=== sat_counter ===
sat_counter/clock_wires.png
Bar = 20 um.
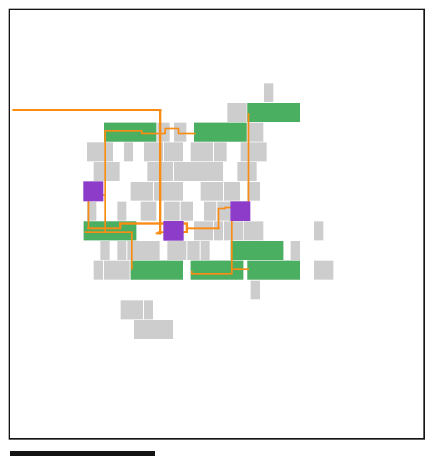

$ cat src/rtl/sat_counter.sv
// Up-counter that sticks at all-ones; clr_i is a synchronous clear with priority.
module sat_counter #(
   parameter int W = 8
) (
   input  logic         clk_i,
   input  logic         clr_i,
   input  logic         inc_i,
   output logic [W-1:0] cnt_o
);

   logic [W-1:0] cnt_q;
   logic [W-1:0] cnt_d;

   always_comb begin
      cnt_d = cnt_q;
      if (clr_i) begin
         cnt_d = '0;
      end else if (inc_i && (cnt_q != '1)) begin
         cnt_d = cnt_q + 1'b1;
      end
   end

   always_ff @(posedge clk_i) begin
      cnt_q <= cnt_d;
   end

   assign cnt_o = cnt_q;

endmodule

$ cat config.mk
export PLATFORM = sky130hd
export DESIGN_NAME = sat_counter
export DESIGN_NICKNAME = d
export VERILOG_FILES = /design/src/rtl/sat_counter.sv
export SDC_FILE = /design/constraint.sdc
export NUM_CORES = 1
export LEC_CHECK = 0
export CORE_AREA = 10 10 47 49
export CTS_BUF_LIST = sky130_fd_sc_hd__clkbuf_2 sky130_fd_sc_hd__clkbuf_4 sky130_fd_sc_hd__clkbuf_8
export DETAILED_ROUTE_END_ITERATION = 6
export DIE_AREA = 0 0 57 59
export HOLD_SLACK_MARGIN = 0.1
export PLACE_DENSITY = 0.58
export RECOVER_POWER = 50
export SLEW_MARGIN = 5
export SYNTH_ARGS = -nofsm -noshare
export SYNTH_HDL_FRONTEND = slang
export SYNTH_SLANG_ARGS = --single-unit
$ cat constraint.sdc
create_clock -name clk_i -period 1.82 [get_ports clk_i]
set_input_delay 0.364 -clock clk_i [delete_from_list [all_inputs] [get_ports clk_i]]
set_output_delay 0.364 -clock clk_i [all_outputs]
set_load 0.05 [all_outputs]
=== scan_digit_entry ===
$ cat config.mk
export PLATFORM = sky130hd
export DESIGN_NAME = scan_digit_entry
export DESIGN_NICKNAME = d
export VERILOG_FILES = /design/src/rtl/scan_digit_entry.sv
export SDC_FILE = /design/constraint.sdc
export NUM_CORES = 1
export LEC_CHECK = 0
export CAP_MARGIN = 25
export CORE_MARGIN = 5
export CORE_UTILIZATION = 51
export DETAILED_ROUTE_END_ITERATION = 7
export PLACE_DENSITY = 0.77
export SYNTH_ARGS = -nofsm -noshare
export SYNTH_HDL_FRONTEND = slang
export SYNTH_SLANG_ARGS = --single-unit
$ cat constraint.sdc
create_clock -name clk_i -period 2.3 [get_ports clk_i]
set_input_delay 0.46 -clock clk_i [delete_from_list [all_inputs] [get_ports clk_i]]
set_output_delay 0.46 -clock clk_i [all_outputs]
set_load 0.1 [all_outputs]
$ cat src/rtl/scan_digit_entry.sv
// PS/2 set-2 make-code digit entry: BCD buffer with Backspace/Esc/Enter commit.
// Latency 1 cycle from scan_valid_i to all outputs; no backpressure, every valid byte is consumed.
module scan_digit_entry #(
  parameter int NUM_DIGITS = 4,
  parameter int NUMPAD_EN  = 1,
  parameter int CNT_W      = 4
) (
  input  logic                    clk_i,
  input  logic                    rst_n_i,
  input  logic [7:0]              scan_code_i,
  input  logic                    scan_valid_i,
  output logic [4*NUM_DIGITS-1:0] entry_bcd_o,
  output logic [CNT_W-1:0]        digit_count_o,
  output logic                    digit_stb_o,
  output logic [3:0]              digit_val_o,
  output logic                    commit_stb_o,
  output logic [4*NUM_DIGITS-1:0] commit_bcd_o,
  output logic [CNT_W-1:0]        commit_len_o,
  output logic                    key_error_o
);

  localparam int BW = 4 * NUM_DIGITS;
  localparam logic [CNT_W-1:0] MAX_CNT = CNT_W'(NUM_DIGITS);

  localparam logic [7:0] CODE_EXT   = 8'hE0;
  localparam logic [7:0] CODE_BRK   = 8'hF0;
  localparam logic [7:0] CODE_BKSP  = 8'h66;
  localparam logic [7:0] CODE_ESC   = 8'h76;
  localparam logic [7:0] CODE_ENTER = 8'h5A;

  typedef enum logic [1:0] {
    S_MAKE = 2'd0,
    S_EXT  = 2'd1,
    S_BRK  = 2'd2
  } state_t;

  state_t                state_q, state_d;
  logic [BW-1:0]         entry_q, entry_d;
  logic [CNT_W-1:0]      count_q, count_d;
  logic                  digit_stb_q, digit_stb_d;
  logic [3:0]            digit_val_q, digit_val_d;
  logic                  commit_stb_q, commit_stb_d;
  logic [BW-1:0]         commit_bcd_q, commit_bcd_d;
  logic [CNT_W-1:0]      commit_len_q, commit_len_d;
  logic                  key_error_q, key_error_d;

  // Returns {hit, value}; numpad codes only hit when NUMPAD_EN is set.
  function automatic logic [4:0] decode_digit(input logic [7:0] code);
    logic [4:0] res;
    res = 5'b0_0000;
    case (code)
      8'h45: res = 5'b1_0000;
      8'h16: res = 5'b1_0001;
      8'h1E: res = 5'b1_0010;
      8'h26: res = 5'b1_0011;
      8'h25: res = 5'b1_0100;
      8'h2E: res = 5'b1_0101;
      8'h36: res = 5'b1_0110;
      8'h3D: res = 5'b1_0111;
      8'h3E: res = 5'b1_1000;
      8'h46: res = 5'b1_1001;
      default: res = 5'b0_0000;
    endcase
    if (NUMPAD_EN != 0) begin
      case (code)
        8'h70: res = 5'b1_0000;
        8'h69: res = 5'b1_0001;
        8'h72: res = 5'b1_0010;
        8'h7A: res = 5'b1_0011;
        8'h6B: res = 5'b1_0100;
        8'h73: res = 5'b1_0101;
        8'h74: res = 5'b1_0110;
        8'h6C: res = 5'b1_0111;
        8'h75: res = 5'b1_1000;
        8'h7D: res = 5'b1_1001;
        default: ;
      endcase
    end
    return res;
  endfunction

  logic [4:0] dig;
  logic       do_enter;

  assign dig = decode_digit(scan_code_i);

  always_comb begin
    state_d      = state_q;
    entry_d      = entry_q;
    count_d      = count_q;
    digit_stb_d  = 1'b0;
    digit_val_d  = digit_val_q;
    commit_stb_d = 1'b0;
    commit_bcd_d = commit_bcd_q;
    commit_len_d = commit_len_q;
    key_error_d  = 1'b0;
    do_enter     = 1'b0;

    if (scan_valid_i) begin
      case (state_q)
        S_MAKE: begin
          if (scan_code_i == CODE_BRK) begin
            state_d = S_BRK;
          end else if (scan_code_i == CODE_EXT) begin
            state_d = S_EXT;
          end else if (dig[4]) begin
            if (count_q < MAX_CNT) begin
              // Upper nibble is guaranteed zero here, so the shift loses nothing.
              entry_d     = (entry_q << 4) | BW'(dig[3:0]);
              count_d     = count_q + CNT_W'(1);
              digit_stb_d = 1'b1;
              digit_val_d = dig[3:0];
            end else begin
              key_error_d = 1'b1;
            end
          end else if (scan_code_i == CODE_BKSP) begin
            if (count_q != '0) begin
              entry_d = entry_q >> 4;
              count_d = count_q - CNT_W'(1);
            end
          end else if (scan_code_i == CODE_ESC) begin
            entry_d = '0;
            count_d = '0;
          end else if (scan_code_i == CODE_ENTER) begin
            do_enter = 1'b1;
          end else begin
            key_error_d = 1'b1;
          end
        end
        S_EXT: begin
          if (scan_code_i == CODE_BRK) begin
            state_d = S_BRK;
          end else begin
            state_d  = S_MAKE;
            do_enter = (scan_code_i == CODE_ENTER);
          end
        end
        S_BRK: begin
          state_d = S_MAKE;
        end
        default: begin
          state_d = S_MAKE;
        end
      endcase

      if (do_enter && (count_q != '0)) begin
        commit_bcd_d = entry_q;
        commit_len_d = count_q;
        commit_stb_d = 1'b1;
        entry_d      = '0;
        count_d      = '0;
      end
    end
  end

  always_ff @(posedge clk_i or negedge rst_n_i) begin
    if (!rst_n_i) begin
      state_q      <= S_MAKE;
      entry_q      <= '0;
      count_q      <= '0;
      digit_stb_q  <= 1'b0;
      digit_val_q  <= 4'h0;
      commit_stb_q <= 1'b0;
      commit_bcd_q <= '0;
      commit_len_q <= '0;
      key_error_q  <= 1'b0;
    end else begin
      state_q      <= state_d;
      entry_q      <= entry_d;
      count_q      <= count_d;
      digit_stb_q  <= digit_stb_d;
      digit_val_q  <= digit_val_d;
      commit_stb_q <= commit_stb_d;
      commit_bcd_q <= commit_bcd_d;
      commit_len_q <= commit_len_d;
      key_error_q  <= key_error_d;
    end
  end

  assign entry_bcd_o   = entry_q;
  assign digit_count_o = count_q;
  assign digit_stb_o   = digit_stb_q;
  assign digit_val_o   = digit_val_q;
  assign commit_stb_o  = commit_stb_q;
  assign commit_bcd_o  = commit_bcd_q;
  assign commit_len_o  = commit_len_q;
  assign key_error_o   = key_error_q;

endmodule

=== lcd_nibble_receiver_flat ===
$ cat src/rtl/lcd_nibble_receiver_if.sv
// 4-bit LCD write bus plus the receiver's byte/status outputs.
// The writer drives the LCD pins; the receiver drives everything else.
interface lcd_nibble_receiver_if;
  logic       LCD_E;
  logic       LCD_RS;
  logic       LCD_RW;
  logic [3:0] SF_D;
  logic       byte_valid;
  logic [7:0] byte_data;
  logic       byte_rs;
  logic       busy;
  logic       err_pulse;
  logic       err_gap;
  logic       err_busy;

  modport master (
    output LCD_E, LCD_RS, LCD_RW, SF_D,
    input  byte_valid, byte_data, byte_rs, busy, err_pulse, err_gap, err_busy
  );
  modport slave (
    input  LCD_E, LCD_RS, LCD_RW, SF_D,
    output byte_valid, byte_data, byte_rs, busy, err_pulse, err_gap, err_busy
  );
endinterface

$ cat src/rtl/lcd_nibble_receiver.sv
// LCD-side display model: pairs nibbles latched on LCD_E falls into bytes,
// models the post-byte busy window and flags protocol timing violations.
module lcd_nibble_receiver #(
  parameter int E_MIN_HIGH  = 12,
  parameter int GAP_MIN     = 50,
  parameter int GAP_TIMEOUT = 4000,
  parameter int BUSY_CYCLES = 2000
) (
  input logic clk,
  input logic reset,
  lcd_nibble_receiver_if.slave bus
);
  localparam int EW = $clog2(E_MIN_HIGH + 1);
  localparam int GW = $clog2(GAP_TIMEOUT + 1);
  localparam int BW = $clog2(BUSY_CYCLES + 1);
  localparam logic [EW-1:0] E_MIN_W   = EW'(E_MIN_HIGH);
  localparam logic [GW:0]   GAP_MIN_W = (GW+1)'(GAP_MIN);
  localparam logic [GW:0]   GAP_TO_W  = (GW+1)'(GAP_TIMEOUT);
  localparam logic [BW-1:0] BUSY_INIT = BW'(BUSY_CYCLES - 1);

  typedef enum logic [1:0] {WAIT_HI, WAIT_LO, BUSY} state_t;
  state_t state;

  logic          r_e, r_rs, r_rw;
  logic [3:0]    r_d;
  logic [EW-1:0] ehi_cnt;
  logic          p_fall, p_short, p_rs, p_rw;
  logic [3:0]    p_d;
  logic [3:0]    hi;
  logic          hi_rs;
  logic [GW-1:0] gap_cnt;
  logic [BW-1:0] busy_cnt;
  logic          byte_valid_q, byte_rs_q, busy_q;
  logic [7:0]    byte_data_q;
  logic          err_pulse_q, err_gap_q, err_busy_q;

  logic          fall, p_take;
  logic [GW:0]   elapsed;

  assign fall    = r_e & ~bus.LCD_E;
  assign p_take  = p_fall & ~p_rw;
  // cycles between the first nibble's fall and the fall being judged now
  assign elapsed = {1'b0, gap_cnt} + 1'b1;

  always_ff @(posedge clk) begin
    if (reset) begin
      state        <= WAIT_HI;
      r_e          <= 1'b0;
      r_rs         <= 1'b0;
      r_rw         <= 1'b0;
      r_d          <= '0;
      ehi_cnt      <= '0;
      p_fall       <= 1'b0;
      p_short      <= 1'b0;
      p_rs         <= 1'b0;
      p_rw         <= 1'b0;
      p_d          <= '0;
      hi           <= '0;
      hi_rs        <= 1'b0;
      gap_cnt      <= '0;
      busy_cnt     <= '0;
      byte_valid_q <= 1'b0;
      byte_data_q  <= 8'h00;
      byte_rs_q    <= 1'b0;
      busy_q       <= 1'b0;
      err_pulse_q  <= 1'b0;
      err_gap_q    <= 1'b0;
      err_busy_q   <= 1'b0;
    end else begin
      r_e  <= bus.LCD_E;
      r_rs <= bus.LCD_RS;
      r_rw <= bus.LCD_RW;
      r_d  <= bus.SF_D;
      if (!bus.LCD_E)             ehi_cnt <= '0;
      else if (ehi_cnt != E_MIN_W) ehi_cnt <= ehi_cnt + 1'b1;

      // the fall and the last E-high sample are judged one cycle later
      p_fall  <= fall;
      p_short <= (ehi_cnt < E_MIN_W);
      p_d     <= r_d;
      p_rs    <= r_rs;
      p_rw    <= r_rw;

      byte_valid_q <= 1'b0;
      err_pulse_q  <= 1'b0;
      err_gap_q    <= 1'b0;
      err_busy_q   <= 1'b0;

      case (state)
        WAIT_HI: begin
          if (p_take) begin
            if (p_short) err_pulse_q <= 1'b1;
            else begin
              hi      <= p_d;
              hi_rs   <= p_rs;
              gap_cnt <= '0;
              state   <= WAIT_LO;
            end
          end
        end
        WAIT_LO: begin
          gap_cnt <= gap_cnt + 1'b1;
          if (p_take) begin
            if (p_short) err_pulse_q <= 1'b1;
            else if (elapsed < GAP_MIN_W || p_rs != hi_rs) begin
              err_gap_q <= 1'b1;
              state     <= WAIT_HI;
            end else begin
              byte_data_q  <= {hi, p_d};
              byte_rs_q    <= p_rs;
              byte_valid_q <= 1'b1;
              busy_q       <= 1'b1;
              busy_cnt     <= BUSY_INIT;
              state        <= BUSY;
            end
          end else if (elapsed >= GAP_TO_W) begin
            // >= so a short pulse landing on the timeout cycle only defers it
            err_gap_q <= 1'b1;
            state     <= WAIT_HI;
          end
        end
        BUSY: begin
          if (p_take) begin
            if (p_short) err_pulse_q <= 1'b1;
            else         err_busy_q  <= 1'b1;
          end
          if (busy_cnt == '0) begin
            busy_q <= 1'b0;
            state  <= WAIT_HI;
          end else begin
            busy_cnt <= busy_cnt - 1'b1;
          end
        end
        default: state <= WAIT_HI;
      endcase
    end
  end

  assign bus.byte_valid = byte_valid_q;
  assign bus.byte_data  = byte_data_q;
  assign bus.byte_rs    = byte_rs_q;
  assign bus.busy       = busy_q;
  assign bus.err_pulse  = err_pulse_q;
  assign bus.err_gap    = err_gap_q;
  assign bus.err_busy   = err_busy_q;
endmodule

$ cat src/flat_wrapper.sv
// flat-port wrapper written by rule: the top's interface ports become plain ports
module lcd_nibble_receiver_flat 
#(
  parameter int E_MIN_HIGH  = 12,
  parameter int GAP_MIN     = 50,
  parameter int GAP_TIMEOUT = 4000,
  parameter int BUSY_CYCLES = 2000
)
  (clk, reset, bus_LCD_E, bus_LCD_RS, bus_LCD_RW, bus_SF_D, bus_byte_valid, bus_byte_data, bus_byte_rs, bus_busy, bus_err_pulse, bus_err_gap, bus_err_busy);
  lcd_nibble_receiver_if bus_i ();
  input logic clk;
  input logic reset;
  input wire logic [$bits(bus_i.LCD_E)-1:0] bus_LCD_E;
  input wire logic [$bits(bus_i.LCD_RS)-1:0] bus_LCD_RS;
  input wire logic [$bits(bus_i.LCD_RW)-1:0] bus_LCD_RW;
  input wire logic [$bits(bus_i.SF_D)-1:0] bus_SF_D;
  output wire logic [$bits(bus_i.byte_valid)-1:0] bus_byte_valid;
  output wire logic [$bits(bus_i.byte_data)-1:0] bus_byte_data;
  output wire logic [$bits(bus_i.byte_rs)-1:0] bus_byte_rs;
  output wire logic [$bits(bus_i.busy)-1:0] bus_busy;
  output wire logic [$bits(bus_i.err_pulse)-1:0] bus_err_pulse;
  output wire logic [$bits(bus_i.err_gap)-1:0] bus_err_gap;
  output wire logic [$bits(bus_i.err_busy)-1:0] bus_err_busy;
  assign bus_i.LCD_E = bus_LCD_E;
  assign bus_i.LCD_RS = bus_LCD_RS;
  assign bus_i.LCD_RW = bus_LCD_RW;
  assign bus_i.SF_D = bus_SF_D;
  assign bus_byte_valid = bus_i.byte_valid;
  assign bus_byte_data = bus_i.byte_data;
  assign bus_byte_rs = bus_i.byte_rs;
  assign bus_busy = bus_i.busy;
  assign bus_err_pulse = bus_i.err_pulse;
  assign bus_err_gap = bus_i.err_gap;
  assign bus_err_busy = bus_i.err_busy;
  lcd_nibble_receiver #(.E_MIN_HIGH(E_MIN_HIGH), .GAP_MIN(GAP_MIN), .GAP_TIMEOUT(GAP_TIMEOUT), .BUSY_CYCLES(BUSY_CYCLES)) u_core (.clk(clk), .reset(reset), .bus(bus_i));
endmodule
$ cat config.mk
export PLATFORM = sky130hd
export DESIGN_NAME = lcd_nibble_receiver_flat
export DESIGN_NICKNAME = d
export VERILOG_FILES = /design/src/rtl/lcd_nibble_receiver_if.sv /design/src/rtl/lcd_nibble_receiver.sv /design/src/flat_wrapper.sv
export SDC_FILE = /design/constraint.sdc
export NUM_CORES = 1
export LEC_CHECK = 0
export ABC_CLOCK_PERIOD_IN_PS = 2600
export CAP_MARGIN = 20
export CORE_MARGIN = 5
export CORE_UTILIZATION = 30
export DETAILED_ROUTE_END_ITERATION = 7
export PLACE_DENSITY = 0.52
export SLEW_MARGIN = 20
export SYNTH_ARGS = -nofsm -noshare
export SYNTH_HDL_FRONTEND = slang
export SYNTH_SLANG_ARGS = --single-unit
$ cat constraint.sdc
create_clock -name clk -period 2.6 [get_ports clk]
set_clock_uncertainty 0.2 [all_clocks]
set_input_delay 0.26 -clock clk [delete_from_list [all_inputs] [get_ports clk]]
set_output_delay 0.26 -clock clk [all_outputs]
set_load 0.005 [all_outputs]
=== instr_fetch_buffer ===
`src/rtl/fetch_pkg.sv`:
```
// Shared fetch types: buffered entry layout, fetch FSM states, default FIFO depth.
package fetch_pkg;

  localparam int unsigned FETCH_DW            = 32;
  localparam int unsigned FETCH_DEPTH_DEFAULT = 4;

  // One fetched instruction with its address and fall-through address
  typedef struct packed {
    logic [FETCH_DW-1:0] instr;
    logic [FETCH_DW-1:0] pc;
    logic [FETCH_DW-1:0] pcplus4;
  } fetch_entry_t;

  typedef enum logic [1:0] {
    IDLE    = 2'd0,
    BUSY    = 2'd1,
    DISCARD = 2'd2
  } fetch_state_t;

  // Fall-through address, wrapping at the top of the address space
  function automatic logic [FETCH_DW-1:0] pc_plus4(input logic [FETCH_DW-1:0] a);
    return FETCH_DW'(a + FETCH_DW'(4));
  endfunction

endpackage

```
`src/rtl/instr_fetch_buffer_fifo.sv`:
```
// fetch_fifo: synchronous FIFO of fetch entries with flush; flush beats push/pop.
module fetch_fifo
  import fetch_pkg::*;
#(
  parameter int unsigned DEPTH = FETCH_DEPTH_DEFAULT,
  localparam int unsigned AW   = $clog2(DEPTH),
  localparam int unsigned CW   = AW + 1
) (
  input  logic          clk,
  input  logic          rst,
  input  logic          push,
  input  logic          pop,
  input  logic          flush,
  input  fetch_entry_t  din,
  output fetch_entry_t  dout,
  output logic [CW-1:0] count,
  output logic          full,
  output logic          empty
);

  fetch_entry_t   mem [DEPTH];
  logic [AW-1:0]  wr_ptr;
  logic [AW-1:0]  rd_ptr;
  logic           do_push;
  logic           do_pop;

  assign full    = (count == CW'(DEPTH));
  assign empty   = (count == '0);
  assign do_push = push && !full;
  assign do_pop  = pop && !empty;
  assign dout    = mem[rd_ptr];

  // Storage, pointers and occupancy
  always_ff @(posedge clk) begin
    if (rst) begin
      wr_ptr <= '0;
      rd_ptr <= '0;
      count  <= '0;
      for (int unsigned i = 0; i < DEPTH; i++) mem[i] <= '0;
    end else if (flush) begin
      wr_ptr <= '0;
      rd_ptr <= '0;
      count  <= '0;
    end else begin
      if (do_push) begin
        mem[wr_ptr] <= din;
        wr_ptr      <= wr_ptr + AW'(1);
      end
      if (do_pop) rd_ptr <= rd_ptr + AW'(1);
      case ({do_push, do_pop})
        2'b10:   count <= count + CW'(1);
        2'b01:   count <= count - CW'(1);
        default: count <= count;
      endcase
    end
  end

endmodule

```
`src/rtl/instr_fetch_buffer.sv`:
```
// instr_fetch_buffer: single-outstanding instruction fetcher feeding decode via a FIFO.
// Optional macro FETCH_BYPASS_EN: an ack into an empty buffer is shown to decode in the
// same cycle, and is not stored if decode takes it immediately.
// Entries are FETCH_DW wide; DATA_WIDTH is expected to equal FETCH_DW.
module instr_fetch_buffer
  import fetch_pkg::*;
#(
  parameter int unsigned DATA_WIDTH = 32,
  parameter int unsigned DEPTH      = FETCH_DEPTH_DEFAULT
) (
  input  logic                  clk,
  input  logic                  rst,
  input  logic [DATA_WIDTH-1:0] pc,
  input  logic                  redirect,
  output logic                  imem_req,
  output logic [DATA_WIDTH-1:0] imem_addr,
  input  logic                  imem_ack,
  input  logic [DATA_WIDTH-1:0] imem_rdata,
  output logic                  pc_advance,
  output logic                  id_valid,
  input  logic                  id_ready,
  output logic [DATA_WIDTH-1:0] id_instr,
  output logic [DATA_WIDTH-1:0] id_pc,
  output logic [DATA_WIDTH-1:0] id_pcplus4
);

  localparam int unsigned CW = $clog2(DEPTH) + 1;

  fetch_state_t          state;
  logic [DATA_WIDTH-1:0] cap_pc;

  fetch_entry_t          new_entry;
  fetch_entry_t          head;
  fetch_entry_t          shown;
  logic [CW-1:0]         fifo_count;
  logic                  fifo_full;
  logic                  fifo_empty;
  logic                  take;
  logic                  push;
  logic                  pop;

  // An ack is accepted only for a live request that is not being redirected away
  assign take       = !rst && (state == BUSY) && imem_ack && !redirect;
  assign pc_advance = take;
  assign pop        = !fifo_empty && id_ready;

  // Entry built from the returning word and the address captured at issue
  always_comb begin
    new_entry         = '0;
    new_entry.instr   = FETCH_DW'(imem_rdata);
    new_entry.pc      = FETCH_DW'(cap_pc);
    new_entry.pcplus4 = pc_plus4(FETCH_DW'(cap_pc));
  end

`ifdef FETCH_BYPASS_EN
  logic bypass;

  // Empty buffer: forward the ack straight to decode, store only if decode stalls
  assign bypass   = take && fifo_empty;
  assign push     = take && !(bypass && id_ready);
  assign id_valid = !fifo_empty || bypass;
  assign shown    = bypass ? new_entry : head;
`else
  // Every accepted ack goes through the buffer first
  assign push     = take;
  assign id_valid = !fifo_empty;
  assign shown    = head;
`endif

  assign id_instr   = DATA_WIDTH'(shown.instr);
  assign id_pc      = DATA_WIDTH'(shown.pc);
  assign id_pcplus4 = DATA_WIDTH'(shown.pcplus4);

  fetch_fifo #(
    .DEPTH (DEPTH)
  ) u_fifo (
    .clk   (clk),
    .rst   (rst),
    .push  (push && !fifo_full),
    .pop   (pop),
    .flush (redirect),
    .din   (new_entry),
    .dout  (head),
    .count (fifo_count),
    .full  (fifo_full),
    .empty (fifo_empty)
  );

  // Request FSM: issue only with a free slot, so buffered + outstanding never exceeds DEPTH
  always_ff @(posedge clk) begin
    if (rst) begin
      state     <= IDLE;
      imem_req  <= 1'b0;
      imem_addr <= '0;
      cap_pc    <= '0;
    end else begin
      imem_req <= 1'b0;
      case (state)
        IDLE: begin
          if (!redirect && (fifo_count < CW'(DEPTH))) begin
            imem_req  <= 1'b1;
            imem_addr <= pc;
            cap_pc    <= pc;
            state     <= BUSY;
          end
        end
        BUSY: begin
          if (imem_ack)      state <= IDLE;
          else if (redirect) state <= DISCARD;
        end
        DISCARD: begin
          // The stale ack ends the discard even if another redirect lands with it
          if (imem_ack) state <= IDLE;
        end
        default: state <= IDLE;
      endcase
    end
  end

endmodule

```
`config.mk`:
```
export PLATFORM = sky130hd
export DESIGN_NAME = instr_fetch_buffer
export DESIGN_NICKNAME = d
export VERILOG_FILES = /design/src/rtl/fetch_pkg.sv /design/src/rtl/instr_fetch_buffer_fifo.sv /design/src/rtl/instr_fetch_buffer.sv
export SDC_FILE = /design/constraint.sdc
export NUM_CORES = 1
export LEC_CHECK = 0
export CAP_MARGIN = 20
export CORE_UTILIZATION = 30
export DETAILED_ROUTE_END_ITERATION = 8
export PLACE_DENSITY = 0.49
export SKIP_LAST_GASP = 1
export SYNTH_ARGS = -nofsm -noshare
export SYNTH_HDL_FRONTEND = slang
export SYNTH_SLANG_ARGS = --single-unit
```
`constraint.sdc`:
```
create_clock -name clk -period 11.32 [get_ports clk]
set_input_delay 2.83 -clock clk [delete_from_list [all_inputs] [get_ports clk]]
set_output_delay 2.83 -clock clk [all_outputs]
set_load 0.03 [all_outputs]
```

## Gallery

Gate-type map.
image #1
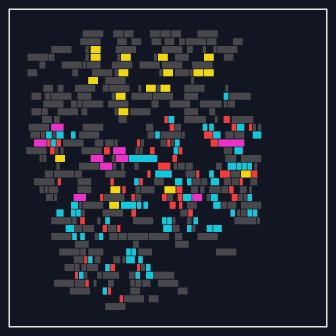
image #2
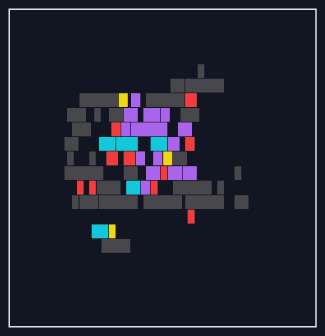
image #3
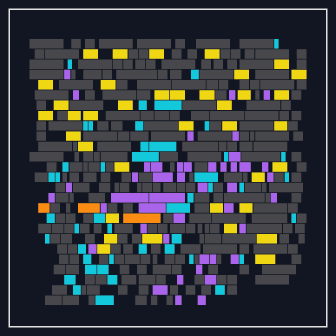
| from | picture |
|---|---|
| scan_digit_entry | image #3 |
| sat_counter | image #2 |
| lcd_nibble_receiver_flat | image #1 |

lcd_nibble_receiver_flat/clock_wires.png
Bar = 20 um.
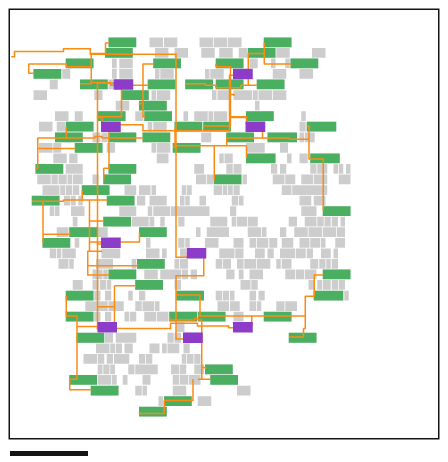
Orange stands for clock wires, length 904 um. Purple stands for clock-net drivers, count 9. Green stands for flip-flops, count 63.
There are 10 routed clock nets.
clock distribution power: 803 uW
clk latency late pin: 340 ps
clock network fraction of total power: 0.324

==> notes.md, lcd_nibble_receiver_flat <==
Flow results are below.

- The flow ran to the end, and the final reports show no timing, DRC or antenna violations.
- RePlAce ended its routability-driven mode at a weighted congestion of 0.8176.
- The global route stage reports its total congestion overflow as 0.
- The synthesized netlist net count is 361, for reference.
- The yosys synthesis chip area is 3019 um2, for reference.
- The internal cell power is 1707 uW, for reference.
- Total global-route track usage over all layers is 0.1161.
- After detailed placement, the total cell area comes to 3376 um2.
- The number of storage elements in the synthesis netlist is 63, for reference.
- The share of synthesized area in the top cell type comes to 0.4177.
- The total power consumption of the routed design is 2479 uW, for reference.
- The data arrival time of the worst path is 2510 ps, for reference.
- Looking at the cell usage after synthesis, the top flip-flop cell is dfxtp_1.
- The clock network area share is 0.05347, for reference.
- For this run, global-route usage on met3 was measured as 0.03087.
- For this design the total switching power over the nets is 772.1 uW.
- The synthesized area divided by synthesized cell count is 8.777 um2, for reference.
- The element type at the critical path end is a flop, for reference.
- The number of warnings reported in the stage logs is 30.
- Per the detail_route report, the via count comes to 2464.
- The number of different library cells used by synthesis comes to 62.
- The utilization after layout is 0.3711, for reference.
- The critical path class is reg -> reg, for reference.
- Among all stages on the critical path, the largest delay is contributed by dfxtp_2.
-- lcd_nibble_receiver_flat: through the flow --
stage               hold WS (ps)  setup slack (ps)
finish                     213.9             140.9
global route               254.5            -6.201
CTS                        209.0             17.19
detailed placement         224.3             6.783
global placement           220.9             73.16
floorplan                  135.8             146.7
-- lcd_nibble_receiver_flat: worst min-delay path, delay by kind of cell --
kind | cells | cell delay, ps
buf+inv | 2 | 270
simple gates | 1 | 130
mux | 1 | 50
-- lcd_nibble_receiver_flat: sequential cells by signal, summed over array words and instances, names as in the netlist, 2 cells and up --
name	flops
u_core.bus.byte_data	8
u_core.hi	4
u_core.ehi_cnt	4
u_core.p_d	4
u_core.gap_cnt	12
u_core.busy_cnt	11
u_core.r_d	4
u_core.state	2
-- lcd_nibble_receiver_flat: logic make-up after synthesis --
kind of cell,count (synthesis)
DFF,63
and+or+nand+nor,138
buffers and inverters,39
xor gates and xnor gates,2
adders and majority gates,9
AOI/OAI and AO/OA,74
muxes,19
-- lcd_nibble_receiver_flat: repair_timing --
action / CTS / global route
hold endpoints to repair: 0 / 0
endpoints found under the setup margin: 2 / 21
buffers inserted: 0 / 1
resized: 1 / 13
pin swaps: 1 / 3
hold buffers: 0 / 0
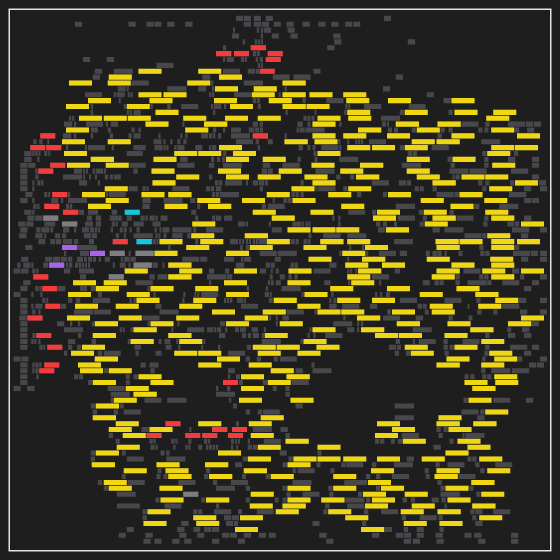
instr_fetch_buffer/ff_map.png
Other sequential cells in the stronger gray, the rest of the logic in the fainter gray.
Cyan stands for u_fifo.wr_ptr, sequential cells 2. Yellow stands for u_fifo.mem, sequential cells 376, where spread over the die. Purple stands for u_fifo.count, sequential cells 3. Red stands for cap_pc, sequential cells 32.
Another 7 sequential cells are not colored.

==> notes.md, instr_fetch_buffer <==
Flow results are below.

- In the final layout, the multi-input gates occupy 5783 um2.
- Overall power consumption after layout is estimated at 3507 uW.
- The global-route met2 utilization is 0.2850, for reference.
- The setup slack of the critical path after layout is 3833 ps, for reference.
- The highest supply drop recorded on VDD is 0.00009311 V.
- The post-route cell area is 22730 um2, for reference.
- Of the post-synthesis cell area, the part taken by muxes is 0.1321.
- The yosys cell count is 1280, for reference.
- The flow ran to the end, and the final reports show no timing, DRC or antenna violations.
- The stage logs contain a warning count of 26.
- The die width is 250.0 um, for reference.
- The clock reaches the later pin of the worst-skew pair after 570 ps.
- The CTS tree is done, for reference.
- The met3 routed wirelength is 3118 um, for reference.
- In the finished design the tool counted flip-flops and latches totalling 420.
- The cell sequence reported for the critical path is buf_2 -> nor4b_2 -> and2_1 -> clkdlybuf4s50_1.
- The number of gates resized after cts is 0, for reference.
- In this run, CTS created clock tree buffers numbering 47.
- Checking max transition, the worst relative margin is 0.2993.
- A synthesized cell averages 14.42 um2.
- The max-cap violation count is 0, for reference.
- In the post-route report, total wirelength is listed as 52990 um.
- The buffer_ports step reported a buffer count of 199.
- The first-pass detailed-route iteration total is 5, for reference.
- The root cell of the clock tree is clkbuf_16, for reference.
- The final routed wire length divided by cell count is 23.37 um, for reference.
[instr_fetch_buffer: cells in the mapped netlist (6+ instances only)]
cell        n  share of area
a21oi_1    71          0.019
and2_1    108          0.037
and3_1    106          0.036
and4_1      6         0.0028
buf_2      21         0.0057
clkbuf_1   75          0.015
dfxtp_1    44          0.048
edfxtp_1  376           0.61
inv_1      32         0.0065
mux2_2     16         0.0098
mux2i_1    14         0.0076
mux4_2     94           0.11
nand2_1    93          0.019
nand3_1    23         0.0062
nand4_1    10         0.0034
nor2_1    107          0.022
nor3_1      6         0.0016
o21ai_0     8         0.0022
or3_1       6         0.0020
or4_1       8         0.0033
xor2_1     12         0.0057
[instr_fetch_buffer: worst max-delay path: cells and delay by family]
family | cells | cell delay, ps
buffers and inverters | 2 | 1060
AND/OR/NAND/NOR | 2 | 750
[instr_fetch_buffer: flip-flops by register name, indices dropped and copies added, names as in the netlist, named ones only]
signal / count
cap_pc: 32
imem_req: 1
state: 2
u_fifo.count: 3
u_fifo.mem: 376
u_fifo.rd_ptr: 2
u_fifo.wr_ptr: 2
sat_counter/port_trees.png
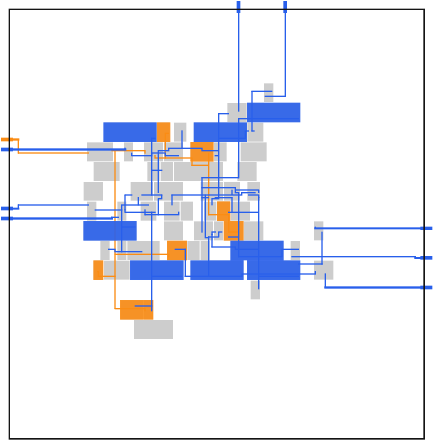
Orange stands for clr_i, bits 1, direction input, end cells 8, buffers 2, wire 81.8 um. Blue stands for cnt_o, bits 8, direction output, end cells 8, buffers 8, wire 396 um.
count of boundary I/O pins: 11
PortBufs: 10

sat_counter/class_map.png
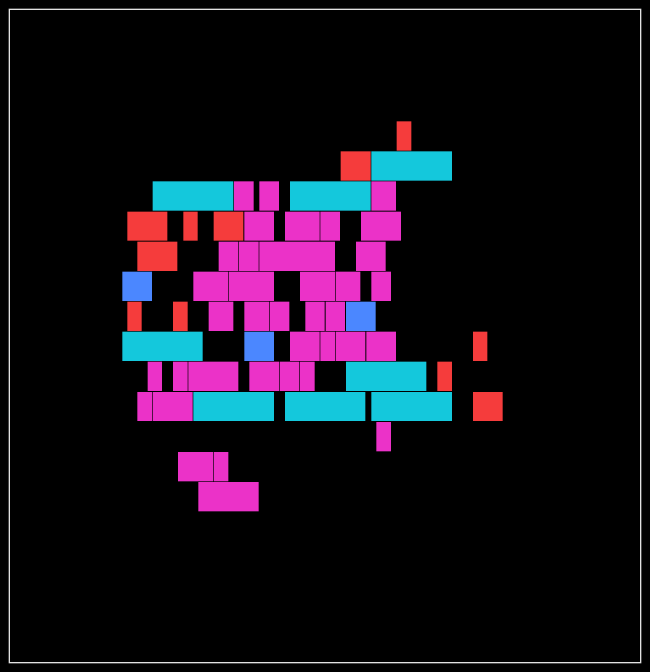
Cyan stands for registers, cells 8, share of their area 32%. Magenta stands for remaining logic cells, cells 37, share of their area 51%. Red stands for remaining buffers and delay cells, cells 11, share of their area 13%. Blue stands for clock-net drivers, cells 3, share of their area 4.4%.

## Picture notes: sat_counter/clock_wires.png
Orange stands for clock wires, length 140 um. Green stands for flip-flops, count 8. Purple stands for clock-net drivers, count 3.
Position of the flops: center.
clock distribution power: 135 uW
clk latency late pin: 250 ps

==> notes.md, sat_counter <==
Flow results are below.

- The overall via count from detail_route is 392, for reference.
- For met2 alone, demand over resource in global routing was 0.08372.
- The run finished with clean final reports.
- The TritonCTS sink count is 8, for reference.
- The critical path endpoint has a required time of 1460 ps.
- STA classifies the critical path endpoint as an output port.
- The count of final setup violators is 0, for reference.
- The via density per instance is 5.227, for reference.
- STA classifies the critical path startpoint as a flop.
- The number of hold violations in the final report is 0, for reference.
- TritonRoute output was used to compute an average wire per cell of 12.87 um.
- The total length of routed wires is 965 um, for reference.
- The global-route wire length before repair is 1600 um, for reference.
- For this run, the slowest stage of the critical path takes 500 ps.
- The clock transition at the registers of the reported paths is 50 ps, for reference.
-- sat_counter: cell type report --
type,instances,share of cell area
Multi-Input combinational cell,36,0.4846
Sequential cell,8,0.3040
Timing Repair Buffer,11,0.1235
Clock buffer,3,0.04276
Tap cell,16,0.03800
Inverter,1,0.007126
-- sat_counter: power by group through the flow --
stage / registers, uW / clock network (uW) / logic [uW]
floorplan: 204 / 0 / 15.4
global placement: 190 / 0 / 49.3
detailed placement: 189 / 0 / 50.1
CTS: 186 / 142 / 50.2
global route: 186 / 149 / 49.5
finish: 185 / 135 / 45.7
-- sat_counter: worst register-to-register path: stages (launching register included) --
cell,delay [ps]
dfxtp_1,350
ha_1,270
and3_4,220
a21boi_4,190
mux2_4,310
-- sat_counter: Yosys cell counts --
cell	instances
inv_1	1
a211oi_1	2
o311a_1	1
dfxtp_1	8
ha_1	1
nor2_1	1
nand2_1	5
a31oi_1	1
nand2b_1	1
and3_4	1
a21boi_0	1
and2b_2	1
buf_6	1
mux2_4	1
a21boi_4	1
a21oi_1	5
o21ai_1	1
or3_2	1
nand3_1	2
and4_1	2
o21bai_1	2
mux2i_1	1
a311oi_1	1
nor3_1	2
nand4_1	2
scan_digit_entry/clock_wires.png
Bar = 20 um.
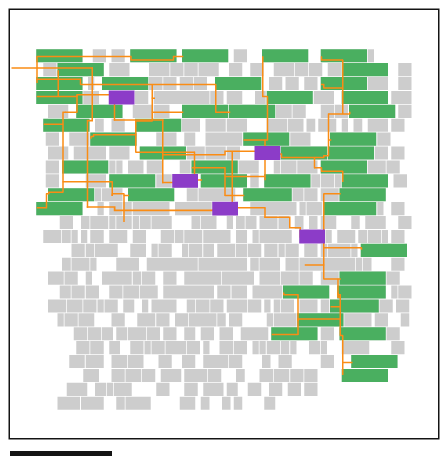
Purple stands for clock-net drivers, count 5. Orange stands for clock wires, length 550 um. Green stands for flip-flops, count 49.
There are 6 routed clock nets.

scan_digit_entry/ff_map.png
Other sequential cells in the stronger gray, the rest of the logic in the fainter gray.
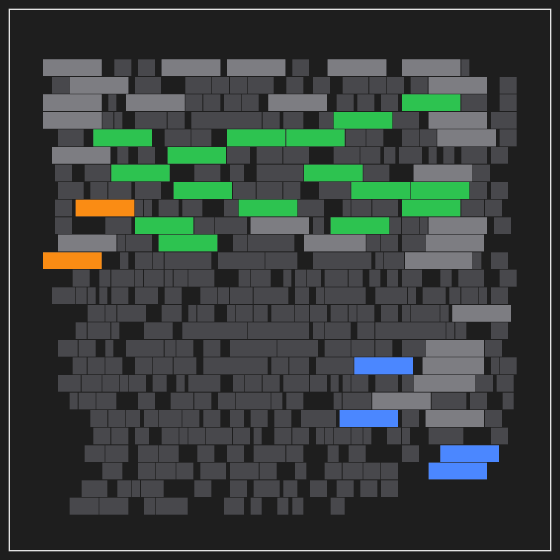
Orange stands for state_q, sequential cells 2. Green stands for entry_bcd_o, sequential cells 16. Blue stands for digit_val_o, sequential cells 4, where lower right.

==> notes.md, scan_digit_entry <==
Flow results are below.

- The final layout report lists a clock buffer count of 5.
- The launch point of the worst path is scan_code_i[0], for reference.
- The run finished with clean final reports.
- The beginning of the worst register-to-register path is digit_count_o[3], for reference.
- Before any placement, the netlist area is recorded as 2774 um2.
- The total length of routed wires is 8208 um, for reference.
- In this run the worst hold path is classified as in -> async.
- Among all flip-flop cells after synthesis, the most frequent one is dfrtp_1.
- The TritonCTS sink count is 49, for reference.
- By instance count after routing, the leading logic cell types are 105 x buf_4, 45 x dfrtp_1, 19 x nand2_1.
- The clock latency on the worst-skew pair is 310 ps, for reference.
- The final layout contains 387 nets.
- The top-level port count is 58, for reference.
- Among all cell classes, the greatest summed area belongs to logic gates.
- The count of nets left with antenna violations once routing finished came out at 0.
## scan_digit_entry: routing by layer
| metal | share of wire | vias up |
|---|---|---|
| met3 | 0.056 | 13 |
| met5 | 0 | - |
| met4 | 0.020 | 0 |
| met2 | 0.48 | 89 |
| met1 | 0.45 | 1274 |
| li1 | - | 1186 |
## scan_digit_entry: worst max-delay path, cell delays in order
cell,delay [ps]
clkdlybuf4s15_1,250
buf_4,200
nor2_1,210
a21boi_2,100
or4b_4,530
nand3_4,120
and3_4,230
mux2_4,300
## scan_digit_entry: state kept, by name, indices dropped and copies added (netlist names)
name           flops
digit_count_o      4
commit_len_o       4
commit_bcd_o      16
state_q            2
digit_val_o        4
entry_bcd_o       16
commit_stb_o       1
digit_stb_o        1
key_error_o        1
## scan_digit_entry: power by group through the flow
| stage | sequential, uW | combinational (uW) | clock, uW |
|---|---|---|---|
| 3_3_place_gp | 996 | 852 | 0 |
| 5_1_grt | 994 | 950 | 780 |
| 6_report | 985 | 907 | 732 |
| 3_5_place_dp | 996 | 858 | 0 |
| 4_1_cts | 980 | 873 | 746 |
| 2_1_floorplan | 1380 | 220 | 0 |

=== cpu_ctrl_fsm_flat ===
cpu_ctrl_fsm_flat/clock_nets.png
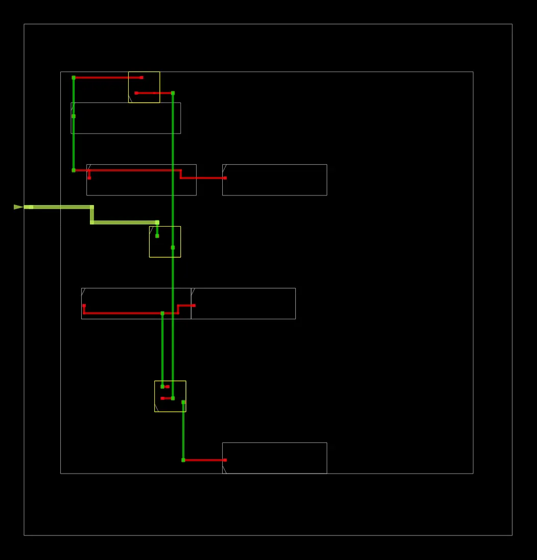

$ cat src/rtl/cpu_pkg.sv
// Shared constants for the 8-bit accumulator CPU.
// Opcodes, accumulator enables and control FSM state encoding.
package cpu_pkg;

  localparam logic [2:0] OP_HLT = 3'b000;
  localparam logic [2:0] OP_SKZ = 3'b001;
  localparam logic [2:0] OP_ADD = 3'b010;
  localparam logic [2:0] OP_AND = 3'b011;
  localparam logic [2:0] OP_XOR = 3'b100;
  localparam logic [2:0] OP_LDA = 3'b101;
  localparam logic [2:0] OP_STO = 3'b110;
  localparam logic [2:0] OP_JMP = 3'b111;

  localparam logic [1:0] AC_EN_HOLD = 2'b00;
  localparam logic [1:0] AC_EN_ALU  = 2'b01;
  localparam logic [1:0] AC_EN_FILE = 2'b10;

  typedef enum logic [2:0] {
    S_FETCH1 = 3'd0,
    S_FETCH2 = 3'd1,
    S_DECODE = 3'd2,
    S_EXEC1  = 3'd3,
    S_EXEC2  = 3'd4,
    S_HALT   = 3'd5
  } state_e;

  function automatic logic is_alu(input logic [2:0] op);
    return (op == OP_ADD) || (op == OP_AND) || (op == OP_XOR);
  endfunction

  // Opcodes that need a data memory read of the operand
  function automatic logic reads_mem(input logic [2:0] op);
    return is_alu(op) || (op == OP_LDA);
  endfunction

endpackage

$ cat src/rtl/cpu_ctrl_fsm_if.sv
// Control bundle between the sequencer and the CPU datapath.
// master = control FSM, slave = datapath (PC, IR, AC, memory).
interface cpu_ctrl_fsm_if #(
  parameter int OPW = 3
);
  logic [OPW-1:0] opcode;
  logic           ac_zero;
  logic           ir_load;
  logic           pc_inc;
  logic           pc_load;
  logic           addr_sel;
  logic           mem_rd;
  logic           mem_wr;
  logic [1:0]     ac_en;
  logic [OPW-1:0] alu_op;
  logic           halted;

  modport master (
    input  opcode, ac_zero,
    output ir_load, pc_inc, pc_load, addr_sel,
    output mem_rd, mem_wr, ac_en, alu_op, halted
  );

  modport slave (
    output opcode, ac_zero,
    input  ir_load, pc_inc, pc_load, addr_sel,
    input  mem_rd, mem_wr, ac_en, alu_op, halted
  );
endinterface

$ cat src/rtl/cpu_ctrl_fsm.sv
// Instruction sequencer: fixed 5-state walk per instruction,
// HLT parks in HALT. Moore outputs from state + latched opcode.
module cpu_ctrl_fsm
  import cpu_pkg::*;
#(
  parameter int   OPW         = 3,
  parameter logic OPERAND_SEL = 1'b1
) (
  input logic          clk,
  input logic          rst,
  cpu_ctrl_fsm_if.master bus
);

  state_e         state;
  logic [OPW-1:0] op_q;
  logic [2:0]     op;
  logic [2:0]     op_in;

  assign op    = 3'(op_q);
  assign op_in = 3'(bus.opcode);

  always_ff @(posedge clk or negedge rst) begin
    if (!rst) begin
      state <= S_FETCH1;
      op_q  <= '0;
    end else begin
      unique case (state)
        S_FETCH1: state <= S_FETCH2;
        S_FETCH2: state <= S_DECODE;
        S_DECODE: begin
          op_q  <= bus.opcode;
          state <= (op_in == OP_HLT) ? S_HALT : S_EXEC1;
        end
        S_EXEC1:  state <= S_EXEC2;
        S_EXEC2:  state <= S_FETCH1;
        S_HALT:   state <= S_HALT;
        default:  state <= S_FETCH1;
      endcase
    end
  end

  // Reset forces every strobe low so nothing leaks while rst is held
  always_comb begin
    bus.ir_load  = 1'b0;
    bus.pc_inc   = 1'b0;
    bus.pc_load  = 1'b0;
    bus.addr_sel = ~OPERAND_SEL;
    bus.mem_rd   = 1'b0;
    bus.mem_wr   = 1'b0;
    bus.ac_en    = AC_EN_HOLD;
    bus.alu_op   = rst ? op_q : '0;
    bus.halted   = 1'b0;
    if (rst) begin
      unique case (state)
        S_FETCH1: bus.mem_rd = 1'b1;
        S_FETCH2: begin
          bus.mem_rd  = 1'b1;
          bus.ir_load = 1'b1;
        end
        S_DECODE: bus.pc_inc = 1'b1;
        S_EXEC1: begin
          bus.addr_sel = OPERAND_SEL;
          bus.mem_rd   = reads_mem(op);
        end
        S_EXEC2: begin
          bus.addr_sel = OPERAND_SEL;
          unique case (1'b1)
            is_alu(op): begin
              bus.mem_rd = 1'b1;
              bus.ac_en  = AC_EN_ALU;
            end
            (op == OP_LDA): begin
              bus.mem_rd = 1'b1;
              bus.ac_en  = AC_EN_FILE;
            end
            (op == OP_STO): bus.mem_wr  = 1'b1;
            (op == OP_JMP): bus.pc_load = 1'b1;
            (op == OP_SKZ): bus.pc_inc  = bus.ac_zero;
            default: ;
          endcase
        end
        S_HALT:  bus.halted = 1'b1;
        default: ;
      endcase
    end
  end

endmodule

$ cat src/flat_wrapper.sv
// flat-port wrapper written by rule: the top's interface ports become plain ports
module cpu_ctrl_fsm_flat import cpu_pkg::*;
#(
  parameter int   OPW         = 3,
  parameter logic OPERAND_SEL = 1'b1
)
  (clk, rst, bus_opcode, bus_ac_zero, bus_ir_load, bus_pc_inc, bus_pc_load, bus_addr_sel, bus_mem_rd, bus_mem_wr, bus_ac_en, bus_alu_op, bus_halted);
  cpu_ctrl_fsm_if #(.OPW(OPW)) bus_i ();
  input logic clk;
  input logic rst;
  input wire logic [$bits(bus_i.opcode)-1:0] bus_opcode;
  input wire logic [$bits(bus_i.ac_zero)-1:0] bus_ac_zero;
  output wire logic [$bits(bus_i.ir_load)-1:0] bus_ir_load;
  output wire logic [$bits(bus_i.pc_inc)-1:0] bus_pc_inc;
  output wire logic [$bits(bus_i.pc_load)-1:0] bus_pc_load;
  output wire logic [$bits(bus_i.addr_sel)-1:0] bus_addr_sel;
  output wire logic [$bits(bus_i.mem_rd)-1:0] bus_mem_rd;
  output wire logic [$bits(bus_i.mem_wr)-1:0] bus_mem_wr;
  output wire logic [$bits(bus_i.ac_en)-1:0] bus_ac_en;
  output wire logic [$bits(bus_i.alu_op)-1:0] bus_alu_op;
  output wire logic [$bits(bus_i.halted)-1:0] bus_halted;
  assign bus_i.opcode = bus_opcode;
  assign bus_i.ac_zero = bus_ac_zero;
  assign bus_ir_load = bus_i.ir_load;
  assign bus_pc_inc = bus_i.pc_inc;
  assign bus_pc_load = bus_i.pc_load;
  assign bus_addr_sel = bus_i.addr_sel;
  assign bus_mem_rd = bus_i.mem_rd;
  assign bus_mem_wr = bus_i.mem_wr;
  assign bus_ac_en = bus_i.ac_en;
  assign bus_alu_op = bus_i.alu_op;
  assign bus_halted = bus_i.halted;
  cpu_ctrl_fsm #(.OPW(OPW), .OPERAND_SEL(OPERAND_SEL)) u_core (.clk(clk), .rst(rst), .bus(bus_i));
endmodule
$ cat config.mk
export PLATFORM = sky130hd
export DESIGN_NAME = cpu_ctrl_fsm_flat
export DESIGN_NICKNAME = d
export VERILOG_FILES = /design/src/rtl/cpu_pkg.sv /design/src/rtl/cpu_ctrl_fsm_if.sv /design/src/rtl/cpu_ctrl_fsm.sv /design/src/flat_wrapper.sv
export SDC_FILE = /design/constraint.sdc
export NUM_CORES = 1
export LEC_CHECK = 0
export CORE_AREA = 3 3 40 42
export DETAILED_ROUTE_END_ITERATION = 10
export DIE_AREA = 0 0 43 45
export MAX_ROUTING_LAYER = met4
export PLACE_DENSITY = 0.66
export SLEW_MARGIN = 20
export SYNTH_ARGS = -nofsm -noshare
export SYNTH_HDL_FRONTEND = slang
export SYNTH_SLANG_ARGS = --single-unit
$ cat constraint.sdc
create_clock -name clk -period 1.62 [get_ports clk]
set_input_delay 0.243 -clock clk [delete_from_list [all_inputs] [get_ports clk]]
set_output_delay 0.243 -clock clk [all_outputs]
set_load 0.02 [all_outputs]
=== draw_banner_anim_flat ===
--- config.mk ---
export PLATFORM = sky130hd
export DESIGN_NAME = draw_banner_anim_flat
export DESIGN_NICKNAME = d
export VERILOG_FILES = /design/src/rtl/draw_banner_anim_if.sv /design/src/rtl/draw_banner_anim.sv /design/src/flat_wrapper.sv
export SDC_FILE = /design/constraint.sdc
export NUM_CORES = 1
export LEC_CHECK = 0
export ABC_AREA = 0
export CAP_MARGIN = 40
export CORE_MARGIN = 2
export CORE_UTILIZATION = 50
export DETAILED_ROUTE_END_ITERATION = 12
export HOLD_SLACK_MARGIN = 0.05
export PLACE_DENSITY = 0.71
export SLEW_MARGIN = 20
export SYNTH_ARGS = -nofsm -noshare
export SYNTH_HDL_FRONTEND = slang
export SYNTH_SLANG_ARGS = --single-unit
export TNS_END_PERCENT = 1
--- constraint.sdc ---
create_clock -name clk -period 13.7 [get_ports clk]
set_input_delay 2.74 -clock clk [delete_from_list [all_inputs] [get_ports clk]]
set_output_delay 2.74 -clock clk [all_outputs]
set_load 0.02 [all_outputs]
--- src/rtl/draw_banner_anim_if.sv ---
// ---------------------------------------------------------------------------
// vga_if : VGA timing stream shared between the timing generator, the game
// renderer and the overlay blocks.
//
//   hcount  11  horizontal pixel counter (0 .. total width - 1)
//   vcount  11  vertical line counter   (0 .. total height - 1)
//   vsync   1   vertical sync pulse
//
// Modports:
//   master  timing source, drives all signals
//   slave   generic consumer, reads all signals
//   in      consumer view used by the overlay blocks (same shape as slave)
// ---------------------------------------------------------------------------
interface vga_if;
    logic [10:0] hcount;
    logic [10:0] vcount;
    logic        vsync;

    modport master (output hcount, output vcount, output vsync);
    modport slave  (input  hcount, input  vcount, input  vsync);
    modport in     (input  hcount, input  vcount, input  vsync);
endinterface

--- src/rtl/draw_banner_anim.sv ---
// ---------------------------------------------------------------------------
// draw_banner_anim : draws one of N_BANNERS equal-size sprite banners over
// the VGA stream. The selected banner slides down from the top edge towards
// the vertical screen centre by SLIDE_STEP pixels per frame, then holds.
// Pixel data comes from an external sprite ROM with ROM_LAT cycles latency.
//
// Ports:
//   clk       pixel clock
//   rst       synchronous, active-high reset
//   start     one-cycle pulse that begins the animation (ignored while busy)
//   sel       banner index, sampled on start, clamped to N_BANNERS-1
//   clear     abort/hide, back to IDLE next cycle (wins over start)
//   vin       timing stream (hcount, vcount, vsync)
//   rom_addr  registered sprite ROM address (0 outside the banner box)
//   rom_data  ROM pixel, valid ROM_LAT cycles after rom_addr
//   rgb       overlay pixel (0 when not valid)
//   valid     overlay pixel is opaque and must be drawn
//   busy      high while sliding or showing
//
// Latency from vin sample to rgb/valid is ROM_LAT+1 cycles; the caller
// delays its own copy of vin to match.
//
// Optional feature macro: BANNER_BLINK_EN. When defined, the banner blinks
// in SHOW with a half-period of BLINK_FRAMES frames, starting visible.
// When undefined the banner is always visible and no counter is built.
// ---------------------------------------------------------------------------
module draw_banner_anim #(
    parameter int          SCREEN_W     = 1024,
    parameter int          SCREEN_H     = 768,
    parameter int          BAN_W        = 201,
    parameter int          BAN_H        = 56,
    parameter int          N_BANNERS    = 3,
    parameter int          ADDR_W       = 16,
    parameter int          ROM_LAT      = 1,
    parameter int          SLIDE_STEP   = 8,
    parameter logic [11:0] KEY_COLOR    = 12'hF0F,
    parameter int          BLINK_FRAMES = 30,
    // A single banner still needs a one-bit select port.
    localparam int         SEL_W        = (N_BANNERS > 1) ? $clog2(N_BANNERS) : 1
) (
    input  logic              clk,
    input  logic              rst,
    input  logic              start,
    input  logic [SEL_W-1:0]  sel,
    input  logic              clear,
    vga_if.in                 vin,
    output logic [ADDR_W-1:0] rom_addr,
    input  logic [11:0]       rom_data,
    output logic [11:0]       rgb,
    output logic              valid,
    output logic              busy
);

    localparam int AW2 = ADDR_W + 2;

    localparam logic [11:0]      X0_C     = 12'((SCREEN_W - BAN_W) / 2);
    localparam logic [11:0]      X1_C     = 12'((SCREEN_W - BAN_W) / 2 + BAN_W);
    localparam logic [10:0]      TARGET_Y = 11'((SCREEN_H - BAN_H) / 2);
    localparam logic [11:0]      STEP_C   = 12'(SLIDE_STEP);
    localparam logic [11:0]      BAN_H_C  = 12'(BAN_H);
    localparam logic [AW2-1:0]   BAN_W_A  = AW2'(BAN_W);
    localparam logic [AW2-1:0]   BAN_SZ_A = AW2'(BAN_W * BAN_H);
    localparam logic [SEL_W:0]   N_BAN_C  = (SEL_W + 1)'(N_BANNERS);
    localparam logic [SEL_W-1:0] SEL_MAX  = SEL_W'(N_BANNERS - 1);

    typedef enum logic [1:0] {
        IDLE  = 2'd0,
        SLIDE = 2'd1,
        SHOW  = 2'd2
    } state_t;

    state_t            state, state_n;
    logic [10:0]       cur_y, cur_y_n;
    logic [SEL_W-1:0]  sel_q, sel_q_n;
    logic              vsync_q;
    logic              frame_tick;
    logic              draw_en;
    logic              in_box;
    logic [AW2-1:0]    addr_full;
    logic [10:0]       dx, dy;
    logic [11:0]       slide_sum;
    logic [ROM_LAT:0]  box_pipe;
    logic [ROM_LAT:0]  en_pipe;

    // Rising edge of the registered vsync; cur_y only moves on this pulse,
    // which falls in vertical blanking, so a frame never tears.
    assign frame_tick = vin.vsync & ~vsync_q;

    always_ff @(posedge clk) begin
        if (rst) begin
            vsync_q <= 1'b0;
        end else begin
            vsync_q <= vin.vsync;
        end
    end

    // ------------------------------------------------------------------
    // FSM: state register
    // ------------------------------------------------------------------
    always_ff @(posedge clk) begin
        if (rst) begin
            state <= IDLE;
            cur_y <= '0;
            sel_q <= '0;
        end else begin
            state <= state_n;
            cur_y <= cur_y_n;
            sel_q <= sel_q_n;
        end
    end

    // ------------------------------------------------------------------
    // FSM: next state
    // ------------------------------------------------------------------
    always_comb begin
        state_n   = state;
        cur_y_n   = cur_y;
        sel_q_n   = sel_q;
        slide_sum = {1'b0, cur_y} + STEP_C;
        if (clear) begin
            state_n = IDLE;
        end else begin
            case (state)
                IDLE: begin
                    if (start) begin
                        sel_q_n = ({1'b0, sel} >= N_BAN_C) ? SEL_MAX : sel;
                        cur_y_n = '0;
                        state_n = SLIDE;
                    end
                end
                SLIDE: begin
                    if (frame_tick) begin
                        if (slide_sum >= {1'b0, TARGET_Y}) begin
                            cur_y_n = TARGET_Y;
                            state_n = SHOW;
                        end else begin
                            cur_y_n = slide_sum[10:0];
                        end
                    end
                end
                SHOW: begin
                    state_n = SHOW;
                end
                default: begin
                    state_n = IDLE;
                end
            endcase
        end
    end

    assign busy = (state != IDLE);

    // ------------------------------------------------------------------
    // Draw enable
    // ------------------------------------------------------------------
`ifdef BANNER_BLINK_EN
    localparam int CNT_W = (BLINK_FRAMES > 1) ? $clog2(BLINK_FRAMES) : 1;
    localparam logic [CNT_W-1:0] CNT_LAST = CNT_W'(BLINK_FRAMES - 1);

    logic [CNT_W-1:0] blink_cnt;
    logic             blink_on;

    // Counter sits at "visible, count 0" everywhere except SHOW, so every
    // entry into SHOW starts with a full visible half-period.
    always_ff @(posedge clk) begin
        if (rst || state != SHOW) begin
            blink_cnt <= '0;
            blink_on  <= 1'b1;
        end else if (frame_tick) begin
            if (blink_cnt == CNT_LAST) begin
                blink_cnt <= '0;
                blink_on  <= ~blink_on;
            end else begin
                blink_cnt <= blink_cnt + 1'b1;
            end
        end
    end

    assign draw_en = (state == SLIDE) || ((state == SHOW) && blink_on);
`else
    logic blink_unused;
    assign blink_unused = (BLINK_FRAMES > 0);
    assign draw_en      = (state != IDLE);
`endif

    // ------------------------------------------------------------------
    // Stage 0: box test and ROM address
    // ------------------------------------------------------------------
    always_comb begin
        in_box = (state != IDLE)
              && ({1'b0, vin.hcount} >= X0_C)
              && ({1'b0, vin.hcount} <  X1_C)
              && ({1'b0, vin.vcount} >= {1'b0, cur_y})
              && ({1'b0, vin.vcount} <  ({1'b0, cur_y} + BAN_H_C));
        dx = vin.hcount - X0_C[10:0];
        dy = vin.vcount - cur_y;
        // Widened by two bits so intermediate sums cannot wrap before the
        // final truncation to the ROM address width.
        addr_full = AW2'(sel_q) * BAN_SZ_A + AW2'(dy) * BAN_W_A + AW2'(dx);
    end

    always_ff @(posedge clk) begin
        if (rst) begin
            rom_addr <= '0;
        end else begin
            rom_addr <= in_box ? ADDR_W'(addr_full) : '0;
        end
    end

    // ------------------------------------------------------------------
    // Align box/enable with rom_data: one stage for the address register
    // plus ROM_LAT stages for the ROM itself.
    // ------------------------------------------------------------------
    always_ff @(posedge clk) begin
        if (rst) begin
            box_pipe <= '0;
            en_pipe  <= '0;
        end else begin
            box_pipe[0] <= in_box;
            en_pipe[0]  <= draw_en;
            for (int i = 1; i <= ROM_LAT; i++) begin
                box_pipe[i] <= box_pipe[i-1];
                en_pipe[i]  <= en_pipe[i-1];
            end
        end
    end

    assign valid = box_pipe[ROM_LAT] & en_pipe[ROM_LAT] & (rom_data != KEY_COLOR);
    assign rgb   = valid ? rom_data : 12'h000;

endmodule

--- src/flat_wrapper.sv ---
// flat-port wrapper written by rule: the top's interface ports become plain ports
module draw_banner_anim_flat 
#(
    parameter int          SCREEN_W     = 1024,
    parameter int          SCREEN_H     = 768,
    parameter int          BAN_W        = 201,
    parameter int          BAN_H        = 56,
    parameter int          N_BANNERS    = 3,
    parameter int          ADDR_W       = 16,
    parameter int          ROM_LAT      = 1,
    parameter int          SLIDE_STEP   = 8,
    parameter logic [11:0] KEY_COLOR    = 12'hF0F,
    parameter int          BLINK_FRAMES = 30,
                                                         
    localparam int         SEL_W        = (N_BANNERS > 1) ? $clog2(N_BANNERS) : 1
)
  (clk, rst, start, sel, clear, rom_addr, rom_data, rgb, valid, busy, vin_hcount, vin_vcount, vin_vsync);
  vga_if vin_i ();
  input  logic clk;
  input  logic rst;
  input  logic start;
  input  logic [SEL_W-1:0] sel;
  input  logic clear;
  output logic [ADDR_W-1:0] rom_addr;
  input  logic [11:0] rom_data;
  output logic [11:0] rgb;
  output logic valid;
  output logic busy;
  input wire logic [$bits(vin_i.hcount)-1:0] vin_hcount;
  input wire logic [$bits(vin_i.vcount)-1:0] vin_vcount;
  input wire logic [$bits(vin_i.vsync)-1:0] vin_vsync;
  assign vin_i.hcount = vin_hcount;
  assign vin_i.vcount = vin_vcount;
  assign vin_i.vsync = vin_vsync;
  draw_banner_anim #(.SCREEN_W(SCREEN_W), .SCREEN_H(SCREEN_H), .BAN_W(BAN_W), .BAN_H(BAN_H), .N_BANNERS(N_BANNERS), .ADDR_W(ADDR_W), .ROM_LAT(ROM_LAT), .SLIDE_STEP(SLIDE_STEP), .KEY_COLOR(KEY_COLOR), .BLINK_FRAMES(BLINK_FRAMES)) u_core (.clk(clk), .rst(rst), .start(start), .sel(sel), .clear(clear), .vin(vin_i), .rom_addr(rom_addr), .rom_data(rom_data), .rgb(rgb), .valid(valid), .busy(busy));
endmodule
=== serial_word_deserializer ===
`src/rtl/serial_word_deserializer.sv`:
```
// Serial-to-parallel receiver: hunts for SYNC_WORD, then assembles WIDTH-bit words MSB first.
// Zero added latency (word valid on the edge of its last bit); one-entry buffer, full buffer drops words into sticky overflow.
module serial_word_deserializer #(
  parameter int               WIDTH     = 16,
  parameter int               LOGWIDTH  = 4,
  parameter logic [WIDTH-1:0] SYNC_WORD = 16'hB38F
) (
  input  logic             clk_i,
  input  logic             reset_ni,
  input  logic             data_i,
  input  logic             bit_valid_i,
  input  logic             relock_i,
  output logic [WIDTH-1:0] data_o,
  output logic             valid_o,
  input  logic             ready_i,
  output logic             locked_o,
  output logic             overflow_o
);

  typedef enum logic {HUNT, LOCKED} state_t;

  localparam logic [LOGWIDTH:0] CNT_LAST = (LOGWIDTH+1)'(WIDTH - 1);
  localparam logic [LOGWIDTH:0] CNT_FULL = (LOGWIDTH+1)'(WIDTH);

  state_t            state_q, state_d;
  logic [WIDTH-1:0]  sr_q, sr_d;
  logic [LOGWIDTH:0] cnt_q, cnt_d;
  logic [WIDTH-1:0]  data_q, data_d;
  logic              valid_q, valid_d;
  logic              overflow_q, overflow_d;
  logic [WIDTH-1:0]  cand;
  logic              drain;

  assign cand  = {sr_q[WIDTH-2:0], data_i};
  assign drain = valid_q && ready_i;

  always_comb begin
    state_d    = state_q;
    sr_d       = sr_q;
    cnt_d      = cnt_q;
    data_d     = data_q;
    valid_d    = valid_q && !drain;
    overflow_d = overflow_q;

    if (bit_valid_i) begin
      sr_d = cand;
    end

    if (relock_i) begin
      // The bit arriving with the relock pulse is already the first fill bit.
      state_d    = HUNT;
      cnt_d      = {{LOGWIDTH{1'b0}}, bit_valid_i};
      overflow_d = 1'b0;
    end else if (bit_valid_i) begin
      case (state_q)
        HUNT: begin
          if (cnt_q >= CNT_LAST && cand == SYNC_WORD) begin
            state_d = LOCKED;
            cnt_d   = '0;
          end else if (cnt_q < CNT_FULL) begin
            cnt_d = cnt_q + 1'b1;
          end
        end
        LOCKED: begin
          if (cnt_q == CNT_LAST) begin
            cnt_d = '0;
            // A completed word equal to the sync word is a re-sync marker, not payload.
            if (cand != SYNC_WORD) begin
              if (!valid_q || drain) begin
                data_d  = cand;
                valid_d = 1'b1;
              end else begin
                overflow_d = 1'b1;
              end
            end
          end else begin
            cnt_d = cnt_q + 1'b1;
          end
        end
        default: state_d = HUNT;
      endcase
    end
  end

  always_ff @(posedge clk_i or posedge reset_ni) begin
    if (reset_ni) begin
      state_q    <= HUNT;
      sr_q       <= '0;
      cnt_q      <= '0;
      data_q     <= '0;
      valid_q    <= 1'b0;
      overflow_q <= 1'b0;
    end else begin
      state_q    <= state_d;
      sr_q       <= sr_d;
      cnt_q      <= cnt_d;
      data_q     <= data_d;
      valid_q    <= valid_d;
      overflow_q <= overflow_d;
    end
  end

  assign data_o     = data_q;
  assign valid_o    = valid_q;
  assign locked_o   = (state_q == LOCKED);
  assign overflow_o = overflow_q;

endmodule

```
`config.mk`:
```
export PLATFORM = sky130hd
export DESIGN_NAME = serial_word_deserializer
export DESIGN_NICKNAME = d
export VERILOG_FILES = /design/src/rtl/serial_word_deserializer.sv
export SDC_FILE = /design/constraint.sdc
export NUM_CORES = 1
export LEC_CHECK = 0
export CORE_ASPECT_RATIO = 1.4
export CORE_MARGIN = 4
export CORE_UTILIZATION = 31
export DETAILED_ROUTE_END_ITERATION = 8
export PLACE_DENSITY = 0.57
export REMOVE_ABC_BUFFERS = 1
export SETUP_SLACK_MARGIN = 0.02
export SLEW_MARGIN = 20
export SYNTH_ARGS = -nofsm -noshare
export SYNTH_HDL_FRONTEND = slang
export SYNTH_SLANG_ARGS = --single-unit
```
`constraint.sdc`:
```
create_clock -name clk_i -period 3.7 [get_ports clk_i]
set_input_delay 0.74 -clock clk_i [delete_from_list [all_inputs] [get_ports clk_i]]
set_output_delay 0.74 -clock clk_i [all_outputs]
set_load 0.05 [all_outputs]
```
cpu_ctrl_fsm_flat/port_trees.png
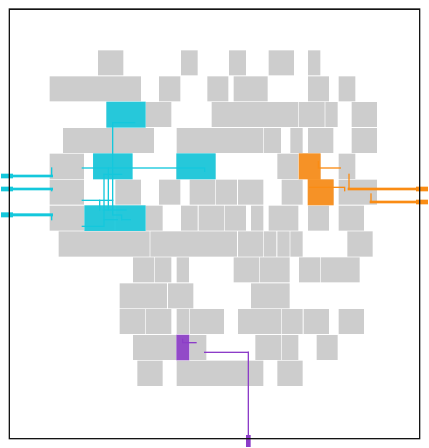
Orange stands for bus_ac_en, bits 2, direction output, end cells 2, buffers 2, wire 21.3 um. Purple stands for bus_halted, bits 1, direction output, end cells 1, buffers 1, wire 15.0 um. Cyan stands for bus_opcode, bits 3, direction input, end cells 5, buffers 3, wire 62.5 um.
count of boundary I/O pins: 18
PortBufs: 17

## Picture notes: cpu_ctrl_fsm_flat/clock_nets.png
clock distribution power: 139 uW
count of clock-net buffers in the final layout: 3
clk latency late pin: 240 ps
Flops: 6
Inserted Clock Buffers: 3

==> notes.md, cpu_ctrl_fsm_flat <==
Flow results are below.

- The run finished with clean final reports.
- According to the floorplan report, the total die area is 1935 um2.
- The starting density of the core is 0.3359, for reference.
- Counting every net in the synthesized netlist gives 57.
- For the pin with the worst max-slew slack, the measured transition is 324.9 ps.
- The worst setup path is of the in -> out kind.
- Power spread over the standard cell area amounts to 1771 nW/um2.
- The endpoint of the lowest-slack register-to-register path is u_core.op[2], for reference.
- The placement stage leaves a total instance area of 708.2 um2.
- The peak-usage layer in the global routing report is met2, for reference.
- Using the TritonRoute via totals, the vias-per-cell ratio works out to 4.714.
- The total power consumption of the routed design is 1318 uW, for reference.
- The placement summary gives the final routability congestion estimate as 0.7723.
- The final layout reports a setup TNS of 0 ps.
- The number of enable-type register cells in the synthesized netlist is 0, for reference.
- The number of max-slew violations in the final report is 0, for reference.
- The combinational cell fraction of total power is 0.649, for reference.
- The max-cap violation count is 0, for reference.
- Internal power comes to 793.5 uW.
- Grouping non-sequential cells by family puts the most area in simple AND/OR/NAND/NOR gates.
- The final timing summary puts the cycle share of the worst path at 0.9900.
- The maximum frequency from static timing analysis is 623.5 MHz, for reference.
- For this run, design rule violations remaining after detail routing come to 0.
- The top cell types in the final layout, fill and taps aside, are 19 x buf_4, 6 x nor2b_1, 5 x nor2_1, 5 x clkdlybuf4s50_1.
- The fraction of the mapped netlist area in simple logic gates is 0.3855, for reference.
==> cpu_ctrl_fsm_flat: cell families after synthesis <==
| family | after synthesis |
|---|---|
| simple gates | 28 |
| compound gates | 10 |
| buf+inv | 4 |
| mux | 3 |
| flops | 6 |
==> cpu_ctrl_fsm_flat: worst min path at each step <==
stage          start              end  slack, ps
6_report         rst     u_core.op[0]        320
5_1_grt          rst  u_core.state[1]        330
4_1_cts          rst  u_core.state[0]        320
3_5_place_dp     rst  u_core.state[0]        580
3_3_place_gp     rst  u_core.state[0]        570
2_1_floorplan    rst     u_core.op[0]        -50
==> cpu_ctrl_fsm_flat: area by class of cell <==
cell class | instances | share of cell area
multi-input cells | 41 | 0.4050
clock buffers | 3 | 0.03025
well taps | 15 | 0.02521
flip-flops and latches | 6 | 0.2067
inverters | 2 | 0.01008
repair buffers | 31 | 0.3227
==> cpu_ctrl_fsm_flat: sequential cells by signal, summed over array words and instances, names as in the netlist <==
register / cells
u_core.state: 3
u_core.op: 3
==> cpu_ctrl_fsm_flat: worst max-delay path, cell delays in order <==
cell and delay, ps:
clkdlybuf4s50_1 470, and4bb_2 270, nand3_1 110, nor2_1 120
buf_4 150
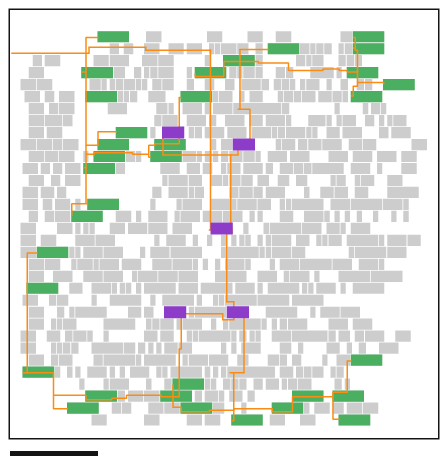
draw_banner_anim_flat/clock_wires.png
Bar = 20 um.
Orange stands for clock wires, length 561 um. Purple stands for clock-net drivers, count 5. Green stands for flip-flops, count 34.
There are 6 routed clock nets.

draw_banner_anim_flat/ff_map.png
Other sequential cells in the stronger gray, the rest of the logic in the fainter gray.
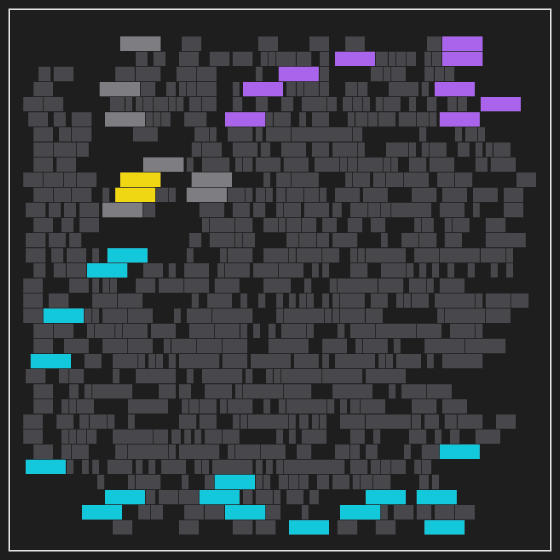
Purple stands for u_core.cur_y, sequential cells 9, where upper right. Cyan stands for u_core.rom_addr, sequential cells 16. Yellow stands for u_core.en_pipe, sequential cells 2.
combined flip-flop and latch cell area: 680.7 um2
fraction of area in registers: 0.1289
power dissipated in sequential cells: 101 uW
final core utilization: 0.6361

==> notes.md, draw_banner_anim_flat <==
Flow results are below.

- The data arrival time of the worst path is 8380 ps, for reference.
- The number of global-route vias before repair is 3493, for reference.
- The number of cells in the design after placement is 679, for reference.
- The first global-routing pass estimated 15190 um of wire.
- For this run, the number of Yosys warnings is 0.
- The most common logic cells in the final layout are 101 x inv_1, 83 x ha_1, 70 x clkdlybuf4s50_1.
- The clock tree buffer count of the final layout is 5, for reference.
- The non-clock inverter total of the final layout is 102, for reference.
- Buffers added to address setup during post-CTS repair amount to 0.
- Counting every net in the synthesized netlist gives 669.
- The setup check on the worst reg-to-reg path leaves a slack of 7850 ps.
- In this run, power in combinational logic comes to 624 uW.
- The first detailed-routing pass ran for 4 iterations.
- The max-slew headroom at the worst pin is 0.4310, for reference.
- The fraction of the yosys area taken by sequential cells is 0.1567, for reference.
- The flow ran to the end, and the final reports show no timing, DRC or antenna violations.
- The multi-input logic cell count is 367, for reference.
- The number of enable-type register cells in the synthesized netlist is 0, for reference.
- The cell with the largest stage delay on the worst path is fa_1, for reference.
- Summed over the clock group, the power is 114 uW.
- The area of the chip is 9447 um2, for reference.
- The critical-path maximum fanout is 5, for reference.
- The final critical delay including setup and external delays is 8162 ps, for reference.
- The internal cell power is 464.0 uW, for reference.
- The kind of cell adding the most delay to the critical path is adder cells, for reference.
- In this run, post-CTS repair resized a total of 0 instances.
[draw_banner_anim_flat: kinds of logic after synthesis]
group | after synthesis | share of synthesized area
AOI/OAI and AO/OA | 82 | 0.1256
adders and majority gates | 115 | 0.3866
buffers and inverters | 112 | 0.09853
muxes | 2 | 0.004898
and+or+nand+nor | 130 | 0.1501
xor gates and xnor gates | 36 | 0.07577
other | 2 | 0.001729
DFF | 34 | 0.1567
[draw_banner_anim_flat: flip-flops by register name, indices dropped and copies added (netlist names)]
register,flops
u_core.rom_addr,16
u_core.cur_y,9
u_core.box_pipe,2
u_core.en_pipe,2
u_core.sel_q,2
u_core.state,2
u_core.vsync_q,1
[draw_banner_anim_flat: how the worst max path moves through the flow]
stage / from / end / slack [ps] / cells after the start
3_3_place_gp: vin_vcount[2] / u_core.rom_addr[14] / 5400 / 22
4_1_cts: vin_vcount[2] / u_core.rom_addr[14] / 5550 / 22
2_1_floorplan: vin_vcount[2] / u_core.rom_addr[15] / 6150 / 24
6_report: vin_vcount[2] / u_core.rom_addr[14] / 5540 / 22
5_1_grt: vin_vcount[2] / u_core.rom_addr[14] / 5050 / 22
3_5_place_dp: vin_vcount[2] / u_core.rom_addr[14] / 5280 / 22
serial_word_deserializer/gates.png
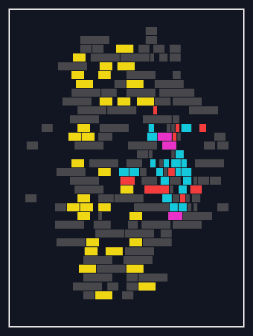
Red stands for nand cells, cells 9. Yellow stands for mux cells, cells 31, where a vertical strip down the middle. Magenta stands for fa/ha/maj cells, cells 3. Cyan stands for aoi and oai cells, cells 19.

serial_word_deserializer/class_map.png
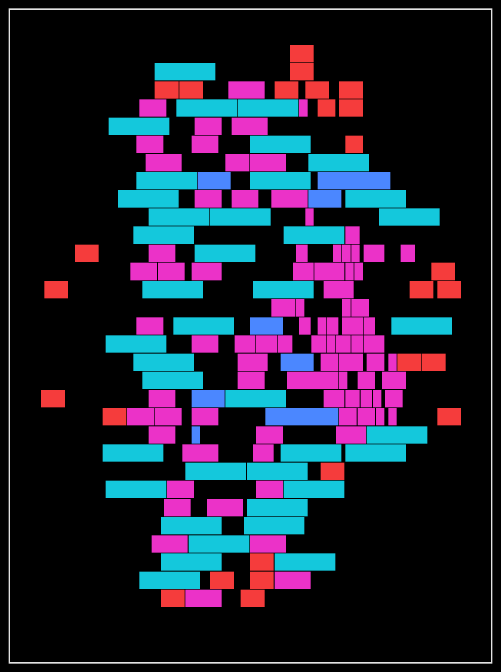
Cyan stands for registers, cells 39, share of their area 46%. Magenta stands for remaining logic cells, cells 85, share of their area 36%. Blue stands for clock drivers and dummy loads, cells 8, share of their area 6.2%. Red stands for remaining buffers and delay cells, cells 26, share of their area 12%.
fraction of area in registers: 0.4387
final core utilization: 0.4026
row count: 32
core area: 5525 um2
summed area of non-filler cells in the final layout: 2225 um2

==> notes.md, serial_word_deserializer <==
Flow results are below.

- The type of element launching the critical path is a flop, for reference.
- According to the timing report, the arrival time at the worst endpoint equals 1670 ps.
- The routed wirelength on the met1 layer is recorded as 1418 um.
- The report lists the cells along the critical path as clkdlybuf4s50_1.
- The run finished with clean final reports.
- The power attributed to the clock group is 410 uW, for reference.
- The power report attributes to the clock group a share of 0.381.
- In this run the mean area of a mapped cell was 14.01 um2.
- For this design, Yosys synthesis ends with a cell count of 127.
- On the final layout, the worst hold slack is 511.6 ps.
- The violation tally from detailed-route iteration zero is 136, for reference.
- The root cell of the clock tree is clkbuf_8, for reference.
- The TritonCTS buffer count is 5, for reference.
- The worst path buffer plus inverter count is 1, for reference.
- The number of cells in the design after placement is 218, for reference.
- The first detailed-routing pass took 4 iterations.
- The proportion of synthesized flip-flops having asynchronous set or reset is 1.000, for reference.
- The number of antenna violations at the first check in global routing is 0, for reference.
- The final weighted congestion in routability-driven placement is 0.8731, for reference.
- The slew at the pin with the worst max-slew slack is 514.9 ps, for reference.
- The analysis attributes to net switching a power of 247.1 uW.
serial_word_deserializer: cell families (layout without fill, tap and decap cells):
| family | Yosys count | in the layout | synth area share |
|---|---|---|---|
| multiplexers | 31 | 31 | 0.2173 |
| AND/OR/NAND/NOR | 21 | 21 | 0.09002 |
| AND-OR/OR-AND | 21 | 21 | 0.08861 |
| adder cells (fa/ha/maj) | 3 | 3 | 0.02110 |
| buffers and inverters | 12 | 43 | 0.03446 |
| flip-flops | 39 | 39 | 0.5485 |
serial_word_deserializer: final cells by class:
type / count / share of cell area
clock buffer: 6 / 0.03262
tap: 68 / 0.03825
clock inverter: 2 / 0.02700
timing repair buffer: 26 / 0.1147
inverter: 9 / 0.01519
sequential: 39 / 0.4387
multi-input combinational: 76 / 0.3335
serial_word_deserializer: placed cells by master, fill, tap and decap left out, types with 4 or more instances in the layout:
cell type	count
clkdlybuf4s50_1	24
clkbuf_8	5
nor2_1	4
dfrtp_1	39
mux2_2	21
mux2_4	10
inv_1	9
serial_word_deserializer: state kept, by name, indices dropped and copies added, names as in the netlist:
name and cells:
locked_o 1, overflow_o 1, cnt_q 5, valid_o 1, data_o 16, sr_q 15

=== age_matrix_issue_queue ===
age_matrix_issue_queue/class_map.png
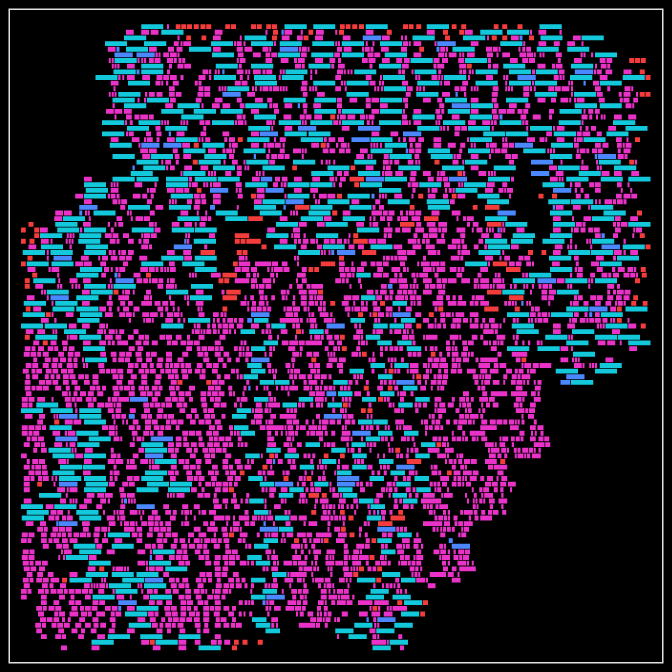

File: src/rtl/age_matrix_issue_queue.sv
// Unified reservation station. Entries are tracked with a full age matrix:
// the oldest ready entries are issued first, independent of slot index and
// ROB number. Supports same-cycle wakeup bypass on dispatch, full flush and
// partial kill of entries younger than a branch.
module age_matrix_issue_queue #(
  parameter int ENTRIES     = 8,
  parameter int WR_PORTS    = 2,
  parameter int ISSUE_PORTS = 2,
  parameter int WB_WIDTH    = 4,
  parameter int PREG_W      = 6,
  parameter int ROB_W       = 5,
  parameter int PAYLOAD_W   = 32
) (
  input  logic                                   clk,
  input  logic                                   a_rst_n,
  input  logic                                   flush_i,
  input  logic                                   kill_valid_i,
  input  logic                                   kill_pos_i,
  input  logic [ROB_W-1:0]                       kill_rob_i,
  input  logic [WR_PORTS-1:0]                    wr_valid_i,
  output logic                                   wr_ready_o,
  input  logic [WR_PORTS-1:0][PREG_W-1:0]        wr_psrc0_i,
  input  logic [WR_PORTS-1:0][PREG_W-1:0]        wr_psrc1_i,
  input  logic [WR_PORTS-1:0]                    wr_psrc0_valid_i,
  input  logic [WR_PORTS-1:0]                    wr_psrc1_valid_i,
  input  logic [WR_PORTS-1:0]                    wr_psrc0_ready_i,
  input  logic [WR_PORTS-1:0]                    wr_psrc1_ready_i,
  input  logic [WR_PORTS-1:0]                    wr_pos_i,
  input  logic [WR_PORTS-1:0][ROB_W-1:0]         wr_rob_i,
  input  logic [WR_PORTS-1:0][PAYLOAD_W-1:0]     wr_payload_i,
  input  logic [WB_WIDTH-1:0]                    wb_i,
  input  logic [WB_WIDTH-1:0][PREG_W-1:0]        wb_pdest_i,
  output logic [ISSUE_PORTS-1:0]                 issue_valid_o,
  input  logic [ISSUE_PORTS-1:0]                 issue_ready_i,
  output logic [ISSUE_PORTS-1:0][PREG_W-1:0]     issue_psrc0_o,
  output logic [ISSUE_PORTS-1:0][PREG_W-1:0]     issue_psrc1_o,
  output logic [ISSUE_PORTS-1:0]                 issue_pos_o,
  output logic [ISSUE_PORTS-1:0][ROB_W-1:0]      issue_rob_o,
  output logic [ISSUE_PORTS-1:0][PAYLOAD_W-1:0]  issue_payload_o,
  output logic [$clog2(ENTRIES+1)-1:0]           count_o
);

  localparam int CNT_W = $clog2(ENTRIES + 1);
  localparam int IDX_W = $clog2(ENTRIES);

  // True when any active writeback port carries the given tag.
  function automatic logic f_hit(input logic [PREG_W-1:0] tag,
                                 input logic [WB_WIDTH-1:0] en,
                                 input logic [WB_WIDTH-1:0][PREG_W-1:0] pd);
    logic hit;
    hit = 1'b0;
    for (int k = 0; k < WB_WIDTH; k++) begin
      if (en[k] && (pd[k] == tag)) hit = 1'b1;
    end
    return hit;
  endfunction

  // Strictly younger than the branch; the position bit resolves ROB wrap.
  function automatic logic f_younger(input logic pos, input logic [ROB_W-1:0] rob,
                                     input logic kpos, input logic [ROB_W-1:0] krob);
    return ((pos == kpos) && (rob > krob)) || ((pos != kpos) && (rob < krob));
  endfunction

  // Reset synchroniser: assertion is immediate, release is clocked.
  logic [1:0] r_rst_sync;
  logic       w_rst_n;

  // Entry state
  logic [ENTRIES-1:0]   r_valid;
  logic [ENTRIES-1:0]   r_p0_v, r_p1_v, r_p0_rdy, r_p1_rdy, r_pos;
  logic [PREG_W-1:0]    r_psrc0   [ENTRIES];
  logic [PREG_W-1:0]    r_psrc1   [ENTRIES];
  logic [ROB_W-1:0]     r_rob     [ENTRIES];
  logic [PAYLOAD_W-1:0] r_payload [ENTRIES];
  logic [ENTRIES-1:0]   r_age     [ENTRIES];  // r_age[i][j]: i older than j
  logic [CNT_W-1:0]     r_count;

  // Combinational helpers
  logic [ENTRIES-1:0]  w_wake0, w_wake1, w_young, w_rdy, w_sel, w_fire;
  logic [ENTRIES-1:0]  w_valid_next;
  logic [CNT_W-1:0]    w_count_next;
  logic [CNT_W-1:0]    w_rank [ENTRIES];
  logic [WR_PORTS-1:0] w_wr_wake0, w_wr_wake1, w_wr_young, w_wr_en;
  logic [IDX_W-1:0]    w_wr_idx [WR_PORTS];

  // Two-flop reset synchroniser
  always_ff @(posedge clk or negedge a_rst_n) begin
    if (!a_rst_n) r_rst_sync <= 2'b00;
    else          r_rst_sync <= {r_rst_sync[0], 1'b1};
  end
  assign w_rst_n = r_rst_sync[1];

  assign count_o    = r_count;
  assign wr_ready_o = (r_count <= CNT_W'(ENTRIES - WR_PORTS));

  genvar gi;
  generate
    for (gi = 0; gi < ENTRIES; gi++) begin : g_entry
      assign w_wake0[gi] = f_hit(r_psrc0[gi], wb_i, wb_pdest_i);
      assign w_wake1[gi] = f_hit(r_psrc1[gi], wb_i, wb_pdest_i);
      assign w_young[gi] = f_younger(r_pos[gi], r_rob[gi], kill_pos_i, kill_rob_i);
      assign w_rdy[gi]   = r_valid[gi] && (r_p0_rdy[gi] || !r_p0_v[gi]) &&
                           (r_p1_rdy[gi] || !r_p1_v[gi]);
      assign w_sel[gi]   = w_rdy[gi] && !(kill_valid_i && w_young[gi]);
    end
    for (gi = 0; gi < WR_PORTS; gi++) begin : g_wr
      assign w_wr_wake0[gi] = f_hit(wr_psrc0_i[gi], wb_i, wb_pdest_i);
      assign w_wr_wake1[gi] = f_hit(wr_psrc1_i[gi], wb_i, wb_pdest_i);
      assign w_wr_young[gi] = f_younger(wr_pos_i[gi], wr_rob_i[gi], kill_pos_i, kill_rob_i);
      assign w_wr_en[gi]    = !flush_i && wr_ready_o && wr_valid_i[gi] &&
                              !(kill_valid_i && w_wr_young[gi]);
    end
  endgenerate

  // Port k is steered to the k-th lowest free slot of the registered state
  always_comb begin
    int n;
    n = 0;
    for (int k = 0; k < WR_PORTS; k++) w_wr_idx[k] = '0;
    for (int s = 0; s < ENTRIES; s++) begin
      if (!r_valid[s]) begin
        for (int k = 0; k < WR_PORTS; k++) begin
          if (n == k) w_wr_idx[k] = IDX_W'(s);
        end
        n++;
      end
    end
  end

  // Rank of each entry = number of selectable entries older than it
  always_comb begin
    for (int e = 0; e < ENTRIES; e++) begin
      w_rank[e] = '0;
      for (int j = 0; j < ENTRIES; j++) begin
        if ((j != e) && w_sel[j] && r_age[j][e]) w_rank[e] = w_rank[e] + CNT_W'(1);
      end
    end
  end

  // Issue port p presents the selectable entry of rank p
  always_comb begin
    issue_valid_o   = '0;
    issue_psrc0_o   = '0;
    issue_psrc1_o   = '0;
    issue_pos_o     = '0;
    issue_rob_o     = '0;
    issue_payload_o = '0;
    w_fire          = '0;
    for (int p = 0; p < ISSUE_PORTS; p++) begin
      for (int e = 0; e < ENTRIES; e++) begin
        if (w_sel[e] && (w_rank[e] == CNT_W'(p))) begin
          issue_valid_o[p]   = 1'b1;
          issue_psrc0_o[p]   = r_psrc0[e];
          issue_psrc1_o[p]   = r_psrc1[e];
          issue_pos_o[p]     = r_pos[e];
          issue_rob_o[p]     = r_rob[e];
          issue_payload_o[p] = r_payload[e];
          if (issue_ready_i[p]) w_fire[e] = 1'b1;
        end
      end
    end
  end

  // Next valid vector: drop fired and killed entries, add accepted writes
  always_comb begin
    for (int e = 0; e < ENTRIES; e++) begin
      w_valid_next[e] = r_valid[e] && !w_fire[e] && !(kill_valid_i && w_young[e]);
    end
    for (int k = 0; k < WR_PORTS; k++) begin
      if (w_wr_en[k]) w_valid_next[w_wr_idx[k]] = 1'b1;
    end
    if (flush_i) w_valid_next = '0;
    w_count_next = '0;
    for (int e = 0; e < ENTRIES; e++) begin
      w_count_next = w_count_next + CNT_W'(w_valid_next[e]);
    end
  end

  // Valid bits and occupancy are the only state that needs a reset
  always_ff @(posedge clk or negedge w_rst_n) begin
    if (!w_rst_n) begin
      r_valid <= '0;
      r_count <= '0;
    end else begin
      r_valid <= w_valid_next;
      r_count <= w_count_next;
    end
  end

  // Entry payload, operand readiness (wakeup + dispatch bypass) and age matrix
  always_ff @(posedge clk) begin
    for (int e = 0; e < ENTRIES; e++) begin
      r_p0_rdy[e] <= r_p0_rdy[e] | w_wake0[e];
      r_p1_rdy[e] <= r_p1_rdy[e] | w_wake1[e];
    end
    for (int k = 0; k < WR_PORTS; k++) begin
      if (w_wr_en[k]) begin
        r_psrc0[w_wr_idx[k]]   <= wr_psrc0_i[k];
        r_psrc1[w_wr_idx[k]]   <= wr_psrc1_i[k];
        r_p0_v[w_wr_idx[k]]    <= wr_psrc0_valid_i[k];
        r_p1_v[w_wr_idx[k]]    <= wr_psrc1_valid_i[k];
        r_p0_rdy[w_wr_idx[k]]  <= wr_psrc0_ready_i[k] | w_wr_wake0[k];
        r_p1_rdy[w_wr_idx[k]]  <= wr_psrc1_ready_i[k] | w_wr_wake1[k];
        r_pos[w_wr_idx[k]]     <= wr_pos_i[k];
        r_rob[w_wr_idx[k]]     <= wr_rob_i[k];
        r_payload[w_wr_idx[k]] <= wr_payload_i[k];
        // New entry is younger than everything already resident
        for (int j = 0; j < ENTRIES; j++) begin
          r_age[w_wr_idx[k]][j] <= 1'b0;
          r_age[j][w_wr_idx[k]] <= r_valid[j];
        end
        // Among same-cycle writes the lower port is older; these win over the
        // resident-only defaults written above
        for (int m = 0; m < WR_PORTS; m++) begin
          if (w_wr_en[m] && (m < k)) r_age[w_wr_idx[m]][w_wr_idx[k]] <= 1'b1;
          else if (w_wr_en[m] && (m > k)) r_age[w_wr_idx[k]][w_wr_idx[m]] <= 1'b1;
        end
      end
    end
  end

endmodule

File: config.mk
export PLATFORM = sky130hd
export DESIGN_NAME = age_matrix_issue_queue
export DESIGN_NICKNAME = d
export VERILOG_FILES = /design/src/rtl/age_matrix_issue_queue.sv
export SDC_FILE = /design/constraint.sdc
export NUM_CORES = 2
export LEC_CHECK = 0
export CAP_MARGIN = 20
export CORE_MARGIN = 5
export CORE_UTILIZATION = 45
export DETAILED_ROUTE_END_ITERATION = 12
export DONT_BUFFER_PORTS = 1
export SLEW_MARGIN = 0
export SYNTH_ARGS = -nofsm -noshare
export SYNTH_HDL_FRONTEND = slang
export SYNTH_SLANG_ARGS = --single-unit
File: constraint.sdc
create_clock -name clk -period 14.2 [get_ports clk]
set_input_delay 2.84 -clock clk [delete_from_list [all_inputs] [get_ports clk]]
set_output_delay 2.84 -clock clk [all_outputs]
set_load 0.005 [all_outputs]
=== wb_arbiter ===
$ cat config.mk
export PLATFORM = sky130hd
export DESIGN_NAME = wb_arbiter
export DESIGN_NICKNAME = d
export VERILOG_FILES = /design/src/rtl/wb_arbiter.sv
export SDC_FILE = /design/constraint.sdc
export NUM_CORES = 1
export LEC_CHECK = 0
export ABC_AREA = 0
export CAP_MARGIN = 20
export CORE_MARGIN = 5
export CORE_UTILIZATION = 35
export CTS_CLUSTER_DIAMETER = 40
export DETAILED_ROUTE_END_ITERATION = 8
export PLACE_DENSITY = 0.6
export REMOVE_ABC_BUFFERS = 1
export SETUP_SLACK_MARGIN = 0.05
export SYNTH_ARGS = -nofsm -noshare
export SYNTH_HDL_FRONTEND = slang
export SYNTH_SLANG_ARGS = --single-unit
export TNS_END_PERCENT = 1
$ cat constraint.sdc
create_clock -name clk -period 11.7 [get_ports clk]
set_input_delay 2.925 -clock clk [delete_from_list [all_inputs] [get_ports clk]]
set_output_delay 2.925 -clock clk [all_outputs]
set_load 0.02 [all_outputs]
$ cat src/rtl/wb_arbiter.sv
`default_nettype none
// ============================================================================
// Module      : wb_arbiter
// Description : Writeback arbiter for the register-file write port. Grants
//               MEM > FPU FIFO head > ALU, drives one registered write per
//               cycle, buffers FPU results and tracks pending destinations.
//               Optional macro WB_FPU_BYPASS_EN lets an FPU result skip an
//               empty FIFO.
// Revision    : 1.0 - initial release
// ============================================================================
module wb_arbiter #(
    parameter int FIFO_DEPTH = 4,
    parameter int PTR_W      = 2
) (
    input  logic        clk,
    input  logic        rst,
    input  logic        alu_valid,
    input  logic [4:0]  alu_rd,
    input  logic [31:0] alu_data,
    output logic        alu_ready,
    input  logic        fpu_valid,
    input  logic [4:0]  fpu_rd,
    input  logic [31:0] fpu_data,
    output logic        fpu_ready,
    input  logic        mem_valid,
    input  logic [4:0]  mem_rd,
    input  logic        mem_fpu,
    input  logic [31:0] mem_data,
    output logic        mem_ready,
    input  logic        issue_valid,
    input  logic [4:0]  issue_rd,
    input  logic        issue_fpu,
    input  logic [4:0]  rs1_id,
    input  logic [4:0]  rs2_id,
    input  logic        rs1_fpu_id,
    input  logic        rs2_fpu_id,
    output logic        hazard_stall,
    output logic [4:0]  rd_wb,
    output logic [31:0] write_data_register_wb,
    output logic [1:0]  regwrite_wb
);

    localparam logic [1:0] c_WB_NONE = 2'b00;
    localparam logic [1:0] c_WB_INT  = 2'b01;
    localparam logic [1:0] c_WB_FP   = 2'b10;

    logic [4:0]   r_fifo_rd   [FIFO_DEPTH];
    logic [31:0]  r_fifo_data [FIFO_DEPTH];
    logic [PTR_W:0] r_wr_ptr, r_rd_ptr;
    logic [31:0]  r_pend_int, r_pend_fp;

    logic         w_empty, w_full, w_push, w_pop, w_bypass;
    logic         w_wr_en, w_wr_fpu;
    logic [4:0]   w_wr_rd;
    logic [31:0]  w_wr_data;
    logic [31:0]  w_clr_int, w_clr_fp, w_set_int, w_set_fp;

    assign w_empty = (r_wr_ptr == r_rd_ptr);
    assign w_full  = (r_wr_ptr[PTR_W] != r_rd_ptr[PTR_W]) &&
                     (r_wr_ptr[PTR_W-1:0] == r_rd_ptr[PTR_W-1:0]);

`ifdef WB_FPU_BYPASS_EN
    assign w_bypass = w_empty && !mem_valid && fpu_valid;
`else
    assign w_bypass = 1'b0;
`endif

    assign w_push    = fpu_valid && !w_full && !w_bypass;
    assign w_pop     = !mem_valid && !w_empty;
    assign fpu_ready = !w_full;
    assign mem_ready = 1'b1;
    assign alu_ready = !mem_valid && w_empty && !w_bypass;

    // Grant selection; integer x0 writes are consumed without a write enable.
    always_comb begin
        w_wr_en   = 1'b0;
        w_wr_fpu  = 1'b0;
        w_wr_rd   = 5'd0;
        w_wr_data = 32'd0;
        if (mem_valid) begin
            w_wr_fpu  = mem_fpu;
            w_wr_rd   = mem_rd;
            w_wr_data = mem_data;
            w_wr_en   = mem_fpu || (mem_rd != 5'd0);
        end else if (!w_empty) begin
            w_wr_fpu  = 1'b1;
            w_wr_rd   = r_fifo_rd[r_rd_ptr[PTR_W-1:0]];
            w_wr_data = r_fifo_data[r_rd_ptr[PTR_W-1:0]];
            w_wr_en   = 1'b1;
        end else if (w_bypass) begin
            w_wr_fpu  = 1'b1;
            w_wr_rd   = fpu_rd;
            w_wr_data = fpu_data;
            w_wr_en   = 1'b1;
        end else if (alu_valid) begin
            w_wr_rd   = alu_rd;
            w_wr_data = alu_data;
            w_wr_en   = (alu_rd != 5'd0);
        end
    end

    always_comb begin
        w_clr_int = 32'd0;
        w_clr_fp  = 32'd0;
        w_set_int = 32'd0;
        w_set_fp  = 32'd0;
        if (w_wr_en) begin
            if (w_wr_fpu) w_clr_fp[w_wr_rd]  = 1'b1;
            else          w_clr_int[w_wr_rd] = 1'b1;
        end
        if (issue_valid) begin
            if (issue_fpu)               w_set_fp[issue_rd]  = 1'b1;
            else if (issue_rd != 5'd0)   w_set_int[issue_rd] = 1'b1;
        end
    end

    assign hazard_stall = (rs1_fpu_id ? r_pend_fp[rs1_id] : r_pend_int[rs1_id]) |
                          (rs2_fpu_id ? r_pend_fp[rs2_id] : r_pend_int[rs2_id]);

    // FIFO storage needs no reset; validity is carried by the pointers.
    always_ff @(posedge clk) begin
        if (w_push) begin
            r_fifo_rd[r_wr_ptr[PTR_W-1:0]]   <= fpu_rd;
            r_fifo_data[r_wr_ptr[PTR_W-1:0]] <= fpu_data;
        end
    end

    always_ff @(posedge clk or posedge rst) begin
        if (rst) begin
            r_wr_ptr               <= '0;
            r_rd_ptr               <= '0;
            r_pend_int             <= 32'd0;
            r_pend_fp              <= 32'd0;
            regwrite_wb            <= c_WB_NONE;
            rd_wb                  <= 5'd0;
            write_data_register_wb <= 32'd0;
        end else begin
            if (w_push) r_wr_ptr <= r_wr_ptr + 1'b1;
            if (w_pop)  r_rd_ptr <= r_rd_ptr + 1'b1;
            // Set after clear: a newer producer keeps the bit pending.
            r_pend_int <= (r_pend_int & ~w_clr_int) | w_set_int;
            r_pend_fp  <= (r_pend_fp  & ~w_clr_fp)  | w_set_fp;
            if (w_wr_en) begin
                regwrite_wb            <= w_wr_fpu ? c_WB_FP : c_WB_INT;
                rd_wb                  <= w_wr_rd;
                write_data_register_wb <= w_wr_data;
            end else begin
                regwrite_wb            <= c_WB_NONE;
            end
        end
    end

endmodule
`default_nettype wire

=== sipo_rx_ctrl ===
===== src/rtl/sipo_ctrl_pkg.sv =====
// Shared types and defaults for the serial-in/parallel-out receive controller.
package sipo_ctrl_pkg;

   localparam int SIPO_WIDTH_DEF = 8;

   typedef enum logic [1:0] {
      ST_IDLE   = 2'd0,
      ST_SHIFT  = 2'd1,
      ST_PARITY = 2'd2,
      ST_HOLD   = 2'd3
   } sipo_state_t;

endpackage


===== src/rtl/sipo_shreg.sv =====
// Right-shifting capture register: serial bit enters the MSB, so the first bit lands in bit 0.
module sipo_shreg #(
   parameter int WIDTH = 8
) (
   input  logic             clk,
   input  logic             i_clr,
   input  logic             i_en,
   input  logic             i_si,
   output logic [WIDTH-1:0] o_q
);

   logic [WIDTH-1:0] r_q;

   always_ff @(posedge clk) begin
      if (i_clr) begin
         r_q <= '0;
      end else if (i_en) begin
         r_q <= {i_si, r_q[WIDTH-1:1]};
      end
   end

   assign o_q = r_q;

endmodule


===== src/rtl/sipo_rx_ctrl.sv =====
// Serial word receiver: frame start, gapped bit capture, held word with ready handshake.
// Define SIPO_PARITY_EN to add a trailing even-parity bit and the parity_err check.
//
// state     | meaning
// ----------+-------------------------------------------------------------
// ST_IDLE   | waiting for start; serial input ignored
// ST_SHIFT  | collecting data bits, one per si_valid cycle
// ST_PARITY | waiting for the parity bit (SIPO_PARITY_EN builds only)
// ST_HOLD   | complete word presented until the consumer takes it
module sipo_rx_ctrl
   import sipo_ctrl_pkg::*;
#(
   parameter int WIDTH = SIPO_WIDTH_DEF
) (
   input  logic             clk,
   input  logic             rst,
   input  logic             start,
   input  logic             si,
   input  logic             si_valid,
   output logic [WIDTH-1:0] po,
   output logic             po_valid,
   input  logic             po_ready,
   output logic             busy,
   output logic             overrun,
   output logic             parity_err
);

   localparam int CW = $clog2(WIDTH + 1);

   sipo_state_t      r_state, w_state_nxt;
   logic [CW-1:0]    r_cnt, w_cnt_nxt;
   logic             r_po_valid, w_po_valid_nxt;
   logic             r_busy;
   logic             r_overrun, w_overrun_nxt;
   logic             w_clr, w_shift;
   logic [WIDTH-1:0] w_po;
`ifdef SIPO_PARITY_EN
   logic             r_parity_err, w_parity_err_nxt;
`endif

   sipo_shreg #(.WIDTH(WIDTH)) u_shreg (
      .clk  (clk),
      .i_clr(rst | w_clr),
      .i_en (w_shift & ~rst),
      .i_si (si),
      .o_q  (w_po)
   );

   always_comb begin
      w_state_nxt    = r_state;
      w_cnt_nxt      = r_cnt;
      w_po_valid_nxt = r_po_valid;
      w_overrun_nxt  = r_overrun;
      w_clr          = 1'b0;
      w_shift        = 1'b0;
`ifdef SIPO_PARITY_EN
      w_parity_err_nxt = r_parity_err;
`endif
      case (r_state)
         ST_IDLE: begin
            if (start) begin
               w_state_nxt = ST_SHIFT;
               w_cnt_nxt   = '0;
               w_clr       = 1'b1;
            end
         end
         ST_SHIFT: begin
            if (start) begin
               w_cnt_nxt = '0;
               w_clr     = 1'b1;
            end else if (si_valid) begin
               w_shift = 1'b1;
               if (r_cnt == CW'(WIDTH - 1)) begin
                  w_cnt_nxt = CW'(WIDTH);
`ifdef SIPO_PARITY_EN
                  w_state_nxt = ST_PARITY;
`else
                  w_state_nxt    = ST_HOLD;
                  w_po_valid_nxt = 1'b1;
`endif
               end else begin
                  w_cnt_nxt = r_cnt + CW'(1);
               end
            end
         end
         ST_PARITY: begin
`ifdef SIPO_PARITY_EN
            if (start) begin
               w_state_nxt = ST_SHIFT;
               w_cnt_nxt   = '0;
               w_clr       = 1'b1;
            end else if (si_valid) begin
               w_parity_err_nxt = (^w_po) ^ si;
               w_state_nxt      = ST_HOLD;
               w_po_valid_nxt   = 1'b1;
            end
`else
            w_state_nxt = ST_IDLE;
`endif
         end
         ST_HOLD: begin
            // a bit arriving on the handshake cycle still counts as lost
            if (po_ready) begin
               w_po_valid_nxt = 1'b0;
               w_overrun_nxt  = si_valid;
               if (start) begin
                  w_state_nxt = ST_SHIFT;
                  w_cnt_nxt   = '0;
                  w_clr       = 1'b1;
               end else begin
                  w_state_nxt = ST_IDLE;
               end
            end else if (si_valid) begin
               w_overrun_nxt = 1'b1;
            end
         end
         default: begin
            w_state_nxt = ST_IDLE;
         end
      endcase
   end

   always_ff @(posedge clk) begin
      if (rst) begin
         r_state    <= ST_IDLE;
         r_cnt      <= '0;
         r_po_valid <= 1'b0;
         r_busy     <= 1'b0;
         r_overrun  <= 1'b0;
      end else begin
         r_state    <= w_state_nxt;
         r_cnt      <= w_cnt_nxt;
         r_po_valid <= w_po_valid_nxt;
         r_busy     <= (w_state_nxt == ST_SHIFT) || (w_state_nxt == ST_PARITY);
         r_overrun  <= w_overrun_nxt;
      end
   end

`ifdef SIPO_PARITY_EN
   always_ff @(posedge clk) begin
      if (rst) begin
         r_parity_err <= 1'b0;
      end else begin
         r_parity_err <= w_parity_err_nxt;
      end
   end
   assign parity_err = r_parity_err;
`else
   assign parity_err = 1'b0;
`endif

   assign po       = w_po;
   assign po_valid = r_po_valid;
   assign busy     = r_busy;
   assign overrun  = r_overrun;

endmodule


===== config.mk =====
export PLATFORM = sky130hd
export DESIGN_NAME = sipo_rx_ctrl
export DESIGN_NICKNAME = d
export VERILOG_FILES = /design/src/rtl/sipo_ctrl_pkg.sv /design/src/rtl/sipo_shreg.sv /design/src/rtl/sipo_rx_ctrl.sv
export SDC_FILE = /design/constraint.sdc
export NUM_CORES = 1
export LEC_CHECK = 0
export ABC_AREA = 1
export CAP_MARGIN = 20
export CORE_MARGIN = 1
export CORE_UTILIZATION = 50
export DETAILED_ROUTE_END_ITERATION = 16
export PLACE_DENSITY = 0.81
export SLEW_MARGIN = 20
export SYNTH_ARGS = -nofsm -noshare
export SYNTH_HDL_FRONTEND = slang
export SYNTH_SLANG_ARGS = --single-unit

===== constraint.sdc =====
create_clock -name clk -period 2.25 [get_ports clk]
set_clock_uncertainty 0.15 [all_clocks]
set_input_delay 0.45 -clock clk [delete_from_list [all_inputs] [get_ports clk]]
set_output_delay 0.45 -clock clk [all_outputs]
set_load 0.05 [all_outputs]

wb_arbiter/clock_wires.png
Bar = 50 um.
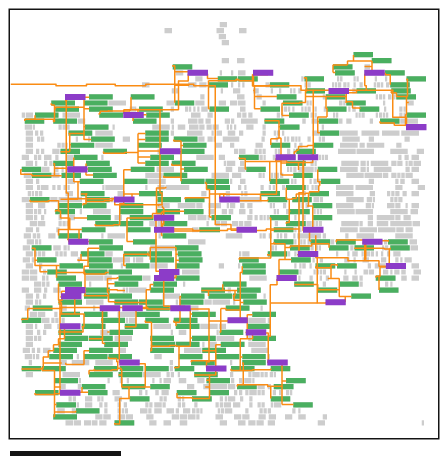
Purple stands for clock-net drivers, count 37. Green stands for flip-flops, count 257. Orange stands for clock wires, length 3350 um.
Position of the flops: spread over the die. There are 38 routed clock nets.

wb_arbiter/gates.png
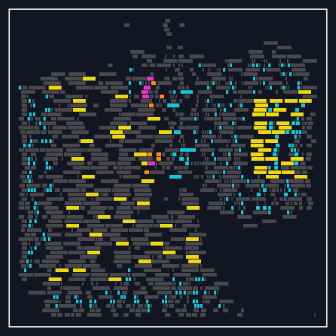
Magenta stands for fa/ha/maj cells, cells 5, where top center. Cyan stands for aoi and oai cells, cells 202, where spread over the die. Orange stands for xor and xnor cells, cells 7, where center. Yellow stands for mux cells, cells 70.
multi-input gate share of the layout cell area: 0.2806
number of non-filler instances in the completed layout: 1573

==> notes.md, wb_arbiter <==
Flow results are below.

- The report lists the cells along the critical path as clkdlybuf4s50_1 -> mux4_2 -> a22oi_1 -> nand2_1 -> a211oi_1 -> a21oi_1 -> or2_2 -> clkdlybuf4s50_1.
- Per the cell usage report, the commonest logic cells after layout are 204 x nand2_1, 176 x clkdlybuf4s50_1, 148 x edfxtp_1.
- For this run, the final setup violation count is recorded as 0.
- The report counts max-capacitance violations totalling 0.
- The portion of synthesized area spent on multiplexers is 0.1337.
- By instance count, the leading cell after synthesis is nand2_1.
- The highest metal layer carrying signal wires in the routed design is met5.
- The main area contributors are edfxtp_1 38%, dfrtp_1 23%, mux4_2 13%.
- The via density per instance is 5.316, for reference.
- The worst hold path endpoint is r_pend_int[0], for reference.
- The CTS tree is done, for reference.
- The overall via count from detail_route is 8362, for reference.
- The quantity of hold-fixing buffers added after cts is 0, for reference.
- The cell-mix breakdown from Yosys lists the compound-gate area share as 0.1066.
- Yosys reports that the most numerous cell types are 205 x nand2_1, 148 x edfxtp_1, 109 x dfrtp_1, 90 x o21ai_0, 73 x a21oi_1.
- Per the synthesis report, the number of distinct cell types is 44.
- The total number of yosys warnings is 0, for reference.
- The run finished with clean final reports.
- Per the repair_timing log after CTS, setup buffers inserted total 0.
- The worst pin sits at a relative slew slack of 0.3067.
- The slew at the pin with the worst max-slew slack is 1040 ps, for reference.
- The count of antenna-violating nets left after detailed routing is 0, for reference.
- The beginning of the worst register-to-register path is r_rd_ptr[0], for reference.
- The critical-path maximum fanout is 16, for reference.
## wb_arbiter: cell type report
type	count	area (um2)	area share
Inverter	6	25.02	0.001643
Multi-Input combinational cell	601	4275	0.2806
Clock inverter	27	330.3	0.02168
Sequential cell	257	7173	0.4708
Clock buffer	41	940.9	0.06176
Tap cell	448	560.5	0.03679
Timing Repair Buffer	193	1929	0.1266
## wb_arbiter: power by group
group	internal (uW)	switching, uW
logic	579	762
clock network	688	435
registers	1260	158
## wb_arbiter: state kept, by name, summed over array words and instances (netlist names)
signal / cells
r_fifo_data: 128
r_pend_fp: 32
r_pend_int: 32
r_wr_ptr: 3
r_rd_ptr: 3
r_fifo_rd: 20
regwrite_wb: 2
rd_wb: 5
write_data_register_wb: 32
## wb_arbiter: stage by stage
stage          area [um2]  instances    util
4_1_cts             15170       1570  0.4559
3_3_place_gp        13900       1502  0.4177
5_1_grt             15230       1573  0.4578
2_1_floorplan       11460        864       -
3_5_place_dp        13900       1502  0.4177
6_report            15230       1573  0.4578
## wb_arbiter: worst max-delay path: cells and delay by family
kind                   cells  cell delay, ps
AND/OR/NAND/NOR            2             380
multiplexers               1             420
AND-OR/OR-AND              3             510
buffers and inverters      2            1490
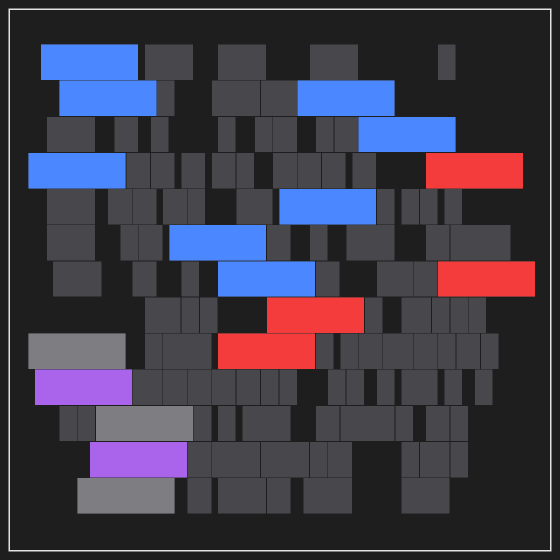
sipo_rx_ctrl/ff_map.png
Other sequential cells in the stronger gray, the rest of the logic in the fainter gray.
Blue stands for u_shreg.o_q, sequential cells 8. Red stands for r_cnt, sequential cells 4. Purple stands for r_state, sequential cells 2.
Another 3 sequential cells are not colored.
combined flip-flop and latch cell area: 340.3 um2
power dissipated in sequential cells: 310 uW
fraction of area in registers: 0.3666

sipo_rx_ctrl/gates.png
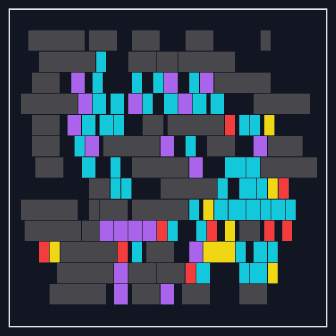
Cyan stands for nand cells, cells 43. Red stands for inv cells, cells 9. Yellow stands for nor cells, cells 7. Purple stands for aoi and oai cells, cells 19.
number of non-filler instances in the completed layout: 134
leading cell type in the layout, fill and taps excluded: nand2_1
multi-input gate share of the layout cell area: 0.3760

==> notes.md, sipo_rx_ctrl <==
Flow results are below.

- The run finished with clean final reports.
- Counting the fill cells in the layout gives 121.
- Of the total power, the share spent switching nets is 0.2414.
- The post-CTS hold buffer count recorded in the log is 0.
- Summed over all routing layers, the global router reports a total usage of 0.2080.
- The max-slew headroom at the worst pin is 0.6627, for reference.
- The synthesized netlist net count is 109, for reference.
- For this configuration, the core starts out at a cell density of 0.5533.
- The report counts max-capacitance violations totalling 0.
- From left edge to right edge, the die measures 40.65 um.
- Per the final report, max-transition violations number 0.
- Synthesis instantiated 19 different standard cells from the library.
- In this run the layout overhead on the synthesized area is reported as 24.29%.
- The slew at the pin with the worst max-slew slack is 504.3 ps, for reference.
- Summed over all failing endpoints, the final setup total negative slack is 0 ps.
- The met1 track demand over resource in global routing is 0.2814, for reference.
[sipo_rx_ctrl: cell families after synthesis]
kind of cell | share of synthesized area
AND-OR/OR-AND | 0.1374
AND/OR/NAND/NOR | 0.3082
buffers and inverters | 0.07704
flip-flops | 0.4556
other | 0.005020
adder cells (fa/ha/maj) | 0.01675
[sipo_rx_ctrl: power by group through the flow]
| stage | registers (uW) | logic [uW] | clock network (uW) |
|---|---|---|---|
| 2_1_floorplan | 321 | 30.6 | 0 |
| 3_3_place_gp | 317 | 49.9 | 0 |
| 3_5_place_dp | 317 | 51.2 | 0 |
| 4_1_cts | 310 | 51.3 | 161 |
| 5_1_grt | 310 | 56.5 | 170 |
| 6_report | 310 | 51.5 | 155 |
[sipo_rx_ctrl: state kept, by name, indices dropped and copies added (netlist names)]
name	cells
overrun	1
r_cnt	4
r_state	2
po_valid	1
u_shreg.o_q	8
busy	1
[sipo_rx_ctrl: routing by layer]
layer | vias up | wire length (um)
li1 | 369 | -
met1 | 320 | 756
met2 | 16 | 692
met3 | 2 | 80
met4 | 0 | 6
met5 | - | 0
age_matrix_issue_queue/ff_map.png
Other sequential cells in the stronger gray, the rest of the logic in the fainter gray.
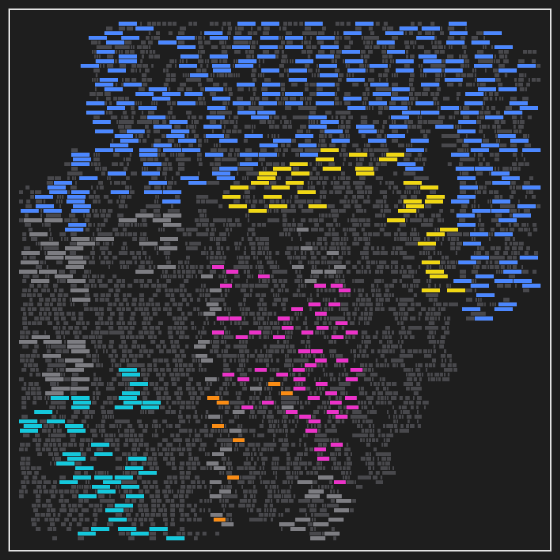
Orange stands for r_p1_v, sequential cells 8, where bottom center. Yellow stands for r_rob, sequential cells 40. Cyan stands for r_psrc0, sequential cells 48, where lower left. Blue stands for r_payload, sequential cells 256. Magenta stands for r_age, sequential cells 56.

About age_matrix_issue_queue/class_map.png:
Blue stands for clock drivers and dummy loads, cells 107, share of their area 4.2%. Magenta stands for remaining logic cells, cells 3597, share of their area 59%. Red stands for remaining buffers and delay cells, cells 205, share of their area 4.3%. Cyan stands for registers, cells 502, share of their area 32%.
summed area of non-filler cells in the final layout: 44920 um2
fraction of area in registers: 0.3126
core area: 91660 um2

==> notes.md, age_matrix_issue_queue <==
Flow results are below.

- The run finished with clean final reports.
- The clock latency on the worst-skew pair is 680 ps, for reference.
- The critical-path maximum fanout is 16, for reference.
- The initialized floorplan defines 111 standard-cell rows.
- The fraction of layout cells with a size suffix above 1 is 0.1528, for reference.
- The pin closest to its max-slew limit shows a slew of 1094 ps.
- Measured against its own limit, the worst slew margin works out to 0.2647.
- The top-level port count is 257, for reference.
- The flow reports power dissipated in combinational cells as 4740 uW.
- The design received a total of 1186 well taps at floorplan.
- The share of the Yosys chip area taken by registers is 0.3377.
- The switching power is 4179 uW, for reference.
- Measured on the final layout, buffering overhead outside the clock network stands at 0.04111.
- In this design, the largest share of critical-path delay is due to AND-OR/OR-AND gates.
- The max-cap violation count is 0, for reference.
- In the final layout, the fill cell count is 8566.
- The number of hold violations in the final report is 0, for reference.
- For this design, Yosys synthesis ends with a cell count of 4578.
==> age_matrix_issue_queue: layer usage <==
metal	routed length (um)	vias up	global-route usage	part of all wire
li1	-	16455	-	-
met1	63530	18651	0.4221	0.37
met2	75990	2601	0.5226	0.44
met3	21530	603	0.08617	0.13
met4	10480	2	0.1728	0.061
met5	10	-	0	0.000058
==> age_matrix_issue_queue: state kept, by name, summed over array words and instances (netlist names), 4 cells and up <==
signal	count
r_payload	256
r_age	56
r_psrc0	48
r_psrc1	48
r_rob	40
r_p0_rdy	8
r_p0_v	8
r_p1_rdy	8
r_p1_v	8
r_pos	8
r_valid	8
count_o	4
==> age_matrix_issue_queue: per-stage QoR <==
stage / area [um2] / worst slack (ps) / total power [uW]
after global placement: 43070 / 993.4 / 7339
final: 44920 / 599.5 / 9014
after CTS: 44900 / 776.2 / 8917
after global routing: 44920 / 281.8 / 9395
after detailed placement: 43070 / 783.4 / 7416
after floorplan: 41590 / 1535 / 5589

==> layout pictures side by side <==
Clock routing.
(a)
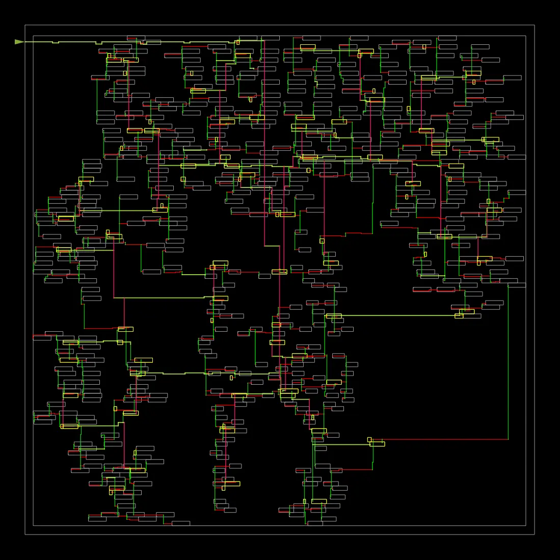
(b)
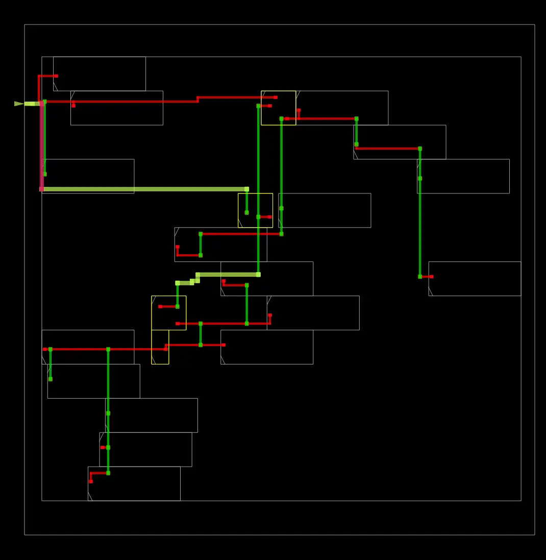
(c)
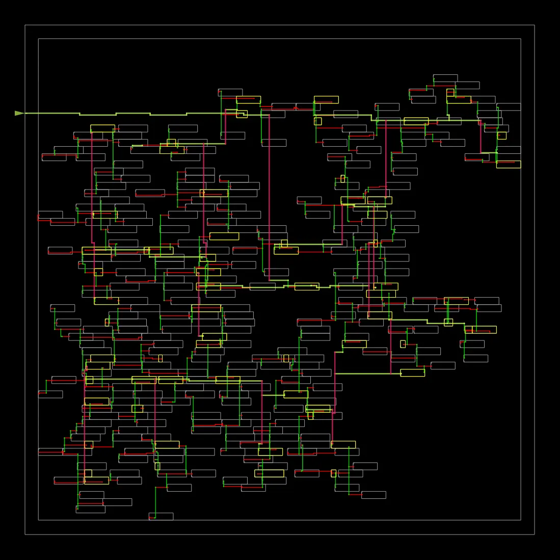
Of these, most clock buffers: (a)
- age_matrix_issue_queue = (a)
- wb_arbiter = (c)
- sipo_rx_ctrl = (b)


=== tdm_mux_8way ===
tdm_mux_8way/clock_wires.png
Bar = 10 um.
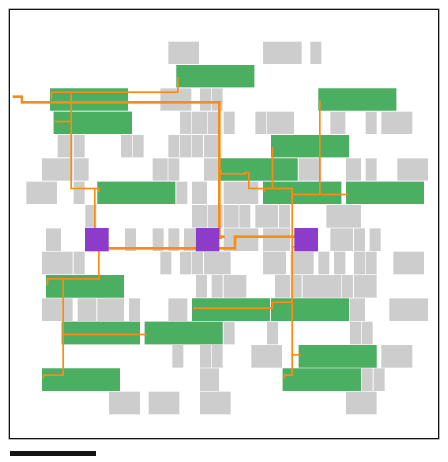
File: config.mk
export PLATFORM = sky130hd
export DESIGN_NAME = tdm_mux_8way
export DESIGN_NICKNAME = d
export VERILOG_FILES = /design/src/rtl/tdm_mux_8way.sv
export SDC_FILE = /design/constraint.sdc
export NUM_CORES = 1
export LEC_CHECK = 0
export ABC_AREA = 1
export CELL_PAD_IN_SITES_DETAIL_PLACEMENT = 0
export CELL_PAD_IN_SITES_GLOBAL_PLACEMENT = 1
export CORE_UTILIZATION = 35
export DETAILED_ROUTE_END_ITERATION = 7
export MAX_ROUTING_LAYER = met4
export PLACE_DENSITY_LB_ADDON = 0.3
export RECOVER_POWER = 25
export SYNTH_ARGS = -nofsm -noshare
export SYNTH_HDL_FRONTEND = slang
export SYNTH_SLANG_ARGS = --single-unit
File: constraint.sdc
create_clock -name clk -period 1.5 [get_ports clk]
set_input_delay 0.225 -clock clk [delete_from_list [all_inputs] [get_ports clk]]
set_output_delay 0.225 -clock clk [all_outputs]
set_load 0.02 [all_outputs]
File: src/rtl/tdm_mux_8way.sv
// tdm_mux_8way: transmit end of an 8-way time-division link.
// Captures eight 1-bit channels once per frame (at slot 0) and serialises
// them onto out0, one slot per enabled clock, with the slot index on s2..s0.
// The frame strobe marks slot 0. Every output is registered, so there is no
// combinational path from any input to any output.
// Compile-time option: define TDM_PARITY_EN to append a ninth, even-parity
// slot after slot 7. When it is undefined, frames are 8 slots long and par
// is tied low.
module tdm_mux_8way (
  input  logic clk,
  input  logic rst,
  input  logic en,
  input  logic sync,
  input  logic in7,
  input  logic in6,
  input  logic in5,
  input  logic in4,
  input  logic in3,
  input  logic in2,
  input  logic in1,
  input  logic in0,
  output logic out0,
  output logic s2,
  output logic s1,
  output logic s0,
  output logic frame,
  output logic valid,
  output logic par
);

`ifdef TDM_PARITY_EN
  // Slots 0..7 carry data and slot 8 carries parity.
  localparam int unsigned CNT_W = 4;
  localparam logic [CNT_W-1:0] LAST_SLOT = 4'd8;
`else
  // Slots 0..7 carry data only.
  localparam int unsigned CNT_W = 3;
  localparam logic [CNT_W-1:0] LAST_SLOT = 3'd7;
`endif

  // Slot counter and the frame capture register.
  logic [CNT_W-1:0] cnt_reg;
  logic [CNT_W-1:0] cnt_next;
  logic [7:0]       shadow_reg;
  logic [7:0]       shadow_next;

  // Output registers.
  logic             out0_reg;
  logic [2:0]       s_reg;
  logic             frame_reg;
  logic             valid_reg;

  // Combinational decode of the slot being emitted on this edge.
  logic [CNT_W-1:0] slot_eff;
  logic             slot_zero;
  logic             parity_slot;
  logic             capture;
  logic             out0_next;
  logic [2:0]       s_next;
  logic [7:0]       chan;

  assign chan = {in7, in6, in5, in4, in3, in2, in1, in0};

  // sync overrides the counter, so the edge it arrives on emits slot 0.
  assign slot_eff  = sync ? '0 : cnt_reg;
  assign slot_zero = (slot_eff == '0);
  assign capture   = en && slot_zero;

`ifdef TDM_PARITY_EN
  assign parity_slot = (slot_eff == LAST_SLOT);
`else
  assign parity_slot = 1'b0;
`endif

  // Wrap after the last slot of the frame. The >= compare also returns
  // the counter to 0 from any value that should never occur.
  assign cnt_next = (slot_eff >= LAST_SLOT) ? '0 : slot_eff + 1'b1;

  // Per-bit capture. All eight channels load together at slot 0, so channel
  // changes mid-frame wait for the next frame.
  generate
    for (genvar gi = 0; gi < 8; gi++) begin : g_capture
      assign shadow_next[gi] = capture ? chan[gi] : shadow_reg[gi];
    end
  endgenerate

  // Select the serial bit and the slot index for this edge.
  always_comb begin
    out0_next = shadow_reg[slot_eff[2:0]];
    s_next    = slot_eff[2:0];
    if (slot_zero) begin
      // Slot 0 carries the live in0 bit, which is also being captured now.
      out0_next = in0;
      s_next    = 3'd0;
    end else if (parity_slot) begin
      // Even parity over the frame captured at slot 0.
      out0_next = ^shadow_reg;
      s_next    = 3'd0;
    end
  end

  // Slot counter and capture register. With en low, only sync can move
  // the counter, and it moves it back to slot 0.
  always_ff @(posedge clk or posedge rst) begin
    if (rst) begin
      cnt_reg    <= '0;
      shadow_reg <= '0;
    end else begin
      shadow_reg <= shadow_next;
      if (en) begin
        cnt_reg <= cnt_next;
      end else if (sync) begin
        cnt_reg <= '0;
      end
    end
  end

  // Registered outputs. Data and index hold through enable gaps, and the
  // strobes are low whenever no slot is emitted.
  always_ff @(posedge clk or posedge rst) begin
    if (rst) begin
      out0_reg  <= 1'b0;
      s_reg     <= 3'd0;
      frame_reg <= 1'b0;
      valid_reg <= 1'b0;
    end else if (en) begin
      out0_reg  <= out0_next;
      s_reg     <= s_next;
      frame_reg <= slot_zero;
      valid_reg <= 1'b1;
    end else begin
      frame_reg <= 1'b0;
      valid_reg <= 1'b0;
    end
  end

`ifdef TDM_PARITY_EN
  logic par_reg;

  // Parity-slot flag, registered alongside the data so it lines up with out0.
  always_ff @(posedge clk or posedge rst) begin
    if (rst) begin
      par_reg <= 1'b0;
    end else begin
      par_reg <= en && parity_slot;
    end
  end

  assign par = par_reg;
`else
  assign par = 1'b0;
`endif

  assign out0  = out0_reg;
  assign s2    = s_reg[2];
  assign s1    = s_reg[1];
  assign s0    = s_reg[0];
  assign frame = frame_reg;
  assign valid = valid_reg;

endmodule

==> notes.md <==
Flow results are below.

- The met1 track demand over resource in global routing is 0.1781, for reference.
- The flow ran to the end, and the final reports show no timing, DRC or antenna violations.
- The switching power is 327.8 uW, for reference.
- Entering global routing, the biggest net connects 18 pins.
- Logged for this run, the post-placement worst setup slack is -202.8 ps.
- The post-CTS repair timing setup buffer count is 0, for reference.
- The number of enable-type register cells in the synthesized netlist is 0, for reference.
- Once placement finished, the instance area stood at 1039 um2.
- The sequential portion of the cell area is 0.3981, for reference.
- The TritonCTS sink count is 17, for reference.
- Headroom to the max-slew limit came out at 0.4075.
- The worst IR drop on VDD is 0.0006634 V, for reference.
- The combinational gate area is 294.0 um2, for reference.
- In the final layout, flip-flops and latches occupy 425.4 um2.
- The global-route met3 utilization is 0.05556, for reference.
- Summing internal, switching and leakage power gives 1090 uW.
- The utilization after layout is 0.5182, for reference.
- The number of placed instances, taps included, is 142.
About tdm_mux_8way/clock_wires.png:
Green stands for flip-flops, count 17. Orange stands for clock wires, length 218 um. Purple stands for clock-net drivers, count 3.
Position of the flops: spread over the die. There are 4 routed clock nets.
clock network fraction of total power: 0.219
final setup skew: 3.365 ps
clk latency late pin: 280 ps
clock distribution power: 239 uW

==> cell usage after synthesis, types with 2 or more instances <==
cell type and number:
dfrtp_1 17, inv_1 10, xor2_1 2, o21ai_0 3, o21ai_1 5, nor2_1 7
nand2_4 2, nand3_1 7, nand2_2 3, nand2_1 26, inv_2 3
==> worst paths after layout <==
check                           startpoint            end  slack [ps]  cells past startpoint
worst max-delay path              s_reg[2]             s2          40                      1
worst min-delay path                   in3  shadow_reg[3]         480                      3
worst max register to register  cnt_reg[0]           out0         110                     10
worst min register to register    s_reg[1]       s_reg[1]         490                      2
max in group asynchronous              rst       s_reg[0]         330                      3
min in group asynchronous              rst  shadow_reg[2]         620                      3
==> worst register-to-register path, cell delays in order (launching register included) <==
cell and delay [ps]:
dfrtp_1 450, nand2_1 120, ha_1 140, inv_1 70, nor2_4 140, nand2_4 70, inv_6 130, nand2_1 80
nand2_1 60, inv_1 30, nand2_1 50
==> what timing repair did <==
action / in CTS / in global routing
endpoints found under the hold margin: 0 / 0
endpoints found under the setup margin: 0 / 3
gates resized: 0 / 3
==> routing by layer <==
layer	share of wire	wire, um	vias up
li1	-	-	333
met1	0.49	697	285
met2	0.45	644	15
met3	0.055	79	2
met4	0.010	15	0
met5	0	0	-


==> notes/layouts.md <==
Pictures saved along the way, in no particular order.

Clock routing.
shot_01.png
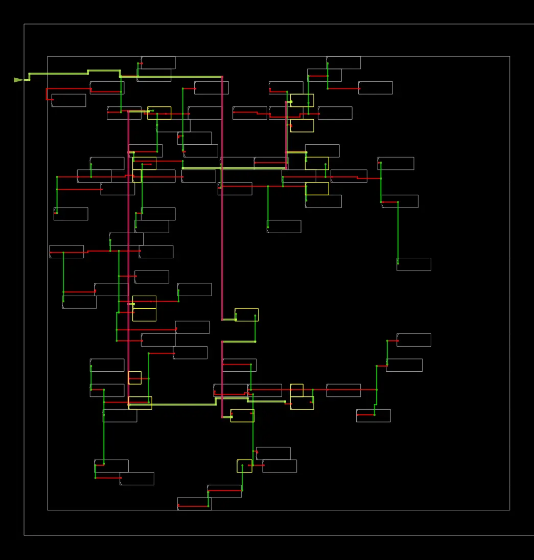
shot_02.png
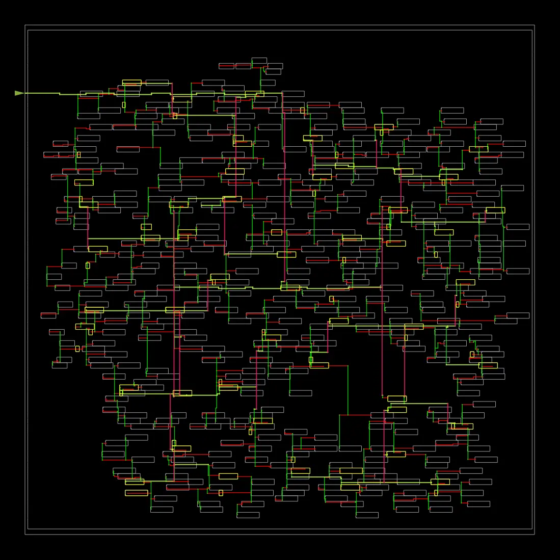
shot_03.png
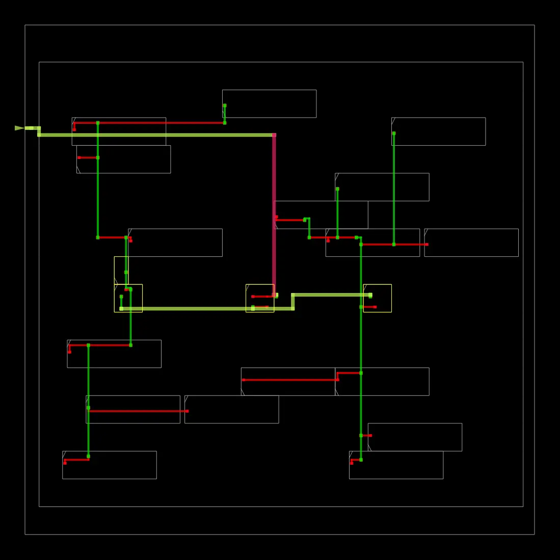
shot_04.png
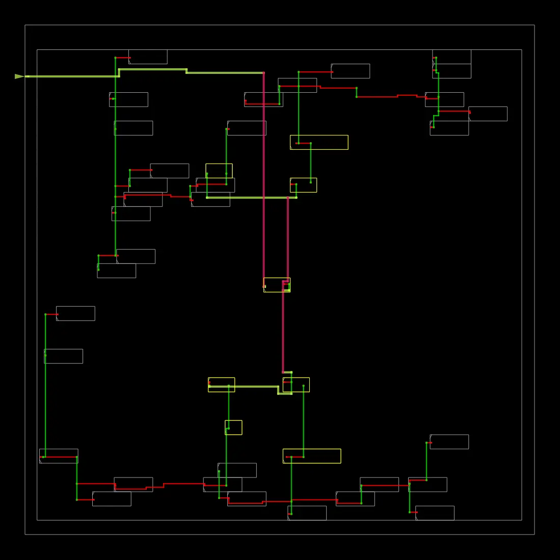
shot_05.png
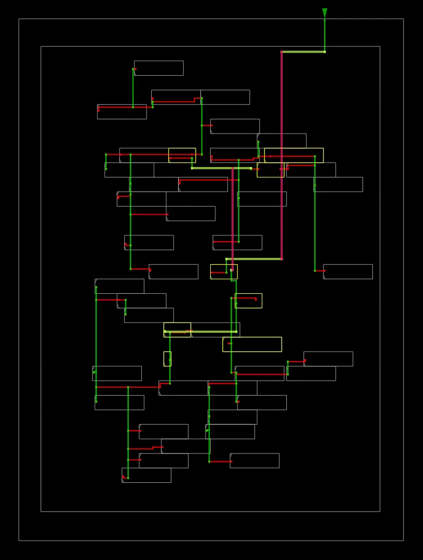
shot_06.png
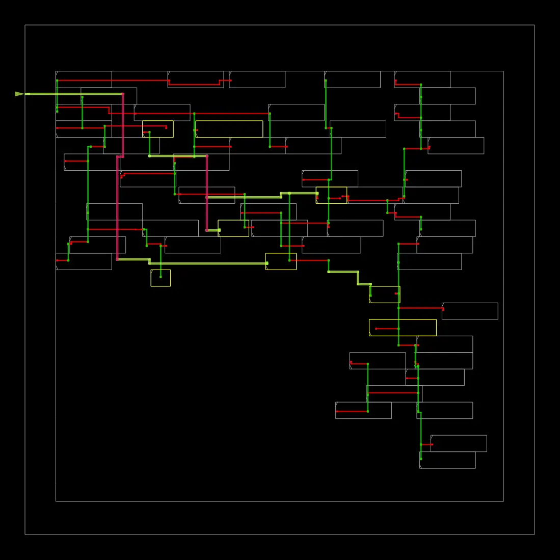
shot_04.png: draw_banner_anim_flat
shot_03.png: tdm_mux_8way
shot_02.png: instr_fetch_buffer
shot_05.png: serial_word_deserializer
shot_06.png: scan_digit_entry
shot_01.png: lcd_nibble_receiver_flat
- most sequential cells: shot_02.png


==> notes/layouts.md <==
Pictures saved along the way, in no particular order.

Where the registers sit.
Other sequential cells in the stronger gray, the rest of the logic in the fainter gray.
panel A
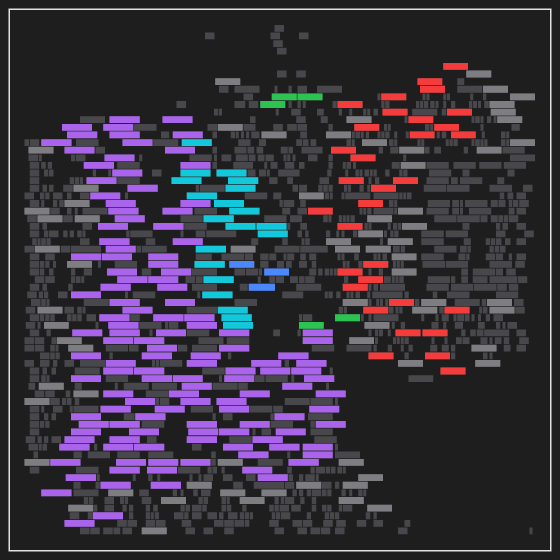
panel B
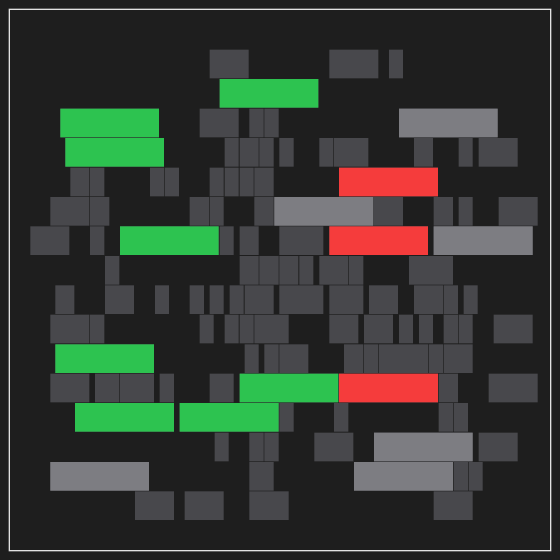
panel C
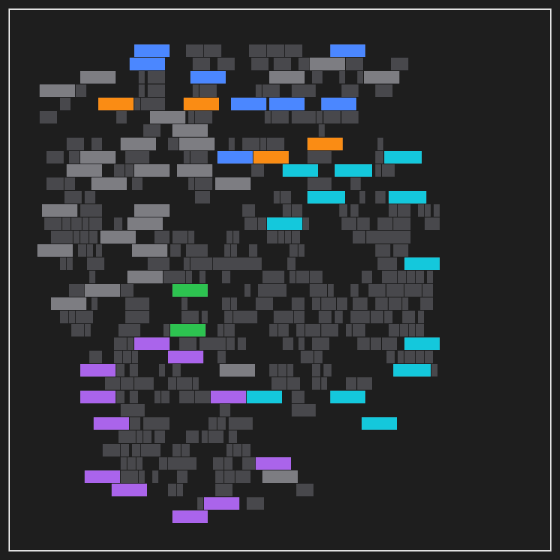
panel D
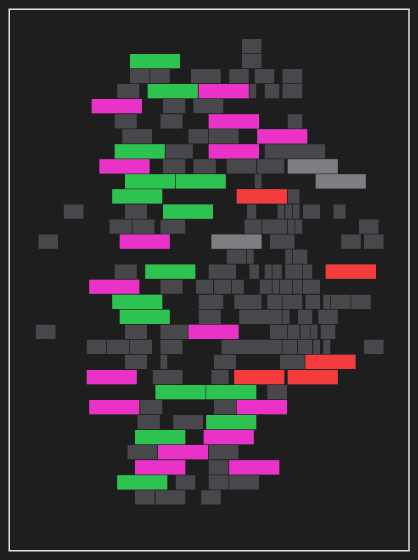
lcd_nibble_receiver_flat: panel C
serial_word_deserializer: panel D
tdm_mux_8way: panel B
wb_arbiter: panel A
- fewest cells: panel B
- most cells: panel A

Power and IR drop assume default switching activity.
